=== ex_mem_stage ===
[config.mk]
export PLATFORM = sky130hd
export DESIGN_NAME = ex_mem_stage
export DESIGN_NICKNAME = d
export VERILOG_FILES = /design/src/rtl/ex_mem_pkg.sv /design/src/rtl/pipe_skid_buf.sv /design/src/rtl/ex_mem_stage.sv
export SDC_FILE = /design/constraint.sdc
export NUM_CORES = 1
export LEC_CHECK = 0
export ABC_CLOCK_PERIOD_IN_PS = 9100
export CORE_ASPECT_RATIO = 0.7
export CORE_MARGIN = 2
export CORE_UTILIZATION = 40
export DETAILED_ROUTE_END_ITERATION = 8
export PLACE_DENSITY = 0.74
export SETUP_SLACK_MARGIN = 0.1
export SYNTH_ARGS = -nofsm -noshare
export SYNTH_HDL_FRONTEND = slang
export SYNTH_SLANG_ARGS = --single-unit
[constraint.sdc]
create_clock -name clk -period 9.1 [get_ports clk]
set_clock_uncertainty 0.15 [all_clocks]
set_input_delay 1.365 -clock clk [delete_from_list [all_inputs] [get_ports clk]]
set_output_delay 1.365 -clock clk [all_outputs]
set_load 0.03 [all_outputs]
[src/rtl/ex_mem_pkg.sv]
// Shared types for the EX->MEM pipeline stage: branch encodings, the
// bundle carried from EX to MEM, and the skid-buffer occupancy states.
package ex_mem_pkg;

    localparam int DW_DEF  = 32;
    localparam int RAW_DEF = 5;

    typedef enum logic [2:0] {
        BR_NONE = 3'd0,
        BR_EQ   = 3'd1,
        BR_NE   = 3'd2,
        BR_LT   = 3'd3,
        BR_GT   = 3'd4,
        BR_LE   = 3'd5,
        BR_GE   = 3'd6,
        BR_JMP  = 3'd7
    } branch_type_e;

    // Occupancy of the 2-entry skid buffer; the state value is the count.
    typedef enum logic [1:0] {
        OCC_EMPTY = 2'd0,
        OCC_ONE   = 2'd1,
        OCC_TWO   = 2'd2
    } occ_state_e;

    typedef struct packed {
        logic [DW_DEF-1:0]  result;
        logic [DW_DEF-1:0]  store_data;
        logic [RAW_DEF-1:0] rd;
        logic               mem_read;
        logic               mem_write;
        logic               reg_write;
        logic               mem_to_reg;
        logic               is_comp;
    } ex_mem_bundle_t;

    // Branch condition from the ALU flags; the flags come from the same
    // operation that produced the bundle.
    function automatic logic branch_taken(input branch_type_e bt,
                                          input logic zero,
                                          input logic lt,
                                          input logic gt);
        logic taken;
        taken = 1'b0;
        case (bt)
            BR_NONE: taken = 1'b0;
            BR_EQ:   taken = zero;
            BR_NE:   taken = ~zero;
            BR_LT:   taken = lt;
            BR_GT:   taken = gt;
            BR_LE:   taken = ~gt;
            BR_GE:   taken = ~lt;
            BR_JMP:  taken = 1'b1;
            default: taken = 1'b0;
        endcase
        return taken;
    endfunction

endpackage

[src/rtl/pipe_skid_buf.sv]
// Two-entry skid buffer: a head register presented downstream and a skid
// register that catches the bundle accepted while the head is stalled.
// in_ready is decoded from the registered occupancy only, so the upstream
// never sees a combinational path from out_ready.
import ex_mem_pkg::*;

module pipe_skid_buf #(
    parameter type T = logic [31:0]
) (
    input  logic clk,
    input  logic rst,
    input  logic flush,
    input  logic in_valid,
    output logic in_ready,
    input  T     in_data,
    output logic out_valid,
    input  logic out_ready,
    output T     out_data
);

    occ_state_e r_state;
    T           r_head;
    T           r_skid;
    logic       w_accept;

    assign in_ready  = (r_state != OCC_TWO);
    assign out_valid = (r_state != OCC_EMPTY);
    assign out_data  = r_head;
    assign w_accept  = in_valid & in_ready & ~flush;

    // Occupancy FSM with head/skid data movement; flush wins over everything.
    always_ff @(posedge clk or posedge rst) begin
        if (rst) begin
            r_state <= OCC_EMPTY;
            r_head  <= '0;
            r_skid  <= '0;
        end else if (flush) begin
            r_state <= OCC_EMPTY;
        end else begin
            case (r_state)
                OCC_EMPTY: begin
                    if (w_accept) begin
                        r_head  <= in_data;
                        r_state <= OCC_ONE;
                    end
                end
                OCC_ONE: begin
                    if (w_accept && !out_ready) begin
                        r_skid  <= in_data;
                        r_state <= OCC_TWO;
                    end else if (w_accept && out_ready) begin
                        r_head  <= in_data;
                    end else if (out_ready) begin
                        r_state <= OCC_EMPTY;
                    end
                end
                OCC_TWO: begin
                    if (out_ready) begin
                        r_head  <= r_skid;
                        r_state <= OCC_ONE;
                    end
                end
                default: r_state <= OCC_EMPTY;
            endcase
        end
    end

endmodule

[src/rtl/ex_mem_stage.sv]
// EX->MEM pipeline stage: buffers the ALU bundle in a 2-entry skid buffer,
// resolves conditional branches at accept time and pulses a PC redirect.
// DW/RAW must stay equal to the package defaults that size the bundle.
import ex_mem_pkg::*;

module ex_mem_stage #(
    parameter int DW  = DW_DEF,
    parameter int RAW = RAW_DEF
) (
    input  logic           clk,
    input  logic           reset,
    input  logic           flush,
    input  logic           in_valid,
    output logic           in_ready,
    input  logic [DW-1:0]  alu_result,
    input  logic           alu_zero,
    input  logic           alu_lt,
    input  logic           alu_gt,
    input  logic           alu_is_comp,
    input  logic [DW-1:0]  store_data,
    input  logic [RAW-1:0] rd_addr,
    input  logic           mem_read,
    input  logic           mem_write,
    input  logic           reg_write,
    input  logic           mem_to_reg,
    input  logic [2:0]     br_type,
    input  logic [DW-1:0]  br_target,
    output logic           out_valid,
    input  logic           out_ready,
    output logic [DW-1:0]  out_result,
    output logic [DW-1:0]  out_store_data,
    output logic [RAW-1:0] out_rd,
    output logic           out_mem_read,
    output logic           out_mem_write,
    output logic           out_reg_write,
    output logic           out_mem_to_reg,
    output logic           out_is_comp,
    output logic           redirect_valid,
    output logic [DW-1:0]  redirect_pc
);

    logic           w_in_ready;
    logic           w_accept;
    logic           w_taken;
    ex_mem_bundle_t w_in_bundle;
    ex_mem_bundle_t w_out_bundle;
    logic           r_redirect_valid;
    logic [DW-1:0]  r_redirect_pc;

    assign w_taken  = branch_taken(branch_type_e'(br_type), alu_zero, alu_lt, alu_gt);
    assign w_accept = in_valid & w_in_ready & ~flush;

    // Pack the incoming bundle; a taken branch must never touch memory.
    always_comb begin
        w_in_bundle            = '0;
        w_in_bundle.result     = alu_result;
        w_in_bundle.store_data = store_data;
        w_in_bundle.rd         = rd_addr;
        w_in_bundle.mem_read   = mem_read  & ~w_taken;
        w_in_bundle.mem_write  = mem_write & ~w_taken;
        w_in_bundle.reg_write  = reg_write;
        w_in_bundle.mem_to_reg = mem_to_reg;
        w_in_bundle.is_comp    = alu_is_comp;
    end

    pipe_skid_buf #(
        .T (ex_mem_bundle_t)
    ) u_skid (
        .clk       (clk),
        .rst       (reset),
        .flush     (flush),
        .in_valid  (in_valid),
        .in_ready  (w_in_ready),
        .in_data   (w_in_bundle),
        .out_valid (out_valid),
        .out_ready (out_ready),
        .out_data  (w_out_bundle)
    );

    // One-cycle redirect pulse for a taken branch; the PC holds between pulses.
    always_ff @(posedge clk or posedge reset) begin
        if (reset) begin
            r_redirect_valid <= 1'b0;
            r_redirect_pc    <= '0;
        end else begin
            r_redirect_valid <= w_accept & w_taken;
            if (w_accept && w_taken) begin
                r_redirect_pc <= br_target;
            end
        end
    end

    assign in_ready       = w_in_ready;
    assign out_result     = w_out_bundle.result;
    assign out_store_data = w_out_bundle.store_data;
    assign out_rd         = w_out_bundle.rd;
    assign out_mem_read   = w_out_bundle.mem_read;
    assign out_mem_write  = w_out_bundle.mem_write;
    assign out_reg_write  = w_out_bundle.reg_write;
    assign out_mem_to_reg = w_out_bundle.mem_to_reg;
    assign out_is_comp    = w_out_bundle.is_comp;
    assign redirect_valid = r_redirect_valid;
    assign redirect_pc    = r_redirect_pc;

endmodule

=== uba_intr_flat ===
<file path="src/rtl/uba_intr_if.sv">
// Unibus adapter interrupt bundle: device request/vector lines, UBA PI-level setup and CPU acknowledge bus.
// master = devices/CPU side driving requests and acknowledges; slave = uba_intr.
interface uba_intr_if #(
    parameter int NDEV = 8
);
    logic [NDEV-1:0]    devIRQ;
    logic [2*NDEV-1:0]  devBR;
    logic [16*NDEV-1:0] devVECT;
    logic [2:0]         ubaPIH;
    logic [2:0]         ubaPIL;
    logic               busACKN;
    logic [2:0]         busACKLEV;
    logic [6:0]         busINTR;
    logic [15:0]        busVECT;
    logic               busVECTVLD;
    logic [NDEV-1:0]    devIACK;

    modport master (
        output devIRQ, devBR, devVECT, ubaPIH, ubaPIL, busACKN, busACKLEV,
        input  busINTR, busVECT, busVECTVLD, devIACK
    );

    modport slave (
        input  devIRQ, devBR, devVECT, ubaPIH, ubaPIL, busACKN, busACKLEV,
        output busINTR, busVECT, busVECTVLD, devIACK
    );
endinterface

</file>
<file path="src/rtl/uba_intr.sv">
// UBA interrupt responder: maps BR4-BR7 device IRQs onto two PI levels and answers the acknowledge cycle.
// Latency: IRQ->busINTR 1 clk; ack edge->vector/IACK 2 clks. No backpressure: CPU holds busACKN until vector taken.
// Tie-break among equal BR: fixed lowest index, or round-robin when UBAINTR_RR_EN is defined.
module uba_intr #(
    parameter int NDEV = 8
) (
    input  logic     clk,
    input  logic     rst,
    input  logic     devRESET,
    uba_intr_if.slave bus
);
    typedef enum logic [1:0] {IDLE, ARB, RESP, HOLD} state_t;

    state_t          state_q, state_d;
    logic            ack_q;
    logic [6:0]      intr_q, intr_d;
    logic [15:0]     vect_q, vect_d;
    logic            vld_q, vld_d;
    logic [NDEV-1:0] iack_q, iack_d;

    logic            clr;
    logic [NDEV-1:0] hi_irq, lo_irq, cand, ok;
    logic            hi_match, lo_match, any_cand;
    logic [1:0]      max_br;
    logic [3:0]      win_idx;
    logic [15:0]     win_vect;

    assign clr = rst | devRESET;

    always_comb begin
        hi_irq = '0;
        lo_irq = '0;
        for (int i = 0; i < NDEV; i++) begin
            hi_irq[i] = bus.devIRQ[i] &  bus.devBR[2*i+1];
            lo_irq[i] = bus.devIRQ[i] & ~bus.devBR[2*i+1];
        end
    end

    // A group whose PI field is zero is disabled for both requests and acknowledges.
    assign hi_match = (bus.ubaPIH != 3'd0) && (bus.ubaPIH == bus.busACKLEV);
    assign lo_match = (bus.ubaPIL != 3'd0) && (bus.ubaPIL == bus.busACKLEV);
    assign cand     = (hi_irq & {NDEV{hi_match}}) | (lo_irq & {NDEV{lo_match}});
    assign any_cand = |cand;

    always_comb begin
        intr_d = '0;
        if ((|hi_irq) && (bus.ubaPIH != 3'd0))
            intr_d[bus.ubaPIH - 3'd1] = 1'b1;
        if ((|lo_irq) && (bus.ubaPIL != 3'd0))
            intr_d[bus.ubaPIL - 3'd1] = 1'b1;
    end

    always_comb begin
        max_br = 2'd0;
        for (int i = 0; i < NDEV; i++)
            if (cand[i] && (bus.devBR[2*i +: 2] > max_br))
                max_br = bus.devBR[2*i +: 2];
        ok = '0;
        for (int i = 0; i < NDEV; i++)
            ok[i] = cand[i] && (bus.devBR[2*i +: 2] == max_br);
    end

`ifdef UBAINTR_RR_EN
    logic [3:0] ptr_q [4];
    logic [3:0] start;
    logic [3:0] ptr_nxt;
    logic       found;

    assign start = ptr_q[max_br];

    // Two passes: indices at/after the pointer first, then wrap to the low ones.
    always_comb begin
        win_idx = '0;
        found   = 1'b0;
        for (int i = 0; i < NDEV; i++)
            if (!found && (i >= int'(start)) && ok[i]) begin
                win_idx = 4'(i);
                found   = 1'b1;
            end
        for (int i = 0; i < NDEV; i++)
            if (!found && ok[i]) begin
                win_idx = 4'(i);
                found   = 1'b1;
            end
    end

    assign ptr_nxt = (int'(win_idx) + 1 >= NDEV) ? 4'd0 : win_idx + 4'd1;

    always_ff @(posedge clk) begin
        if (clr) begin
            for (int b = 0; b < 4; b++)
                ptr_q[b] <= 4'd0;
        end else if (state_q == ARB && any_cand) begin
            ptr_q[max_br] <= ptr_nxt;
        end
    end
`else
    always_comb begin
        win_idx = '0;
        for (int i = NDEV - 1; i >= 0; i--)
            if (ok[i])
                win_idx = 4'(i);
    end
`endif

    assign win_vect = bus.devVECT[16*win_idx +: 16];

    always_comb begin
        state_d = state_q;
        vect_d  = vect_q;
        vld_d   = vld_q;
        iack_d  = '0;
        case (state_q)
            IDLE: if (bus.busACKN && !ack_q) state_d = ARB;
            ARB: begin
                state_d = RESP;
                vld_d   = 1'b1;
                vect_d  = any_cand ? win_vect : 16'd0;
                if (any_cand)
                    iack_d = {{(NDEV-1){1'b0}}, 1'b1} << win_idx;
            end
            RESP: state_d = HOLD;
            HOLD: begin
                // Registered ack level, so release lands one clock after busACKN is seen low.
                if (!ack_q) begin
                    state_d = IDLE;
                    vld_d   = 1'b0;
                    vect_d  = 16'd0;
                end
            end
            default: state_d = IDLE;
        endcase
    end

    always_ff @(posedge clk) begin
        if (clr) begin
            state_q <= IDLE;
            ack_q   <= 1'b0;
            intr_q  <= '0;
            vect_q  <= '0;
            vld_q   <= 1'b0;
            iack_q  <= '0;
        end else begin
            state_q <= state_d;
            ack_q   <= bus.busACKN;
            intr_q  <= intr_d;
            vect_q  <= vect_d;
            vld_q   <= vld_d;
            iack_q  <= iack_d;
        end
    end

    assign bus.busINTR    = intr_q;
    assign bus.busVECT    = vect_q;
    assign bus.busVECTVLD = vld_q;
    assign bus.devIACK    = iack_q;
endmodule

</file>
<file path="src/flat_wrapper.sv">
// flat-port wrapper written by rule: the top's interface ports become plain ports
module uba_intr_flat 
#(
    parameter int NDEV = 8
)
  (clk, rst, devRESET, bus_devIRQ, bus_devBR, bus_devVECT, bus_ubaPIH, bus_ubaPIL, bus_busACKN, bus_busACKLEV, bus_busINTR, bus_busVECT, bus_busVECTVLD, bus_devIACK);
  uba_intr_if #(.NDEV(NDEV)) bus_i ();
  input  logic clk;
  input  logic rst;
  input  logic devRESET;
  input wire logic [$bits(bus_i.devIRQ)-1:0] bus_devIRQ;
  input wire logic [$bits(bus_i.devBR)-1:0] bus_devBR;
  input wire logic [$bits(bus_i.devVECT)-1:0] bus_devVECT;
  input wire logic [$bits(bus_i.ubaPIH)-1:0] bus_ubaPIH;
  input wire logic [$bits(bus_i.ubaPIL)-1:0] bus_ubaPIL;
  input wire logic [$bits(bus_i.busACKN)-1:0] bus_busACKN;
  input wire logic [$bits(bus_i.busACKLEV)-1:0] bus_busACKLEV;
  output wire logic [$bits(bus_i.busINTR)-1:0] bus_busINTR;
  output wire logic [$bits(bus_i.busVECT)-1:0] bus_busVECT;
  output wire logic [$bits(bus_i.busVECTVLD)-1:0] bus_busVECTVLD;
  output wire logic [$bits(bus_i.devIACK)-1:0] bus_devIACK;
  assign bus_i.devIRQ = bus_devIRQ;
  assign bus_i.devBR = bus_devBR;
  assign bus_i.devVECT = bus_devVECT;
  assign bus_i.ubaPIH = bus_ubaPIH;
  assign bus_i.ubaPIL = bus_ubaPIL;
  assign bus_i.busACKN = bus_busACKN;
  assign bus_i.busACKLEV = bus_busACKLEV;
  assign bus_busINTR = bus_i.busINTR;
  assign bus_busVECT = bus_i.busVECT;
  assign bus_busVECTVLD = bus_i.busVECTVLD;
  assign bus_devIACK = bus_i.devIACK;
  uba_intr #(.NDEV(NDEV)) u_core (.clk(clk), .rst(rst), .devRESET(devRESET), .bus(bus_i));
endmodule
</file>
<file path="config.mk">
export PLATFORM = sky130hd
export DESIGN_NAME = uba_intr_flat
export DESIGN_NICKNAME = d
export VERILOG_FILES = /design/src/rtl/uba_intr_if.sv /design/src/rtl/uba_intr.sv /design/src/flat_wrapper.sv
export SDC_FILE = /design/constraint.sdc
export NUM_CORES = 1
export LEC_CHECK = 0
export CAP_MARGIN = 10
export CELL_PAD_IN_SITES_DETAIL_PLACEMENT = 1
export CELL_PAD_IN_SITES_GLOBAL_PLACEMENT = 1
export CORE_ASPECT_RATIO = 0.8
export CORE_MARGIN = 1.5
export CORE_UTILIZATION = 45
export DETAILED_ROUTE_END_ITERATION = 8
export DONT_BUFFER_PORTS = 1
export GPL_TIMING_DRIVEN = 0
export PLACE_DENSITY = 0.88
export SYNTH_ARGS = -nofsm -noshare
export SYNTH_HDL_FRONTEND = slang
export SYNTH_SLANG_ARGS = --single-unit
</file>
<file path="constraint.sdc">
create_clock -name clk -period 19.6 [get_ports clk]
set_clock_uncertainty 0.15 [all_clocks]
set_input_delay 4.9 -clock clk [delete_from_list [all_inputs] [get_ports clk]]
set_output_delay 4.9 -clock clk [all_outputs]
set_load 0.01 [all_outputs]
</file>
**ex_mem_stage: clock wires, drivers and flops**

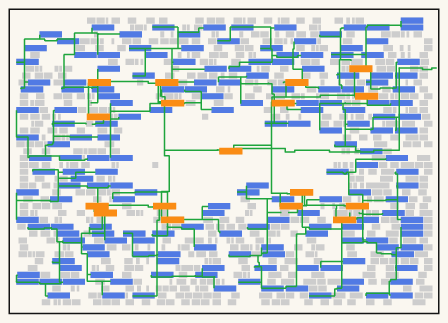
[green] clock wires | length: 2210 um
[blue] flip-flops | count: 183
[orange] clock-net drivers | count: 17
flops lie: all over the die
routed clock nets: 18
clock network power share: 27.6%
clk pwr: 0.000709 W

**ex_mem_stage: routing congestion map**

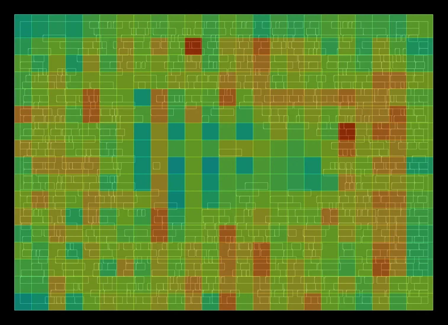
M1 GR Usage: 24.0%
Final Util: 56.6%
grt met3 use: 5.54%
routing usage on met2: 26.7%
GR peak layer: met2

==> results_dict.tcl, ex_mem_stage <==
# collected from the flow reports
set metrics [dict create \
    synth-main-ff-cell "dfrtp_1" \
    fp.dieW_um 169 \
    fmax_ghz 0.287 \
    yosys_area_um2 7660 \
    clockRootBuffer "clkbuf_16" \
    holdPathStages 2 \
    crit_type "input port to flop" \
    hold_buffers 0 \
    synth_flops 183 \
    end_kind "flop" \
    inverters 2 \
    cts_tree "built" \
    grt_first_pass_wirelength_um 27500 \
    power_w 0.00257 \
    hold_ws_ns 0.331 \
    cts_buffers 17 \
    path_max_fanout 77 \
    synthesis.area_um2 7660 \
    r2r_end "u_skid.out_data[59]" \
    post-place-cells 1014 \
    cts_max_level 4 \
    synth-edff-count 0 \
    ys_seq_share_pct 59.7 \
    setup_ws_ns 5.61 \
    status "finished, final reports clean" \
    grt.overflow.total 0 \
    comb_cell_power_w 0.000750 \
    peakVddDrop_v 0.0000922 \
    worst-path-buf-inv 1 \
    core_um2 18900 \
    drive_above_1_share_pct 19.0 \
    seq_share_pct 42.9 \
    warning_count 26 \
    biggestCellCategory "registers" \
    cpPeakStageDelay_ns 0.66 \
    drtIter0Drc 286 \
]
[ex_mem_stage: placed cells by master (no fill, tap or decap), types with 2 or more instances in the layout]
cell type / instances
nor2_1: 2
o21ai_0: 74
clkinv_4: 3
nand2_1: 74
buf_4: 7
inv_8: 5
nand4_1: 2
clkdlybuf4s50_1: 225
mux2_4: 29
nand3_1: 2
a21oi_1: 5
clkinv_2: 2
dfrtp_1: 183
mux2_2: 76
nor4b_1: 2
mux2i_1: 73
inv_6: 6
nor2b_1: 3
clkbuf_16: 17
[ex_mem_stage: cells by family after synthesis]
group | synth area share (%)
AND-OR/OR-AND | 6.12
buffers and inverters | 2.55
AND/OR/NAND/NOR | 5.21
flip-flops | 59.7
multiplexers | 26.4
[ex_mem_stage: worst max-delay path by stage]
stage	endpoint	slack, ns	startpoint	cells after the start
floorplan	redirect_pc[0]	2.61	reset	1
global placement	u_skid.r_skid[64]	5.20	flush	4
detailed placement	u_skid.r_skid[46]	5.16	flush	4
CTS	u_skid.r_skid[61]	5.60	flush	4
global route	u_skid.r_skid[41]	5.40	flush	4
finish	u_skid.r_skid[61]	5.61	flush	4
**uba_intr_flat: placed cells, one colour a class**

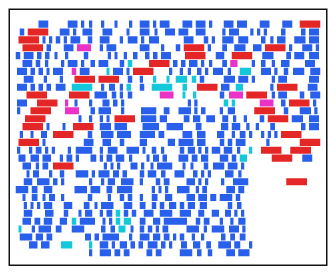
| colour | class | cells | share of their area |
|---|---|---|---|
| cyan | remaining buffers and delay cells | 26 | 4.3% |
| blue | remaining logic cells | 477 | 77% |
| magenta | clock drivers and dummy loads | 8 | 2.0% |
| red | registers | 35 | 17% |
design area: 4310 um2
FP Rows: 30
core footprint: 8600 um2
Final Util: 50.1%

==> results_dict.tcl, uba_intr_flat <==
# collected from the flow reports
set metrics [dict create \
    diodes 0 \
    wl_um 14500 \
    fin_crit_ns 18.61 \
    cpPeakStageDelay_ns 0.52 \
    synth-edff-count 0 \
    comb_power_share_pct 49.1 \
    yosysTopAreaCellShare_pct 17.3 \
    viasPerCell 6.54 \
    grt_pass1_vias 4439 \
    status "finished, final reports clean" \
    drtIter0Drc 278 \
    synthesis.area_um2 4050 \
    clk_latency_ns 0.29 \
    r2r_start "u_core.state_q[1]" \
    seq_share_pct 16.3 \
    reg2reg_slack_ns 16.94 \
    warning_count 31 \
    chipArea_um2 9580 \
    end_kind "flop" \
    switching_share_pct 39.6 \
    syn_area_per_cell_um2 7.55 \
    grt.overflow.total 0 \
    seq_area_um2 701 \
    grt_use_total_pct 29.6 \
    synth_flops 35 \
    hp-class "flop to flop" \
    grt_antenna_before_repair 0 \
    setup_viol 0 \
    biggestCellCategory "logic gates" \
    p_clk_share_pct 21.2 \
    leakagePower_nw 1.68 \
]
==> uba_intr_flat: synthesized netlist by cell type, types with 3 or more instances <==
| library cell | instances |
|---|---|
| nand2_1 | 77 |
| mux2i_1 | 61 |
| nor2_1 | 57 |
| dfxtp_1 | 35 |
| o21ai_0 | 30 |
| inv_1 | 24 |
| o21ai_1 | 24 |
| ha_1 | 18 |
| nor3_1 | 16 |
| a21oi_1 | 12 |
| nor2b_1 | 12 |
| a31oi_1 | 11 |
| a311oi_1 | 10 |
| mux2_2 | 10 |
| clkbuf_1 | 9 |
| nand3_1 | 9 |
| xnor2_1 | 7 |
| xor2_1 | 7 |
| buf_2 | 6 |
| o211ai_1 | 6 |
| a21o_1 | 4 |
| a32oi_1 | 4 |
| and2_1 | 4 |
| nand2b_1 | 4 |
| o21a_1 | 4 |
| or4_1 | 4 |
| a22oi_1 | 3 |
| a2bb2oi_1 | 3 |
| a311oi_2 | 3 |
| buf_6 | 3 |
| o22ai_1 | 3 |
| or3_1 | 3 |

=== wb_port_arbiter ===
**wb_port_arbiter: signal wires by layer**

Two of the layers only.
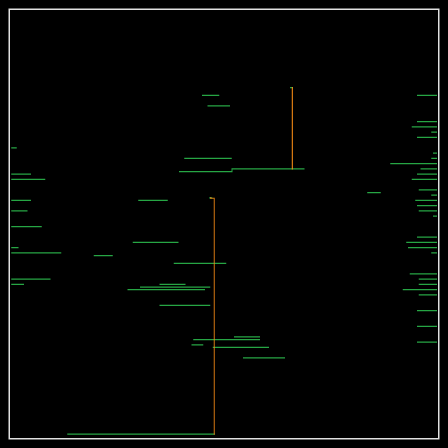

`src/rtl/wb_port_arbiter.sv`:
```
// wb_port_arbiter
//   Shares the single register-file write port between the pipeline
//   write-back stage and one multi-cycle unit. Multi-cycle results are held
//   in a 2-entry in-order buffer and drained into cycles the pipeline leaves
//   idle. A starvation counter raises stall_req when the buffer head waits
//   too long. Decode can ask whether a source register has a write pending
//   in the buffer.
//
// Ports
//   clk                   clock, all state on rising edge
//   rst                   asynchronous, active-low reset
//   pipe_we/addr/data     write-back stage request (always granted)
//   mc_valid/addr/data    multi-cycle result, handshake with mc_ready
//   mc_ready              buffer not full
//   q_addr_a/q_addr_b     decode source-register queries
//   q_busy                a query hits a live buffered entry (combinational)
//   stall_req             registered request to freeze the pipeline
//   rf_we/rf_addr/rf_data registered register-file write port
module wb_port_arbiter #(
    parameter int                 ADDR_W       = 4,
    parameter int                 DATA_W       = 16,
    parameter logic [ADDR_W-1:0]  EMPTY_ADDR   = {ADDR_W{1'b1}},
    parameter int                 STARVE_LIMIT = 4
) (
    input  logic              clk,
    input  logic              rst,
    input  logic              pipe_we,
    input  logic [ADDR_W-1:0] pipe_addr,
    input  logic [DATA_W-1:0] pipe_data,
    input  logic              mc_valid,
    input  logic [ADDR_W-1:0] mc_addr,
    input  logic [DATA_W-1:0] mc_data,
    output logic              mc_ready,
    input  logic [ADDR_W-1:0] q_addr_a,
    input  logic [ADDR_W-1:0] q_addr_b,
    output logic              q_busy,
    output logic              stall_req,
    output logic              rf_we,
    output logic [ADDR_W-1:0] rf_addr,
    output logic [DATA_W-1:0] rf_data
);

    localparam logic [3:0] LIMIT = 4'(STARVE_LIMIT);

    // Buffer storage; entry 0 is the head.
    logic [1:0]        vld_reg;
    logic [ADDR_W-1:0] addr_reg [2];
    logic [DATA_W-1:0] data_reg [2];
    logic [1:0]        vld_next;
    logic [ADDR_W-1:0] addr_next [2];
    logic [DATA_W-1:0] data_next [2];

    logic [3:0] cnt_reg;
    logic [3:0] cnt_next;

    logic       pipe_real;
    logic       accept;
    logic       store;
    logic       grant_head;
    logic [1:0] kill;
    logic [1:0] hit;
    logic [1:0] keep;

    assign pipe_real  = pipe_we && (pipe_addr != EMPTY_ADDR);
    assign mc_ready   = !(vld_reg[0] && vld_reg[1]);
    assign accept     = mc_valid && mc_ready;
    // Results for the null register, or already overwritten by this cycle's
    // pipeline write, complete the handshake but are not stored.
    assign store      = accept && (mc_addr != EMPTY_ADDR) &&
                        !(pipe_real && (mc_addr == pipe_addr));
    assign grant_head = !pipe_real && vld_reg[0];

    for (genvar gi = 0; gi < 2; gi++) begin : g_entry
        assign kill[gi] = vld_reg[gi] && pipe_real && (addr_reg[gi] == pipe_addr);
        assign hit[gi]  = vld_reg[gi] &&
                          (((addr_reg[gi] == q_addr_a) && (q_addr_a != EMPTY_ADDR)) ||
                           ((addr_reg[gi] == q_addr_b) && (q_addr_b != EMPTY_ADDR)));
    end

    assign keep[0] = vld_reg[0] && !kill[0] && !grant_head;
    assign keep[1] = vld_reg[1] && !kill[1];
    assign q_busy  = |hit;

    // Survivors compact toward the head, the new result goes behind them.
    // All three cannot coexist because acceptance requires a free slot.
    always_comb begin
        vld_next     = 2'b00;
        addr_next[0] = addr_reg[0];
        addr_next[1] = addr_reg[1];
        data_next[0] = data_reg[0];
        data_next[1] = data_reg[1];
        if (keep[0]) begin
            vld_next[0] = 1'b1;
            if (keep[1]) begin
                vld_next[1] = 1'b1;
            end else if (store) begin
                vld_next[1]  = 1'b1;
                addr_next[1] = mc_addr;
                data_next[1] = mc_data;
            end
        end else if (keep[1]) begin
            vld_next[0]  = 1'b1;
            addr_next[0] = addr_reg[1];
            data_next[0] = data_reg[1];
            if (store) begin
                vld_next[1]  = 1'b1;
                addr_next[1] = mc_addr;
                data_next[1] = mc_data;
            end
        end else if (store) begin
            vld_next[0]  = 1'b1;
            addr_next[0] = mc_addr;
            data_next[0] = mc_data;
        end
    end

    // Counts cycles the current head sat valid without being written or
    // killed; anything else restarts it.
    always_comb begin
        cnt_next = 4'd0;
        if (vld_reg[0] && !grant_head && !kill[0])
            cnt_next = (cnt_reg == 4'hF) ? cnt_reg : cnt_reg + 4'd1;
    end

    always_ff @(posedge clk or negedge rst) begin
        if (!rst) begin
            vld_reg <= 2'b00;
            cnt_reg <= 4'd0;
            for (int i = 0; i < 2; i++) begin
                addr_reg[i] <= EMPTY_ADDR;
                data_reg[i] <= '0;
            end
        end else begin
            vld_reg <= vld_next;
            cnt_reg <= cnt_next;
            for (int i = 0; i < 2; i++) begin
                addr_reg[i] <= addr_next[i];
                data_reg[i] <= data_next[i];
            end
        end
    end

    // Write port and stall. stall_req looks at the counter before this
    // cycle's update, so it drops one cycle after the head is served.
    always_ff @(posedge clk or negedge rst) begin
        if (!rst) begin
            rf_we     <= 1'b0;
            rf_addr   <= EMPTY_ADDR;
            rf_data   <= '0;
            stall_req <= 1'b0;
        end else begin
            stall_req <= (cnt_reg >= LIMIT);
            if (pipe_real) begin
                rf_we   <= 1'b1;
                rf_addr <= pipe_addr;
                rf_data <= pipe_data;
            end else if (vld_reg[0]) begin
                rf_we   <= 1'b1;
                rf_addr <= addr_reg[0];
                rf_data <= data_reg[0];
            end else begin
                rf_we   <= 1'b0;
                rf_addr <= EMPTY_ADDR;
            end
        end
    end

endmodule

```
`config.mk`:
```
export PLATFORM = sky130hd
export DESIGN_NAME = wb_port_arbiter
export DESIGN_NICKNAME = d
export VERILOG_FILES = /design/src/rtl/wb_port_arbiter.sv
export SDC_FILE = /design/constraint.sdc
export NUM_CORES = 1
export LEC_CHECK = 0
export ABC_AREA = 1
export CORE_UTILIZATION = 30
export DETAILED_ROUTE_END_ITERATION = 8
export SLEW_MARGIN = 25
export SYNTH_ARGS = -nofsm -noshare
export SYNTH_HDL_FRONTEND = slang
export SYNTH_SLANG_ARGS = --single-unit
export TNS_END_PERCENT = 1
```
`constraint.sdc`:
```
create_clock -name clk -period 2.3 [get_ports clk]
set_input_delay 0.46 -clock clk [delete_from_list [all_inputs] [get_ports clk]]
set_output_delay 0.46 -clock clk [all_outputs]
set_load 0.05 [all_outputs]
```
=== pipeline_fetch_redirect ===
<file path="config.mk">
export PLATFORM = sky130hd
export DESIGN_NAME = pipeline_fetch_redirect
export DESIGN_NICKNAME = d
export VERILOG_FILES = /design/src/rtl/pipeline_pkg.sv /design/src/rtl/if_id_reg.sv /design/src/rtl/pipeline_fetch_redirect.sv
export SDC_FILE = /design/constraint.sdc
export NUM_CORES = 1
export LEC_CHECK = 0
export CORE_ASPECT_RATIO = 1.4
export CORE_MARGIN = 2
export CORE_UTILIZATION = 50
export CTS_CLUSTER_SIZE = 25
export DETAILED_ROUTE_END_ITERATION = 6
export PLACE_DENSITY_LB_ADDON = 0.08
export SYNTH_ARGS = -nofsm -noshare
export SYNTH_HDL_FRONTEND = slang
export SYNTH_SLANG_ARGS = --single-unit
</file>
<file path="constraint.sdc">
create_clock -name clk -period 3.55 [get_ports clk]
set_input_delay 0.355 -clock clk [delete_from_list [all_inputs] [get_ports clk]]
set_output_delay 0.355 -clock clk [all_outputs]
set_load 0.05 [all_outputs]
</file>
<file path="src/rtl/pipeline_pkg.sv">
`default_nettype none
// ============================================================================
// Module      : pipeline_pkg
// Description : Shared defaults and the fetch-control state type used by the
//               fetch/redirect block and the IF/ID register.
//               Contents:
//                 XLEN     - default datapath / PC width
//                 NOP_INST - addi x0,x0,0, injected into IF/ID on a flush
//                 RESET_PC - default PC after reset
//                 fetch_state_e - BOOT / RUN fetch-control states
// Revision    : 1.0 - initial release
// ============================================================================
package pipeline_pkg;

  localparam int          XLEN     = 32;
  localparam logic [31:0] NOP_INST = 32'h0000_0013;
  localparam logic [31:0] RESET_PC = 32'h0000_0000;

  typedef enum logic [0:0] {
    ST_BOOT = 1'b0,
    ST_RUN  = 1'b1
  } fetch_state_e;

endpackage : pipeline_pkg
`default_nettype wire

</file>
<file path="src/rtl/if_id_reg.sv">
`default_nettype none
// ============================================================================
// Module      : if_id_reg
// Description : IF/ID pipeline register with hold and flush controls.
//               Flush has priority over hold: a squashed instruction must not
//               be kept alive by a stall raised on its behalf.
// Ports       : clk, rst        - clock, synchronous active-high reset
//               i_hold          - keep current contents
//               i_flush         - load {0, NOP, valid=0}
//               i_pc, i_inst    - PC and instruction being fetched
//               o_pc, o_inst    - registered PC / instruction
//               o_valid         - 1 = real instruction, 0 = bubble
// Revision    : 1.0 - initial release
// ============================================================================
module if_id_reg import pipeline_pkg::*; #(
  parameter int          XLEN = pipeline_pkg::XLEN,
  parameter logic [31:0] NOP  = pipeline_pkg::NOP_INST
) (
  input  logic            clk,
  input  logic            rst,
  input  logic            i_hold,
  input  logic            i_flush,
  input  logic [XLEN-1:0] i_pc,
  input  logic [31:0]     i_inst,
  output logic [XLEN-1:0] o_pc,
  output logic [31:0]     o_inst,
  output logic            o_valid
);

  logic [XLEN-1:0] r_pc;
  logic [31:0]     r_inst;
  logic            r_valid;

  always_ff @(posedge clk) begin
    if (rst || i_flush) begin
      r_pc    <= '0;
      r_inst  <= NOP;
      r_valid <= 1'b0;
    end else if (!i_hold) begin
      r_pc    <= i_pc;
      r_inst  <= i_inst;
      r_valid <= 1'b1;
    end
  end

  assign o_pc    = r_pc;
  assign o_inst  = r_inst;
  assign o_valid = r_valid;

endmodule : if_id_reg
`default_nettype wire

</file>
<file path="src/rtl/pipeline_fetch_redirect.sv">
`default_nettype none
// ============================================================================
// Module      : pipeline_fetch_redirect
// Description : Fetch stage consumer of the MEM-stage branch decision. Owns
//               the PC and the IF/ID register, applies redirects, issues the
//               downstream flushes, honours the load-use stall and keeps
//               redirect / bubble statistics.
// Ports       : clk, rst          - clock, synchronous active-high reset
//               i_pc_src          - redirect request from MEM
//               i_branch_target   - redirect target (valid with i_pc_src)
//               i_stall           - load-use stall from ID
//               i_inst_in         - imem read data for o_pc_out
//               o_pc_out          - current PC / imem address
//               o_ifid_pc/inst/valid - IF/ID contents
//               o_flush_id_ex, o_flush_ex_mem - same-edge downstream clears
//               o_misalign        - sticky misaligned-target flag
//               o_redirect_cnt    - accepted redirects (wraps)
//               o_bubble_cnt      - RUN cycles with an IF/ID bubble (wraps)
// Revision    : 1.0 - initial release
// ============================================================================
module pipeline_fetch_redirect import pipeline_pkg::*; #(
  parameter int              XLEN     = pipeline_pkg::XLEN,
  parameter logic [XLEN-1:0] RESET_PC = XLEN'(pipeline_pkg::RESET_PC),
  parameter logic [31:0]     NOP      = pipeline_pkg::NOP_INST
) (
  input  logic            clk,
  input  logic            rst,
  input  logic            i_pc_src,
  input  logic [XLEN-1:0] i_branch_target,
  input  logic            i_stall,
  input  logic [31:0]     i_inst_in,
  output logic [XLEN-1:0] o_pc_out,
  output logic [XLEN-1:0] o_ifid_pc,
  output logic [31:0]     o_ifid_inst,
  output logic            o_ifid_valid,
  output logic            o_flush_id_ex,
  output logic            o_flush_ex_mem,
  output logic            o_misalign,
  output logic [31:0]     o_redirect_cnt,
  output logic [31:0]     o_bubble_cnt
);

  fetch_state_e    r_state;
  fetch_state_e    w_state_nxt;
  logic            w_in_run;
  logic            w_redirect;
  logic            w_hold;

  logic [XLEN-1:0] r_pc;
  logic            r_misalign;
  logic [31:0]     r_redirect_cnt;
  logic [31:0]     r_bubble_cnt;

  // --------------------------------------------------------------------------
  // Fetch-control FSM. BOOT is a single cycle in which fetch runs freely and
  // redirect/stall requests are ignored, since nothing is in flight yet.
  // --------------------------------------------------------------------------
  always_ff @(posedge clk) begin
    if (rst) begin
      r_state <= ST_BOOT;
    end else begin
      r_state <= w_state_nxt;
    end
  end

  always_comb begin
    w_state_nxt = r_state;
    w_in_run    = 1'b0;
    w_redirect  = 1'b0;
    w_hold      = 1'b0;
    case (r_state)
      ST_BOOT: begin
        w_state_nxt = ST_RUN;
      end
      ST_RUN: begin
        w_state_nxt = ST_RUN;
        w_in_run    = 1'b1;
        w_redirect  = i_pc_src;
        // A redirect squashes the stalling instruction, so it wins.
        w_hold      = i_stall & ~i_pc_src;
      end
      default: begin
        w_state_nxt = ST_BOOT;
      end
    endcase
  end

  // --------------------------------------------------------------------------
  // PC register. Low two target bits are dropped on load; PC+4 wraps.
  // --------------------------------------------------------------------------
  always_ff @(posedge clk) begin
    if (rst) begin
      r_pc <= RESET_PC;
    end else if (w_redirect) begin
      r_pc <= {i_branch_target[XLEN-1:2], 2'b00};
    end else if (!w_hold) begin
      r_pc <= r_pc + XLEN'(4);
    end
  end

  // --------------------------------------------------------------------------
  // Debug statistics. Bubble counting looks at IF/ID validity before the
  // edge, so stalled bubble cycles are counted too.
  // --------------------------------------------------------------------------
  always_ff @(posedge clk) begin
    if (rst) begin
      r_misalign     <= 1'b0;
      r_redirect_cnt <= '0;
      r_bubble_cnt   <= '0;
    end else begin
      if (w_redirect) begin
        r_redirect_cnt <= r_redirect_cnt + 32'd1;
        if (i_branch_target[1:0] != 2'b00) begin
          r_misalign <= 1'b1;
        end
      end
      if (w_in_run && !o_ifid_valid) begin
        r_bubble_cnt <= r_bubble_cnt + 32'd1;
      end
    end
  end

  if_id_reg #(
    .XLEN (XLEN),
    .NOP  (NOP)
  ) u_if_id_reg (
    .clk     (clk),
    .rst     (rst),
    .i_hold  (w_hold),
    .i_flush (w_redirect),
    .i_pc    (r_pc),
    .i_inst  (i_inst_in),
    .o_pc    (o_ifid_pc),
    .o_inst  (o_ifid_inst),
    .o_valid (o_ifid_valid)
  );

  // Flushes follow pc_src directly so ID/EX and EX/MEM clear on the same
  // edge that loads the target into the PC.
  assign o_flush_id_ex  = i_pc_src;
  assign o_flush_ex_mem = i_pc_src;

  assign o_pc_out       = r_pc;
  assign o_misalign     = r_misalign;
  assign o_redirect_cnt = r_redirect_cnt;
  assign o_bubble_cnt   = r_bubble_cnt;

endmodule : pipeline_fetch_redirect
`default_nettype wire

</file>
=== fetcher_flat ===
File: config.mk
export PLATFORM = sky130hd
export DESIGN_NAME = fetcher_flat
export DESIGN_NICKNAME = d
export VERILOG_FILES = /design/src/rtl/fetcher_if.sv /design/src/rtl/fetcher.sv /design/src/flat_wrapper.sv
export SDC_FILE = /design/constraint.sdc
export NUM_CORES = 1
export LEC_CHECK = 0
export CAP_MARGIN = 40
export CORE_ASPECT_RATIO = 0.8
export CORE_MARGIN = 1.5
export CORE_UTILIZATION = 60
export DETAILED_ROUTE_END_ITERATION = 16
export PLACE_DENSITY = 0.82
export SYNTH_ARGS = -nofsm -noshare
export SYNTH_HDL_FRONTEND = slang
export SYNTH_SLANG_ARGS = --single-unit
File: constraint.sdc
create_clock -name clk -period 9.2 [get_ports clk]
set_input_delay 1.38 -clock clk [delete_from_list [all_inputs] [get_ports clk]]
set_output_delay 1.38 -clock clk [all_outputs]
set_load 0.01 [all_outputs]
File: src/rtl/fetcher_if.sv
// Fetch-stage bus bundle: instruction-memory req/ack, branch redirect and issuer handshake.
// The master modport is the fetcher's view; slave is the memory/issuer/redirect side.
interface fetcher_if;
    logic        imemReq;
    logic [31:0] imemAddr;
    logic        imemAck;
    logic [31:0] imemData;
    logic        branchValid;
    logic [31:0] branchTarget;
    logic        triggerIn;
    logic        readyOut;
    logic [31:0] dataOut;
    logic [31:0] pcOut;
    logic        protoErr;

    modport master (
        output imemReq, imemAddr, readyOut, dataOut, pcOut, protoErr,
        input  imemAck, imemData, branchValid, branchTarget, triggerIn
    );

    modport slave (
        input  imemReq, imemAddr, readyOut, dataOut, pcOut, protoErr,
        output imemAck, imemData, branchValid, branchTarget, triggerIn
    );
endinterface

File: src/rtl/fetcher.sv
// Instruction fetch stage: sequences the PC, fetches over req/ack into a prefetch FIFO,
// and presents the head word to the issuer with a level-ready / toggle-trigger handshake.
module fetcher #(
    parameter int unsigned DEPTH    = 4,
    parameter logic [31:0] RESET_PC = 32'h0000_0000
) (
    input  logic      clk,
    input  logic      reset,
    fetcher_if.master bus
);
    localparam int unsigned PW = (DEPTH > 1) ? $clog2(DEPTH) : 1;
    localparam int unsigned CW = PW + 1;

    typedef enum logic [1:0] {IDLE, REQ, DRAIN} state_t;
    typedef struct packed {
        logic [31:0] pc;
        logic [31:0] data;
    } entry_t;

    state_t        state, state_nxt;
    entry_t        mem [DEPTH];
    entry_t        head, head_nxt, push_entry;
    logic [PW-1:0] rd_ptr, wr_ptr;
    logic [CW-1:0] count, count_nxt, count_left;
    logic [31:0]   fetch_pc, fetch_pc_nxt, req_addr;
    logic          req, ready, proto_err, trig_prev;
    logic          trig_edge, flush, pop, push, new_req, ready_nxt;

    // Handshake and FIFO bookkeeping; a redirect overrides everything else this cycle.
    always_comb begin
        trig_edge  = bus.triggerIn ^ trig_prev;
        flush      = bus.branchValid;
        pop        = trig_edge & ready & ~flush;
        push       = (state == REQ) & bus.imemAck & ~flush;
        push_entry = '{pc: fetch_pc, data: bus.imemData};
        count_left = count - CW'(pop);
        count_nxt  = flush ? '0 : count_left + CW'(push);
        head_nxt   = (count_left == '0) ? push_entry : mem[rd_ptr + PW'(pop)];
        // A pop always leaves one dead cycle so the issuer cannot resample a stale word.
        ready_nxt  = ~pop & ~flush & (count_nxt != '0);
    end

    // Fetch FSM next state; new_req marks the cycle a fresh address is launched.
    always_comb begin
        state_nxt    = state;
        fetch_pc_nxt = fetch_pc;
        new_req      = 1'b0;
        case (state)
            IDLE: begin
                if (count < CW'(DEPTH)) begin
                    state_nxt = REQ;
                    new_req   = 1'b1;
                end
            end
            REQ: begin
                if (bus.imemAck) begin
                    fetch_pc_nxt = fetch_pc + 32'd4;
                    if (count_nxt < CW'(DEPTH)) begin
                        new_req = 1'b1;
                    end else begin
                        state_nxt = IDLE;
                    end
                end
            end
            DRAIN: begin
                if (bus.imemAck) begin
                    state_nxt = IDLE;
                end
            end
            default: state_nxt = IDLE;
        endcase
        if (flush) begin
            fetch_pc_nxt = bus.branchTarget;
            new_req      = 1'b0;
            state_nxt    = ((state != IDLE) && !bus.imemAck) ? DRAIN : IDLE;
        end
    end

    always_ff @(posedge clk) begin
        if (reset) begin
            state     <= IDLE;
            fetch_pc  <= RESET_PC;
            req_addr  <= RESET_PC;
            req       <= 1'b0;
            rd_ptr    <= '0;
            wr_ptr    <= '0;
            count     <= '0;
            ready     <= 1'b0;
            head      <= '0;
            proto_err <= 1'b0;
            trig_prev <= bus.triggerIn;
        end else begin
            state     <= state_nxt;
            fetch_pc  <= fetch_pc_nxt;
            req       <= (state_nxt != IDLE);
            trig_prev <= bus.triggerIn;
            count     <= count_nxt;
            ready     <= ready_nxt;
            if (new_req) begin
                req_addr <= fetch_pc_nxt;
            end
            if (trig_edge & ~ready & ~flush) begin
                proto_err <= 1'b1;
            end
            if (ready_nxt) begin
                head <= head_nxt;
            end
            if (flush) begin
                rd_ptr <= '0;
                wr_ptr <= '0;
            end else begin
                if (pop) begin
                    rd_ptr <= rd_ptr + PW'(1);
                end
                if (push) begin
                    wr_ptr <= wr_ptr + PW'(1);
                end
            end
        end
    end

    always_ff @(posedge clk) begin
        if (push) begin
            mem[wr_ptr] <= push_entry;
        end
    end

    assign bus.imemReq  = req;
    assign bus.imemAddr = req_addr;
    assign bus.readyOut = ready;
    assign bus.dataOut  = head.data;
    assign bus.pcOut    = head.pc;
    assign bus.protoErr = proto_err;
endmodule

File: src/flat_wrapper.sv
// flat-port wrapper written by rule: the top's interface ports become plain ports
module fetcher_flat 
#(
    parameter int unsigned DEPTH    = 4,
    parameter logic [31:0] RESET_PC = 32'h0000_0000
)
  (clk, reset, bus_imemReq, bus_imemAddr, bus_readyOut, bus_dataOut, bus_pcOut, bus_protoErr, bus_imemAck, bus_imemData, bus_branchValid, bus_branchTarget, bus_triggerIn);
  fetcher_if bus_i ();
  input  logic clk;
  input  logic reset;
  output wire logic [$bits(bus_i.imemReq)-1:0] bus_imemReq;
  output wire logic [$bits(bus_i.imemAddr)-1:0] bus_imemAddr;
  output wire logic [$bits(bus_i.readyOut)-1:0] bus_readyOut;
  output wire logic [$bits(bus_i.dataOut)-1:0] bus_dataOut;
  output wire logic [$bits(bus_i.pcOut)-1:0] bus_pcOut;
  output wire logic [$bits(bus_i.protoErr)-1:0] bus_protoErr;
  input wire logic [$bits(bus_i.imemAck)-1:0] bus_imemAck;
  input wire logic [$bits(bus_i.imemData)-1:0] bus_imemData;
  input wire logic [$bits(bus_i.branchValid)-1:0] bus_branchValid;
  input wire logic [$bits(bus_i.branchTarget)-1:0] bus_branchTarget;
  input wire logic [$bits(bus_i.triggerIn)-1:0] bus_triggerIn;
  assign bus_imemReq = bus_i.imemReq;
  assign bus_imemAddr = bus_i.imemAddr;
  assign bus_readyOut = bus_i.readyOut;
  assign bus_dataOut = bus_i.dataOut;
  assign bus_pcOut = bus_i.pcOut;
  assign bus_protoErr = bus_i.protoErr;
  assign bus_i.imemAck = bus_imemAck;
  assign bus_i.imemData = bus_imemData;
  assign bus_i.branchValid = bus_branchValid;
  assign bus_i.branchTarget = bus_branchTarget;
  assign bus_i.triggerIn = bus_triggerIn;
  fetcher #(.DEPTH(DEPTH), .RESET_PC(RESET_PC)) u_core (.clk(clk), .reset(reset), .bus(bus_i));
endmodule
=== rv_cluster_mem_arb ===
File: config.mk
export PLATFORM = sky130hd
export DESIGN_NAME = rv_cluster_mem_arb
export DESIGN_NICKNAME = d
export VERILOG_FILES = /design/src/rtl/rv_cluster_pkg.sv /design/src/rtl/rv_cluster_mem_arb_pick.sv /design/src/rtl/rv_cluster_mem_arb.sv
export SDC_FILE = /design/constraint.sdc
export NUM_CORES = 1
export LEC_CHECK = 0
export ABC_AREA = 1
export CORE_AREA = 10 10 176 178
export DETAILED_ROUTE_END_ITERATION = 16
export DIE_AREA = 0 0 186 188
export PLACE_DENSITY = 0.67
export RECOVER_POWER = 25
export SYNTH_ARGS = -nofsm -noshare
export SYNTH_HDL_FRONTEND = slang
export SYNTH_SLANG_ARGS = --single-unit
File: constraint.sdc
create_clock -name CLK -period 2.2 [get_ports CLK]
set_clock_uncertainty 0.05 [all_clocks]
set_input_delay 0.22 -clock CLK [delete_from_list [all_inputs] [get_ports CLK]]
set_output_delay 0.22 -clock CLK [all_outputs]
set_load 0.03 [all_outputs]
File: src/rtl/rv_cluster_pkg.sv
// rv_cluster_pkg: shared types and widths for the cluster memory arbiter.
// Exports the arbiter state enum, the latched request bundle and widths.
package rv_cluster_pkg;

  localparam int XLEN      = 32;
  localparam int LINE_W    = 128;
  localparam int CTRL_W    = 3;
  localparam int MAX_HARTS = 8;
  localparam int TMO_W     = 4;

  typedef enum logic [2:0] {
    IDLE,
    ISSUE,
    WAIT_ACK,
    WAIT_DONE,
    RESP
  } arb_state_e;

  typedef struct packed {
    logic [XLEN-1:0]   addr;
    logic [XLEN-1:0]   wdata;
    logic              we;
    logic [CTRL_W-1:0] ctrl;
  } mem_req_t;

  // Width of a hart index; a single hart still needs a 1-bit index.
  function automatic int idx_w(input int n);
    return (n > 1) ? $clog2(n) : 1;
  endfunction

endpackage

File: src/rtl/rv_cluster_mem_arb_pick.sv
// rv_rr_pick: combinational round-robin picker.
// Ports: req vector, ptr start index -> one-hot gnt, binary idx, any.
module rv_rr_pick
  import rv_cluster_pkg::*;
#(
  parameter int N  = 2,
  parameter int PW = 1
) (
  input  logic [N-1:0]  req,
  input  logic [PW-1:0] ptr,
  output logic [N-1:0]  gnt,
  output logic [PW-1:0] idx,
  output logic          any
);

  always_comb begin
    int j;
    j   = 0;
    gnt = '0;
    idx = '0;
    any = 1'b0;
    for (int i = 0; i < N; i++) begin
      j = int'(ptr) + i;
      if (j >= N) j = j - N;
      if (!any && req[j]) begin
        any    = 1'b1;
        gnt[j] = 1'b1;
        idx    = PW'(j);
      end
    end
  end

endmodule

File: src/rtl/rv_cluster_mem_arb.sv
// rv_cluster_mem_arb: round-robin arbiter from N hart ports to one mem port.
// Ports: CLK/RST_X, per-hart i_* requests, o_gnt/o_done/o_stall/o_rdata, w_* controller side.
module rv_cluster_mem_arb
  import rv_cluster_pkg::*;
#(
  parameter int N_HARTS     = 2,
  parameter int ACK_TIMEOUT = 4
) (
  input  logic                      CLK,
  input  logic                      RST_X,
  input  logic [N_HARTS-1:0]        i_req,
  input  logic [N_HARTS-1:0]        i_lock,
  input  logic [XLEN*N_HARTS-1:0]   i_addr,
  input  logic [XLEN*N_HARTS-1:0]   i_wdata,
  input  logic [N_HARTS-1:0]        i_we,
  input  logic [CTRL_W*N_HARTS-1:0] i_ctrl,
  output logic [N_HARTS-1:0]        o_gnt,
  output logic [N_HARTS-1:0]        o_done,
  output logic [N_HARTS-1:0]        o_stall,
  output logic [LINE_W-1:0]         o_rdata,
  output logic                      w_mem_req,
  output logic [XLEN-1:0]           w_data_addr,
  output logic [XLEN-1:0]           w_data_wdata,
  output logic                      w_data_we,
  output logic [CTRL_W-1:0]         w_data_ctrl,
  input  logic                      w_busy,
  input  logic [LINE_W-1:0]         w_data_data
);

  localparam int PW = idx_w(N_HARTS);
  localparam logic [PW-1:0] LAST =
    PW'(N_HARTS - 1);
  localparam logic [TMO_W-1:0] TMO_LAST =
    TMO_W'(ACK_TIMEOUT - 1);

  arb_state_e         state;
  logic [PW-1:0]      ptr;
  logic [PW-1:0]      own;
  logic [PW-1:0]      nxt_ptr;
  logic [PW-1:0]      src;
  logic [PW-1:0]      pick_idx;
  logic [N_HARTS-1:0] pick_gnt;
  logic               pick_any;
  logic [TMO_W-1:0]   tmo;
  mem_req_t           lat_q;
  mem_req_t           sel;

  rv_rr_pick #(
    .N  (N_HARTS),
    .PW (PW)
  ) u_pick (
    .req (i_req),
    .ptr (ptr),
    .gnt (pick_gnt),
    .idx (pick_idx),
    .any (pick_any)
  );

  // One mux serves both the first grant and the locked relatch.
  assign src = (state == RESP) ? own : pick_idx;

  always_comb begin
    sel.addr  = i_addr[XLEN*src +: XLEN];
    sel.wdata = i_wdata[XLEN*src +: XLEN];
    sel.we    = i_we[src];
    sel.ctrl  = i_ctrl[CTRL_W*src +: CTRL_W];
  end

  assign nxt_ptr = (own == LAST) ? '0 : own + 1'b1;

  assign o_stall      = i_req & ~o_gnt;
  assign w_data_addr  = lat_q.addr;
  assign w_data_wdata = lat_q.wdata;
  assign w_data_we    = lat_q.we;
  assign w_data_ctrl  = lat_q.ctrl;

  always_ff @(posedge CLK) begin
    if (!RST_X) begin
      state     <= IDLE;
      ptr       <= '0;
      own       <= '0;
      tmo       <= '0;
      lat_q     <= '0;
      o_gnt     <= '0;
      o_done    <= '0;
      w_mem_req <= 1'b0;
      o_rdata   <= '0;
    end else begin
      w_mem_req <= 1'b0;
      o_done    <= '0;
      unique case (state)
        IDLE: begin
          if (pick_any) begin
            lat_q     <= sel;
            own       <= pick_idx;
            o_gnt     <= pick_gnt;
            w_mem_req <= 1'b1;
            state     <= ISSUE;
          end
        end
        ISSUE: begin
          tmo   <= '0;
          state <= WAIT_ACK;
        end
        WAIT_ACK: begin
          if (w_busy) begin
            state <= WAIT_DONE;
          end else if (tmo == TMO_LAST) begin
            // No busy seen: treat as zero-latency.
            o_rdata <= w_data_data;
            o_done  <= o_gnt;
            state   <= RESP;
          end else begin
            tmo <= tmo + 1'b1;
          end
        end
        WAIT_DONE: begin
          if (!w_busy) begin
            o_rdata <= w_data_data;
            o_done  <= o_gnt;
            state   <= RESP;
          end
        end
        RESP: begin
          if (i_lock[own] & i_req[own]) begin
            lat_q     <= sel;
            w_mem_req <= 1'b1;
            state     <= ISSUE;
          end else begin
            ptr   <= nxt_ptr;
            o_gnt <= '0;
            state <= IDLE;
          end
        end
        default: state <= IDLE;
      endcase
    end
  end

endmodule

**pipeline_fetch_redirect: pin placement**

Pins as bars across the die edge, other pins in grey.
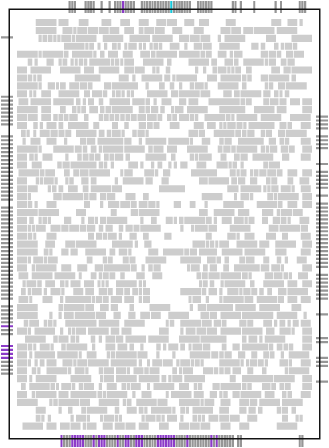
| colour | port | pins | direction | edge |
|---|---|---|---|---|
| cyan | `i_stall` | 1 | input | north |
| purple | `i_inst_in` | 32 | input | 26 south, 5 west, 1 north |
all pins by edge: 69 south, 66 west, 51 north, 46 east
die width: 106 um
die height: 147 um
PortBufs: 227

==> results_dict.tcl, pipeline_fetch_redirect <==
# collected from the flow reports
set metrics [dict create \
    status "finished, final reports clean" \
    internal_power_w 0.00326 \
    hp-class "input port to flop" \
    grt.overflow.total 0 \
    finalCritPeriodShare_pct 68.8 \
    core_um2 14400 \
    drtIter0Drc 404 \
    peakVddDrop_v 0.000310 \
    hold_viol 0 \
    mux_share_pct 2.09 \
    cp-start-kind "flop" \
    seq_share_pct 31.0 \
    post-place-cells 1272 \
    hold_buffers 0 \
    tap-cell-count 189 \
    tightest_slew_ns 0.980 \
    buffer_area_share_pct 23.3 \
    switching_share_pct 27.0 \
    clockRootBuffer "clkbuf_16" \
    route.detailed.drc 0 \
    drive_above_1_share_pct 6.28 \
    placed_area_um2 9640 \
    syn_area_per_cell_um2 8.03 \
    cp_data_arrival_time_ns 2.76 \
    grt_antenna_before_repair 0 \
    nNonClkBuffers 240 \
    dp_hpwl_um 14200 \
    p_per_area_nw_per_um2 435 \
    p_clk_share_pct 43.2 \
    simple_gate_share_pct 27.2 \
    postCtsSetupRepairBufs 0 \
]
## pipeline_fetch_redirect: registers in the layout, indices dropped and copies added (netlist names)
signal / flops
o_bubble_cnt: 32
o_misalign: 1
o_pc_out: 30
o_redirect_cnt: 32
r_state: 1
u_if_id_reg.o_inst: 32
u_if_id_reg.o_pc: 30
u_if_id_reg.o_valid: 1
## pipeline_fetch_redirect: critical path, cell delays in order, from the launching register on
cell     delay (ns)
dfxtp_1        0.46
buf_4          0.25
and3b_1        0.39
nand4_1        0.49
nor4_1         0.37
mux2_2         0.37
## pipeline_fetch_redirect: synth_stat cells, types with 22 or more instances
master,instances,area (um2)
nor2_1,51,191
nand4_1,22,138
clkbuf_1,46,173
or4_1,23,173
o31ai_1,23,173
dfxtp_1,159,3180
o21ai_0,29,145
nand3_1,39,195
nand2_1,171,642
a21oi_1,103,515
## pipeline_fetch_redirect: layer usage
layer | wire (um) | vias up
met3 | 1430 | 32
met5 | 0 | -
met4 | 369 | 0
met1 | 8580 | 3500
met2 | 10500 | 256
li1 | - | 3659
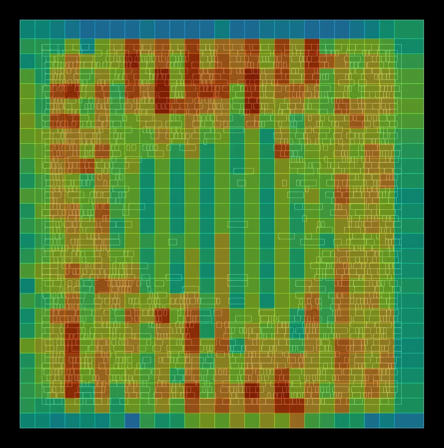
**Above:** rv_cluster_mem_arb (routing congestion map).
routing usage on met2: 33.5%
grt met3 use: 7.46%

==> results_dict.tcl, rv_cluster_mem_arb <==
# collected from the flow reports
set metrics [dict create \
    routedWlPerCell_um 17.7 \
    comb_share_pct 26.5 \
    yosys.area.top_type "dfxtp_1" \
    highest_layer "met5" \
    grt_first_pass_wirelength_um 52600 \
    gr-max-usage-layer "met2" \
    ys_seq_share_pct 49.1 \
    min_to "o_rdata[39]" \
    synthCells 1197 \
    globalplace.congestion 0.845 \
    nFillCells 2647 \
    ios 474 \
    power_w 0.0130 \
    wl_met3_um 3970 \
    use_met1_pct 20.3 \
    final_cell_mix "clkdlybuf4s50_1, nor2_1, nand2_1, nand3_1, dfxtp_1" \
    clockRootBuffer "clkbuf_16" \
    status "finished, final reports clean" \
    biggestCellCategory "non-clock buffers" \
]
## rv_cluster_mem_arb: power breakdown
| part | switching [W] | leakage (nW) | total [W] | internal, W |
|---|---|---|---|---|
| clock network | 0.00160 | 0.404 | 0.00407 | 0.00247 |
| logic | 0.00255 | 3.74 | 0.00429 | 0.00174 |
| registers | 0.000286 | 1.71 | 0.00461 | 0.00432 |
| total | 0.00443 | 5.85 | 0.0130 | 0.00853 |
## rv_cluster_mem_arb: worst max-delay path, delay by kind of cell (launching register included)
| kind | cells | cell delay (ns) |
|---|---|---|
| buf+inv | 1 | 0.71 |
| flops | 1 | 0.35 |
| simple gates | 1 | 0.12 |
## rv_cluster_mem_arb: kinds of logic after synthesis
group	Yosys count	share of synthesized area, %
simple gates	735	36.0
compound gates	141	8.29
flops	210	49.1
fa+ha+maj	1	0.146
buf+inv	110	6.47
## rv_cluster_mem_arb: state kept, by name, summed over array words and instances, names as in the netlist
name	count
w_data_wdata	32
o_rdata	128
tmo	4
state	3
w_data_addr	32
w_mem_req	1
w_data_ctrl	3
o_gnt	2
o_done	2
w_data_we	1
ptr	1
own	1
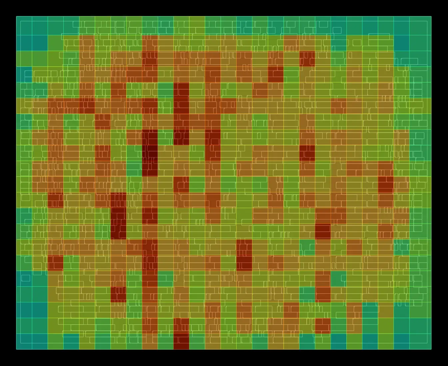
**Above:** fetcher_flat (routing congestion map).
Final Util: 73.7%
GR peak layer: met2
routing usage on met2: 39.2%
M1 GR Usage: 37.5%

**fetcher_flat: pin placement**

Pins as bars across the die edge, other pins in grey.
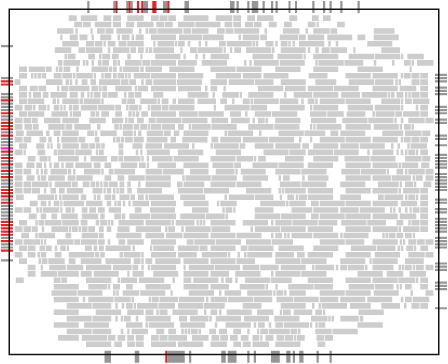
| colour | port | pins | direction | edge |
|---|---|---|---|---|
| magenta | `bus_protoErr` | 1 | output | west |
| red | `bus_branchTarget` | 32 | input | 24 west, 7 north, 1 south |
die height: 146 um
die width: 182 um

==> results_dict.tcl, fetcher_flat <==
# collected from the flow reports
set metrics [dict create \
    clockRootBuffer "clkbuf_16" \
    diodes 0 \
    drv_cap 0 \
    n_clock_buffer 58 \
    cp-endpoint "u_core.bus.dataOut[18]" \
    cts_tree "built" \
    final_max_slew_viol_count 0 \
    nFillCells 1585 \
    min_from "u_core.bus.dataOut[22]" \
    synthArstFlopShare_pct 0 \
    grt_pass1_vias 9581 \
    clock_area_share_pct 6.47 \
    routedWlPerCell_um 20.9 \
    core_um2 25200 \
    hold_viol 0 \
    slowest_stage "nor3_1" \
    cts_buffers 38 \
    synth-main-ff-cell "edfxtp_1" \
    crit_start "bus_branchValid" \
    post-place-cells 1518 \
    status "finished, final reports clean" \
    num-nets-final 1313 \
    tightest_slew_ns 0.900 \
]
[fetcher_flat: synth_stat cells (all sizes together), types with 3 or more instances]
master	count
edfxtp	256
nand2	146
dfxtp	141
nor2	141
a311oi	66
mux4	64
clkbuf	44
a211oi	31
buf	27
xor2	25
mux2i	17
inv	15
nor3	15
nand3	14
xnor2	12
ha	10
nand4	9
nor4	9
and2	7
a21oi	5
and3	5
a32o	4
o21ai	4
nor2b	3
[fetcher_flat: metal layers]
layer  track usage, %  vias to the layer above
met5            0.364                        -
met4             7.19                        0
met3             3.94                       54
met2             39.2                      400
met1             37.5                     4801
li1                 -                     4397
[fetcher_flat: worst min-delay path, cell delays in order, from the launching register on]
cell and delay [ns]:
dfxtp_1 0.31, nor2_1 0.09, a311oi_1 0.05
[fetcher_flat: metrics by stage]
stage | hold WS (ns) | utilization, % | power, W | setup WS (ns)
after floorplan | 0.458 | - | 0.00212 | 5.25
after global routing | 0.514 | 73.7 | 0.00382 | 4.01
after global placement | 0.470 | 68.5 | 0.00224 | 4.17
after CTS | 0.498 | 73.7 | 0.00373 | 4.40
after detailed placement | 0.464 | 68.9 | 0.00225 | 3.93
final | 0.492 | 73.7 | 0.00370 | 4.34
**wb_port_arbiter: clock wires, drivers and flops**

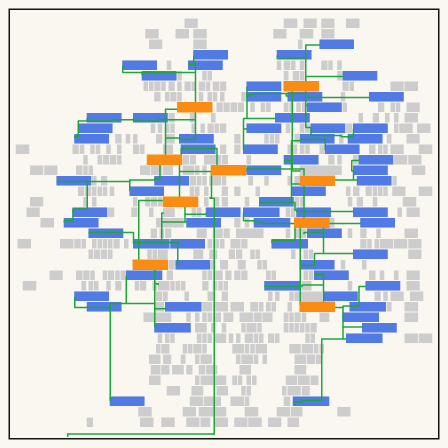
[blue] flip-flops | count: 68
[green] clock wires | length: 923 um
[orange] clock-net drivers | count: 9
routed clock nets: 10

**wb_port_arbiter: placed cells, one colour a class**

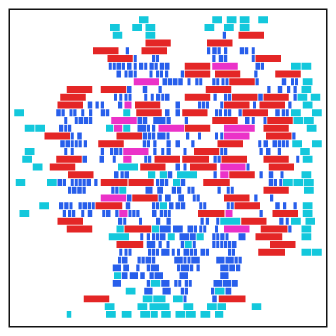
| colour | class | cells | share of their area |
|---|---|---|---|
| blue | remaining logic cells | 370 | 36% |
| cyan | remaining buffers and delay cells | 93 | 20% |
| magenta | clock drivers and dummy loads | 16 | 6.6% |
| red | registers | 68 | 37% |

Notes on 'signal wires by layer' of wb_port_arbiter above:
| colour | layer | wire length |
|---|---|---|
| orange | M4 | 83.2 um |
| green | M3 | 436 um |
vias: 3197
GRT Util Overall: 16.2%

==> results_dict.tcl, wb_port_arbiter <==
# collected from the flow reports
set metrics [dict create \
    status "finished, final reports clean" \
    die_h_um 111 \
    drtIter0Drc 261 \
    placed_area_um2 4500 \
    r2r_start "addr_reg[2]" \
    grt_max_degree 53 \
    synthToLayoutAreaGrowth_pct 35.5 \
    yosys.area_share.aoi_pct 1.69 \
    required_ns 1.84 \
    setup_tns_ns 0 \
    grt_pass1_vias 3006 \
    peakVddDrop_v 0.000615 \
    path_delay_family "flip-flops" \
    pre_cts_ws_ns -0.0282 \
    pwr-share-seq_pct 33.6 \
    port-buffer-count 75 \
    core_um2 11500 \
    firstDrtPassIters 5 \
    syn_area_per_cell_um2 7.65 \
    xor_share_pct 5.17 \
    yosys_area_um2 3560 \
    yosys.area.top_type "dfrtp_1" \
    end_kind "output pin" \
    rsz0062_at_grt "false" \
    hp-class "input port to asynchronous set/reset pin" \
    comb_power_share_pct 44.2 \
    ys_cells 465 \
    fp.dieW_um 111 \
]
-- wb_port_arbiter: what timing repair did --
item / CTS / global route
pin swaps: 2 / 1
buffers inserted: 0 / 1
setup endpoints to repair: 1 / 1
resized: 2 / 3
-- wb_port_arbiter: power by group through the flow --
stage	clock network [W]	logic, W	registers, W
6_report	0.00140	0.00279	0.00212
4_1_cts	0.00143	0.00279	0.00213
3_3_place_gp	0	0.00274	0.00214
3_5_place_dp	0	0.00278	0.00214
2_1_floorplan	0	0.00159	0.00242
5_1_grt	0.00149	0.00309	0.00219
-- wb_port_arbiter: layout make-up --
class / instances / share of cell area (%)
Tap cell: 143 / 3.71
Clock inverter: 7 / 1.66
Timing Repair Buffer: 93 / 19.5
Clock buffer: 9 / 4.67
Inverter: 21 / 1.64
Sequential cell: 68 / 35.6
Multi-Input combinational cell: 349 / 33.2
-- wb_port_arbiter: layer usage --
metal	routed length, um	share of wire, %	GRT usage [%]
met3	435	4.6	2.24
met5	0	0	0
met4	83	0.88	6.93
met1	4670	50	23.1
met2	4220	45	24.4

=== alu_sequencer ===
**alu_sequencer: signal wires by layer**

Two of the layers only.
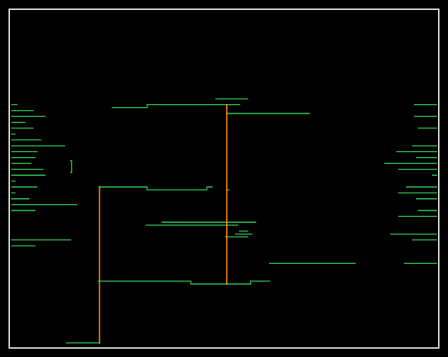

`src/rtl/alu_pkg.sv`:
```
// Shared definitions for the ALU control path: opcodes, load-enable bit positions,
// sequencer states and the opcode legality check.
package alu_pkg;

    localparam logic [3:0] OP_NOP = 4'b0000;
    localparam logic [3:0] OP_ADD = 4'b0001;
    localparam logic [3:0] OP_SUB = 4'b0010;
    localparam logic [3:0] OP_XOR = 4'b0011;
    localparam int         MODE_BIT = 3;

    localparam int EN_A = 0;
    localparam int EN_B = 1;
    localparam int EN_R = 2;

    typedef enum logic [2:0] {
        ST_IDLE,
        ST_LOAD_A,
        ST_LOAD_B,
        ST_EXEC,
        ST_CAPTURE,
        ST_RESP
    } state_t;

    // The mode bit is forwarded to the ALU untouched, so legality ignores it.
    function automatic bit op_is_legal(logic [3:0] op);
        logic [3:0] base;
        base           = op;
        base[MODE_BIT] = 1'b0;
        case (base)
            OP_NOP, OP_ADD, OP_SUB, OP_XOR: return 1'b1;
            default:                        return 1'b0;
        endcase
    endfunction

endpackage

```
`src/rtl/alu_sequencer.sv`:
```
// Sequences one ALU operation at a time: loads A and B over the shared bus, fires the
// function, captures the result and returns it over a valid/ready response channel.
module alu_sequencer
    import alu_pkg::*;
#(
    parameter int CNT_W = 16
) (
    input  logic             clk,
    input  logic             async_reset,
    input  logic             req_valid,
    output logic             req_ready,
    input  logic [3:0]       req_op,
    input  logic [7:0]       req_a,
    input  logic [7:0]       req_b,
    output logic [7:0]       bus_out,
    output logic             bus_oe,
    output logic [2:0]       alu_en,
    output logic [3:0]       alu_func,
    input  logic [7:0]       alu_result,
    output logic             resp_valid,
    input  logic             resp_ready,
    output logic [7:0]       resp_data,
    output logic             resp_zero,
    output logic             resp_err,
    output logic [CNT_W-1:0] op_count
);

    state_t     state;
    logic [3:0] op_q;
    logic [7:0] b_q;

    // Every output is registered and set up on the edge that enters the state it
    // belongs to, so each state's drive appears for exactly the cycle it occupies.
    // NOTE: state registers use non-blocking assignments so every register samples
    // pre-edge values; blocking here would let later statements see updated state.
    always_ff @(posedge clk or posedge async_reset) begin
        if (async_reset) begin
            // NOTE: every register, including the operand latches, is reset so a
            // dropped operation leaves nothing behind for the next request.
            state      <= ST_IDLE;
            op_q       <= '0;
            b_q        <= '0;
            req_ready  <= 1'b1;
            bus_out    <= '0;
            bus_oe     <= 1'b0;
            alu_en     <= '0;
            alu_func   <= '0;
            resp_valid <= 1'b0;
            resp_data  <= '0;
            resp_zero  <= 1'b0;
            resp_err   <= 1'b0;
            op_count   <= '0;
        end else begin
            case (state)
                ST_IDLE: begin
                    if (req_valid) begin
                        op_q      <= req_op;
                        b_q       <= req_b;
                        req_ready <= 1'b0;
                        if (op_is_legal(req_op)) begin
                            state   <= ST_LOAD_A;
                            bus_oe  <= 1'b1;
                            bus_out <= req_a;
                            alu_en  <= 3'(1 << EN_A);
                        end else begin
                            // Illegal codes never reach the ALU; answer straight away.
                            state      <= ST_RESP;
                            resp_valid <= 1'b1;
                            resp_data  <= '0;
                            resp_zero  <= 1'b1;
                            resp_err   <= 1'b1;
                        end
                    end
                end
                ST_LOAD_A: begin
                    state   <= ST_LOAD_B;
                    bus_out <= b_q;
                    alu_en  <= 3'(1 << EN_B);
                end
                ST_LOAD_B: begin
                    state    <= ST_EXEC;
                    bus_oe   <= 1'b0;
                    bus_out  <= '0;
                    alu_en   <= 3'(1 << EN_R);
                    alu_func <= op_q;
                end
                ST_EXEC: begin
                    state    <= ST_CAPTURE;
                    alu_en   <= '0;
                    alu_func <= '0;
                end
                ST_CAPTURE: begin
                    state      <= ST_RESP;
                    resp_valid <= 1'b1;
                    resp_data  <= alu_result;
                    resp_zero  <= (alu_result == 8'h00);
                    resp_err   <= 1'b0;
                end
                ST_RESP: begin
                    if (resp_ready) begin
                        state      <= ST_IDLE;
                        resp_valid <= 1'b0;
                        req_ready  <= 1'b1;
                        op_count   <= op_count + CNT_W'(1);
                    end
                end
                default: begin
                    state      <= ST_IDLE;
                    req_ready  <= 1'b1;
                    bus_out    <= '0;
                    bus_oe     <= 1'b0;
                    alu_en     <= '0;
                    alu_func   <= '0;
                    resp_valid <= 1'b0;
                end
            endcase
        end
    end

endmodule

```
`config.mk`:
```
export PLATFORM = sky130hd
export DESIGN_NAME = alu_sequencer
export DESIGN_NICKNAME = d
export VERILOG_FILES = /design/src/rtl/alu_pkg.sv /design/src/rtl/alu_sequencer.sv
export SDC_FILE = /design/constraint.sdc
export NUM_CORES = 1
export LEC_CHECK = 0
export CAP_MARGIN = 20
export CORE_AREA = 3 3 96 75
export CTS_CLUSTER_DIAMETER = 100
export DETAILED_ROUTE_END_ITERATION = 10
export DIE_AREA = 0 0 99 78
export PLACE_DENSITY = 0.71
export REMOVE_ABC_BUFFERS = 1
export SETUP_SLACK_MARGIN = 0.3
export SYNTH_ARGS = -nofsm -noshare
export SYNTH_HDL_FRONTEND = slang
export SYNTH_SLANG_ARGS = --single-unit
```
`constraint.sdc`:
```
create_clock -name clk -period 1.8 [get_ports clk]
set_input_delay 0.27 -clock clk [delete_from_list [all_inputs] [get_ports clk]]
set_output_delay 0.27 -clock clk [all_outputs]
set_load 0.1 [all_outputs]
```
=== cpu_datapath_flat ===
$ cat config.mk
export PLATFORM = sky130hd
export DESIGN_NAME = cpu_datapath_flat
export DESIGN_NICKNAME = d
export VERILOG_FILES = /design/src/rtl/cpu_datapath_if.sv /design/src/rtl/cpu_datapath.sv /design/src/flat_wrapper.sv
export SDC_FILE = /design/constraint.sdc
export NUM_CORES = 1
export LEC_CHECK = 0
export ABC_AREA = 1
export ABC_CLOCK_PERIOD_IN_PS = 1500
export CORE_MARGIN = 2
export CORE_UTILIZATION = 42
export CTS_BUF_LIST = sky130_fd_sc_hd__clkbuf_16
export DETAILED_ROUTE_END_ITERATION = 16
export PLACE_DENSITY = 0.84
export SLEW_MARGIN = 10
export SYNTH_ARGS = -nofsm -noshare
export SYNTH_HDL_FRONTEND = slang
export SYNTH_SLANG_ARGS = --single-unit
$ cat constraint.sdc
create_clock -name clk -period 1.5 [get_ports clk]
set_clock_uncertainty 0.1 [all_clocks]
set_input_delay 0.225 -clock clk [delete_from_list [all_inputs] [get_ports clk]]
set_output_delay 0.225 -clock clk [all_outputs]
set_load 0.01 [all_outputs]
$ cat src/rtl/cpu_datapath_if.sv
// Controller/memory-side bundle for the accumulator CPU datapath: strobes and
// memory read data in, address/write data/enables and status back out.
interface cpu_datapath_if #(
  parameter int DWIDTH = 8,
  parameter int OPW    = 3
);
  localparam int AWIDTH = DWIDTH - OPW;

  logic              load_ir;
  logic              inc_pc;
  logic              load_pc;
  logic              load_ac;
  logic              mem_rd;
  logic              mem_wr;
  logic              halt;
  logic              sel;
  logic [DWIDTH-1:0] mem_rdata;
  logic [AWIDTH-1:0] mem_addr;
  logic [DWIDTH-1:0] mem_wdata;
  logic              mem_re;
  logic              mem_we;
  logic [OPW-1:0]    opcode;
  logic              zero;
  logic [AWIDTH-1:0] pc;
  logic [DWIDTH-1:0] ac;
  logic              halted;

  modport master (
    output load_ir, inc_pc, load_pc, load_ac, mem_rd, mem_wr, halt, sel, mem_rdata,
    input  mem_addr, mem_wdata, mem_re, mem_we, opcode, zero, pc, ac, halted
  );

  modport slave (
    input  load_ir, inc_pc, load_pc, load_ac, mem_rd, mem_wr, halt, sel, mem_rdata,
    output mem_addr, mem_wdata, mem_re, mem_we, opcode, zero, pc, ac, halted
  );
endinterface

$ cat src/rtl/cpu_datapath.sv
// Accumulator CPU datapath: PC, IR, AC, sticky halt latch and ALU, driven by
// the sequencing controller strobes.
module cpu_datapath #(
  parameter int DWIDTH = 8,
  parameter int OPW    = 3
) (
  input  logic           clk,
  input  logic           rst,
  cpu_datapath_if.slave  bus
);
  localparam int AWIDTH = DWIDTH - OPW;

  localparam logic [OPW-1:0] OP_ADD = OPW'(2);
  localparam logic [OPW-1:0] OP_AND = OPW'(3);
  localparam logic [OPW-1:0] OP_XOR = OPW'(4);
  localparam logic [OPW-1:0] OP_LDA = OPW'(5);

  logic [AWIDTH-1:0] pc;
  logic [DWIDTH-1:0] ir;
  logic [DWIDTH-1:0] ac;
  logic              halted;
  logic [OPW-1:0]    op;
  logic [AWIDTH-1:0] operand;
  logic [DWIDTH-1:0] alu_out;
  logic              freeze;

  function automatic logic [DWIDTH-1:0] alu(input logic [OPW-1:0]    f,
                                            input logic [DWIDTH-1:0] a,
                                            input logic [DWIDTH-1:0] b);
    logic [DWIDTH-1:0] r;
    case (f)
      OP_ADD:  r = a + b;
      OP_AND:  r = a & b;
      OP_XOR:  r = a ^ b;
      OP_LDA:  r = b;
      default: r = a;
    endcase
    return r;
  endfunction

  assign op      = ir[DWIDTH-1:AWIDTH];
  assign operand = ir[AWIDTH-1:0];
  assign alu_out = alu(op, ac, bus.mem_rdata);
  // The halt request freezes state on the very edge it is first sampled.
  assign freeze  = bus.halt | halted;

  always_ff @(posedge clk) begin
    if (rst) begin
      pc     <= '0;
      ir     <= '0;
      ac     <= '0;
      halted <= 1'b0;
    end else begin
      if (bus.halt) halted <= 1'b1;
      if (!freeze) begin
        if (bus.load_pc)     pc <= operand;
        else if (bus.inc_pc) pc <= pc + AWIDTH'(1);
        if (bus.load_ir) ir <= bus.mem_rdata;
        if (bus.load_ac) ac <= alu_out;
      end
    end
  end

  assign bus.mem_addr  = bus.sel ? pc : operand;
  assign bus.mem_wdata = ac;
  assign bus.mem_re    = bus.mem_rd & ~halted;
  assign bus.mem_we    = bus.mem_wr & ~halted;
  assign bus.opcode    = op;
  assign bus.zero      = (ac == '0);
  assign bus.pc        = pc;
  assign bus.ac        = ac;
  assign bus.halted    = halted;
endmodule

$ cat src/flat_wrapper.sv
// flat-port wrapper written by rule: the top's interface ports become plain ports
module cpu_datapath_flat 
#(
  parameter int DWIDTH = 8,
  parameter int OPW    = 3
)
  (clk, rst, bus_load_ir, bus_inc_pc, bus_load_pc, bus_load_ac, bus_mem_rd, bus_mem_wr, bus_halt, bus_sel, bus_mem_rdata, bus_mem_addr, bus_mem_wdata, bus_mem_re, bus_mem_we, bus_opcode, bus_zero, bus_pc, bus_ac, bus_halted);
  cpu_datapath_if #(.DWIDTH(DWIDTH), .OPW(OPW)) bus_i ();
  input  logic clk;
  input  logic rst;
  input wire logic [$bits(bus_i.load_ir)-1:0] bus_load_ir;
  input wire logic [$bits(bus_i.inc_pc)-1:0] bus_inc_pc;
  input wire logic [$bits(bus_i.load_pc)-1:0] bus_load_pc;
  input wire logic [$bits(bus_i.load_ac)-1:0] bus_load_ac;
  input wire logic [$bits(bus_i.mem_rd)-1:0] bus_mem_rd;
  input wire logic [$bits(bus_i.mem_wr)-1:0] bus_mem_wr;
  input wire logic [$bits(bus_i.halt)-1:0] bus_halt;
  input wire logic [$bits(bus_i.sel)-1:0] bus_sel;
  input wire logic [$bits(bus_i.mem_rdata)-1:0] bus_mem_rdata;
  output wire logic [$bits(bus_i.mem_addr)-1:0] bus_mem_addr;
  output wire logic [$bits(bus_i.mem_wdata)-1:0] bus_mem_wdata;
  output wire logic [$bits(bus_i.mem_re)-1:0] bus_mem_re;
  output wire logic [$bits(bus_i.mem_we)-1:0] bus_mem_we;
  output wire logic [$bits(bus_i.opcode)-1:0] bus_opcode;
  output wire logic [$bits(bus_i.zero)-1:0] bus_zero;
  output wire logic [$bits(bus_i.pc)-1:0] bus_pc;
  output wire logic [$bits(bus_i.ac)-1:0] bus_ac;
  output wire logic [$bits(bus_i.halted)-1:0] bus_halted;
  assign bus_i.load_ir = bus_load_ir;
  assign bus_i.inc_pc = bus_inc_pc;
  assign bus_i.load_pc = bus_load_pc;
  assign bus_i.load_ac = bus_load_ac;
  assign bus_i.mem_rd = bus_mem_rd;
  assign bus_i.mem_wr = bus_mem_wr;
  assign bus_i.halt = bus_halt;
  assign bus_i.sel = bus_sel;
  assign bus_i.mem_rdata = bus_mem_rdata;
  assign bus_mem_addr = bus_i.mem_addr;
  assign bus_mem_wdata = bus_i.mem_wdata;
  assign bus_mem_re = bus_i.mem_re;
  assign bus_mem_we = bus_i.mem_we;
  assign bus_opcode = bus_i.opcode;
  assign bus_zero = bus_i.zero;
  assign bus_pc = bus_i.pc;
  assign bus_ac = bus_i.ac;
  assign bus_halted = bus_i.halted;
  cpu_datapath #(.DWIDTH(DWIDTH), .OPW(OPW)) u_core (.clk(clk), .rst(rst), .bus(bus_i));
endmodule

==> layout pictures side by side <==
Clock wires, drivers and flops.
shot_01.png
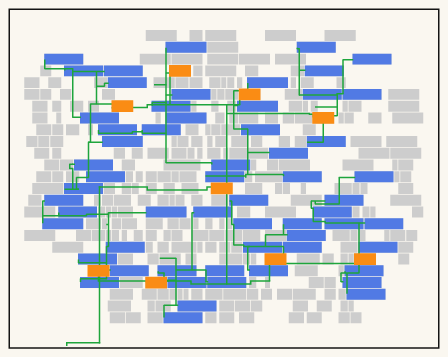
shot_02.png
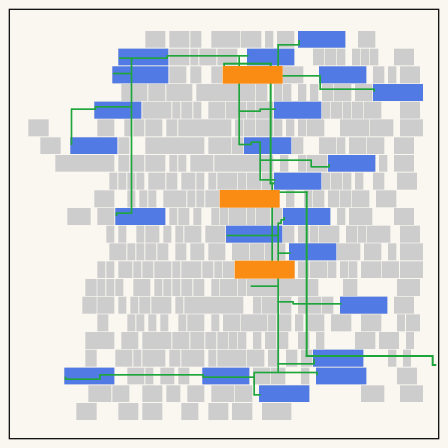
shot_01.png: alu_sequencer
shot_02.png: cpu_datapath_flat
The one with the most sequential cells is shot_01.png.

**cpu_datapath_flat: pin placement**

Pins as bars across the die edge, other pins in grey.
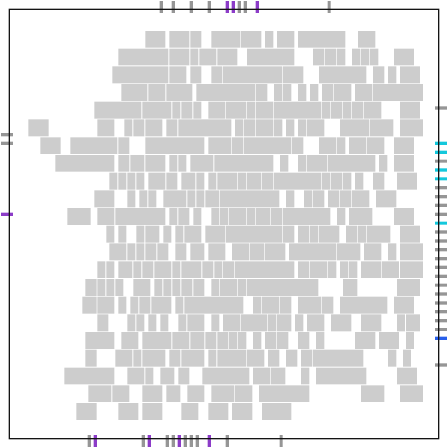
| colour | port | pins | direction | edge |
|---|---|---|---|---|
| blue | `bus_halted` | 1 | output | east |
| cyan | `bus_pc` | 5 | output | east |
| purple | `bus_mem_rdata` | 8 | input | 4 south, 3 north, 1 west |

==> results_dict.tcl, cpu_datapath_flat <==
# collected from the flow reports
set metrics [dict create \
    pwr-share-seq_pct 33.5 \
    yosysMostFrequentCell "nand2_1" \
    tap-cell-count 48 \
    synth-main-ff-cell "dfxtp_1" \
    warning_count 29 \
    inverters 32 \
    slowest_stage "dfxtp_4" \
    final_area_um2 2530 \
    status "finished, violations left" \
    viasPerCell 5.13 \
    final_cell_mix "nand2_1, buf_4, dlygate4sd2_1, inv_1" \
    num-nets-final 348 \
    postCtsSetupRepairBufs 0 \
    setup_ws_ns -0.212 \
    hold_viol 0 \
    reg2reg_slack_ns -0.21 \
    clk_latency_ns 0.26 \
    cts_num_sinks 22 \
    relSlewSlack_pct 73.8 \
    yosys.area.top_type "dfxtp_1" \
    worstPathCellList "buf_4 > nor4_2 > buf_4 > and2_1 > clkbuf_2" \
    violations "setup timing" \
    crit_type "flop to output pin" \
    clk_pin_slew_worst_paths_ns 0.07 \
    globalplace.congestion 0.885 \
    synth_cell_types 34 \
    finalCritPeriodShare_pct 114 \
    setup_viol 7 \
    logic_area_um2 1050 \
    grt_first_pass_wirelength_um 8270 \
]
[cpu_datapath_flat: cell families (layout without fill, tap and decap cells)]
family | count (synthesis) | after routing | synth area share [%]
xor gates and xnor gates | 4 | 4 | 2.19
adders and majority gates | 10 | 10 | 8.29
AOI/OAI and AO/OA | 58 | 58 | 19.9
buffers and inverters | 48 | 123 | 14.4
and+or+nand+nor | 102 | 102 | 27.7
DFF | 22 | 22 | 27.5
[cpu_datapath_flat: metal layers]
metal  routed length (um)  GRT usage [%]  share of wire [%]
met1                 2100           29.9                 42
met4                  176           14.1                3.6
met5                    0              0                  0
met2                 2370           40.4                 48
met3                  300           3.77                6.1
[cpu_datapath_flat: final timing paths]
kind | from | endpoint | cells past startpoint
setup reg to reg | u_core.bus.ac[0] | u_core.bus.ac[6] | 10
hold reg to reg | u_core.bus.pc[2] | u_core.bus.pc[2] | 2
setup / recovery | u_core.bus.ac[0] | bus_zero | 5
hold / removal | u_core.bus.pc[2] | u_core.bus.pc[2] | 2
[cpu_datapath_flat: registers in the layout, indices dropped and copies added, names as in the netlist]
signal / cells
u_core.ir: 8
u_core.bus.halted: 1
u_core.bus.ac: 8
u_core.bus.pc: 5
**alu_sequencer: routing congestion map**

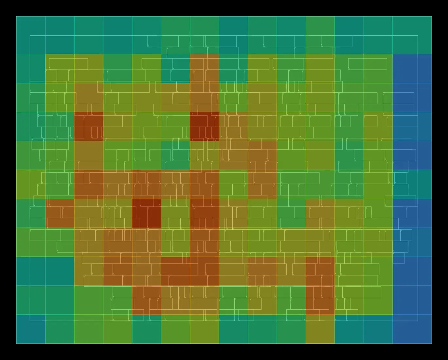
Final Util: 64.7%
routing usage on met2: 26.3%
GRT Util Overall: 17.2%
M1 GR Usage: 22.7%
GR peak layer: met2

Notes on 'signal wires by layer' of alu_sequencer above:
| colour | layer | wire length |
|---|---|---|
| orange | M4 | 77.5 um |
| green | M3 | 441 um |

==> results_dict.tcl, alu_sequencer <==
# collected from the flow reports
set metrics [dict create \
    status "finished, final reports clean" \
    finalCritPeriodShare_pct 87.0 \
    chipArea_um2 7720 \
    largest_register "op_count" \
    cts_buffer_depth 2 \
    setup_viol 0 \
    fmax_ghz 0.639 \
    pg_seq_w 0.00216 \
    pre_cts_ws_ns -0.159 \
    tightest_slew_ns 0.370 \
    synthToLayoutAreaGrowth_pct 61.6 \
    globalRouteMet3Util_pct 6.74 \
    firstDrtPassIters 4 \
    final_cell_mix "dfrtp_1, buf_4, clkdlybuf4s50_1, buf_12, nand2_1" \
    setup_ws_ns 0.234 \
    drv_cap 0 \
    synth-edff-count 0 \
    comb_cell_power_w 0.00464 \
    wl_met3_um 440 \
    num-nets-final 355 \
    slowest_stage "or4_4" \
    nFillCells 481 \
    die_h_um 78 \
    wl_um 6390 \
    globalplace.congestion 0.816 \
    warning_count 27 \
    route.detailed.drc 0 \
    grt_antenna_before_repair 0 \
    topCombFamilyByArea "simple AND/OR/NAND/NOR gates" \
    n_sequential_cell 59 \
    wirelength_met1_um 2910 \
    fp_util_pct 40.0 \
    switchingPower_w 0.00388 \
    layout_top_cell "dfrtp_1" \
    simple_gate_share_pct 14.7 \
    cts_buffers 9 \
    path_max_fanout 3 \
    rows 25 \
    xor_share_pct 5.22 \
    end_kind "flop" \
    grt.overflow.total 0 \
    grt_max_degree 29 \
]
[alu_sequencer: through the flow]
stage	util, %	cells	total power [W]
detailed placement	58.7	384	0.00640
global route	64.7	407	0.00823
CTS	62.9	403	0.00765
global placement	58.7	384	0.00634
floorplan	-	209	0.00498
finish	64.7	407	0.00788
[alu_sequencer: synth_stat cells, types with 3 or more instances]
library cell  count  share of area, %
and3_1            3              0.75
mux2_2            3               1.3
nand2_1          25               3.7
mux2_1            9               4.0
a22o_1           11               3.8
nand3_1           7               1.4
nor2_1            8               1.2
a21oi_1           5              0.99
a22oi_1           9               2.7
xnor2_1           9               3.1
nand2b_1          6               1.5
clkbuf_1          4              0.60
o21ai_0           8               1.6
dfrtp_1          58                58
nor4_1            3              0.75
o21ai_1           8               1.6
inv_1             8               1.2
buf_4             3              0.90
xor2_1            6               2.1
nand4_1           4              0.99
[alu_sequencer: worst paths after layout]
path,start,end,cells past startpoint
max,state[1],op_count[12],4
min,async_reset,alu_func[0],2
max reg2reg,state[1],op_count[12],4
min reg2reg,op_q[1],op_q[1],1
max in group asynchronous,async_reset,req_ready,3
min in group clk,op_q[1],op_q[1],1


## Gallery

Pin placement.
Pins as bars across the die edge, other pins in grey.
image #1
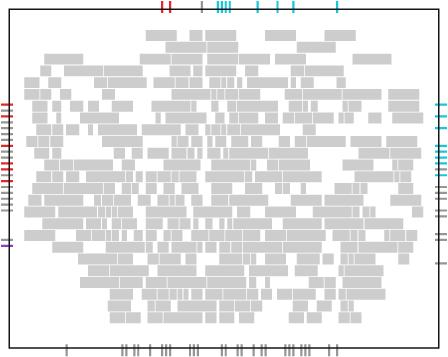
image #2
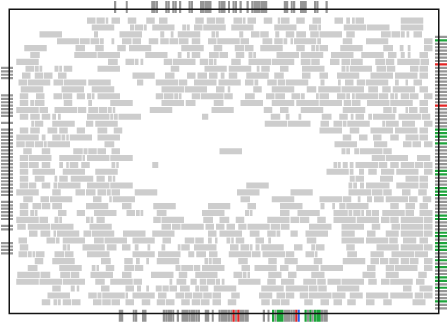
image #3
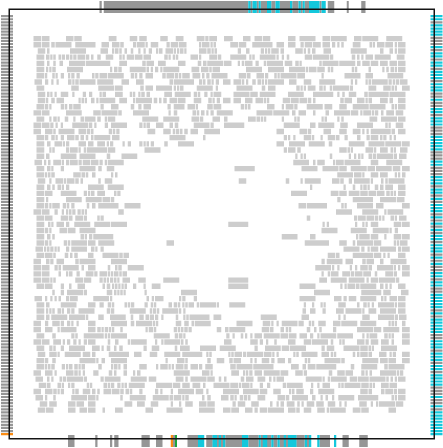
image #4
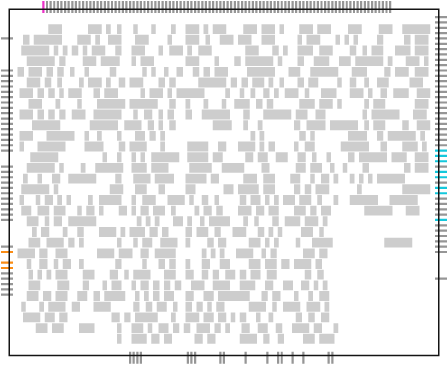
image #5
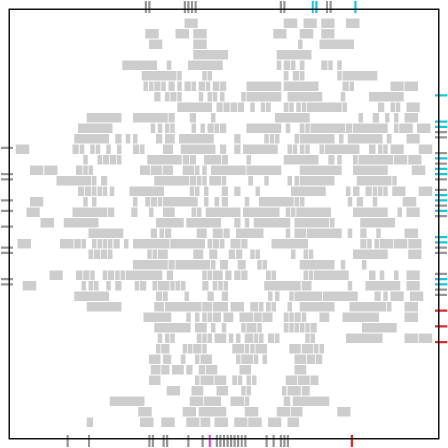
image #1 -> alu_sequencer
image #3 -> rv_cluster_mem_arb
image #2 -> ex_mem_stage
image #4 -> uba_intr_flat
image #5 -> wb_port_arbiter
The one with the most pins is image #3.

Key to image #5:
| colour | port | pins | direction | edge |
|---|---|---|---|---|
| cyan | `rf_data` | 16 | output | 13 east, 3 north |
| magenta | `mc_ready` | 1 | output | south |
| red | `rf_addr` | 4 | output | 3 east, 1 south |
all pins by edge: 29 east, 24 south, 13 north, 10 west


==> layout pictures side by side <==
Placed cells, one colour a class.
(a)
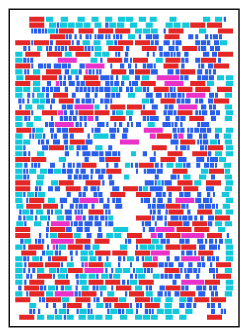
(b)
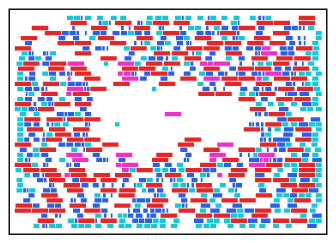
(c)
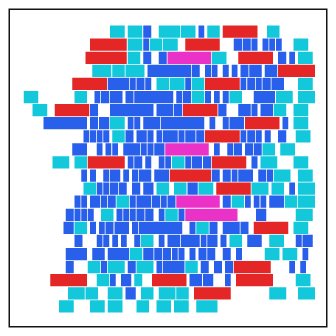
(d)
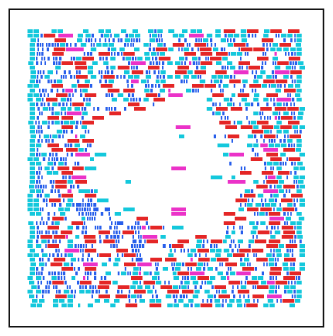
(e)
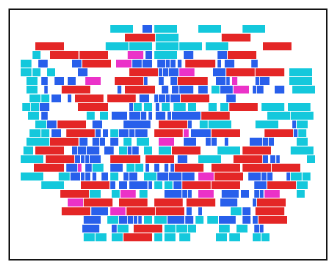
(f)
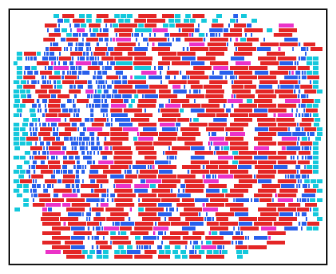
The one with the most sequential cells is (f).
The one with the fewest sequential cells is (c).
(a): pipeline_fetch_redirect
(b): ex_mem_stage
(c): cpu_datapath_flat
(f): fetcher_flat
(e): alu_sequencer
(d): rv_cluster_mem_arb

No activity file was given, so power comes from the tool's default toggle rates.
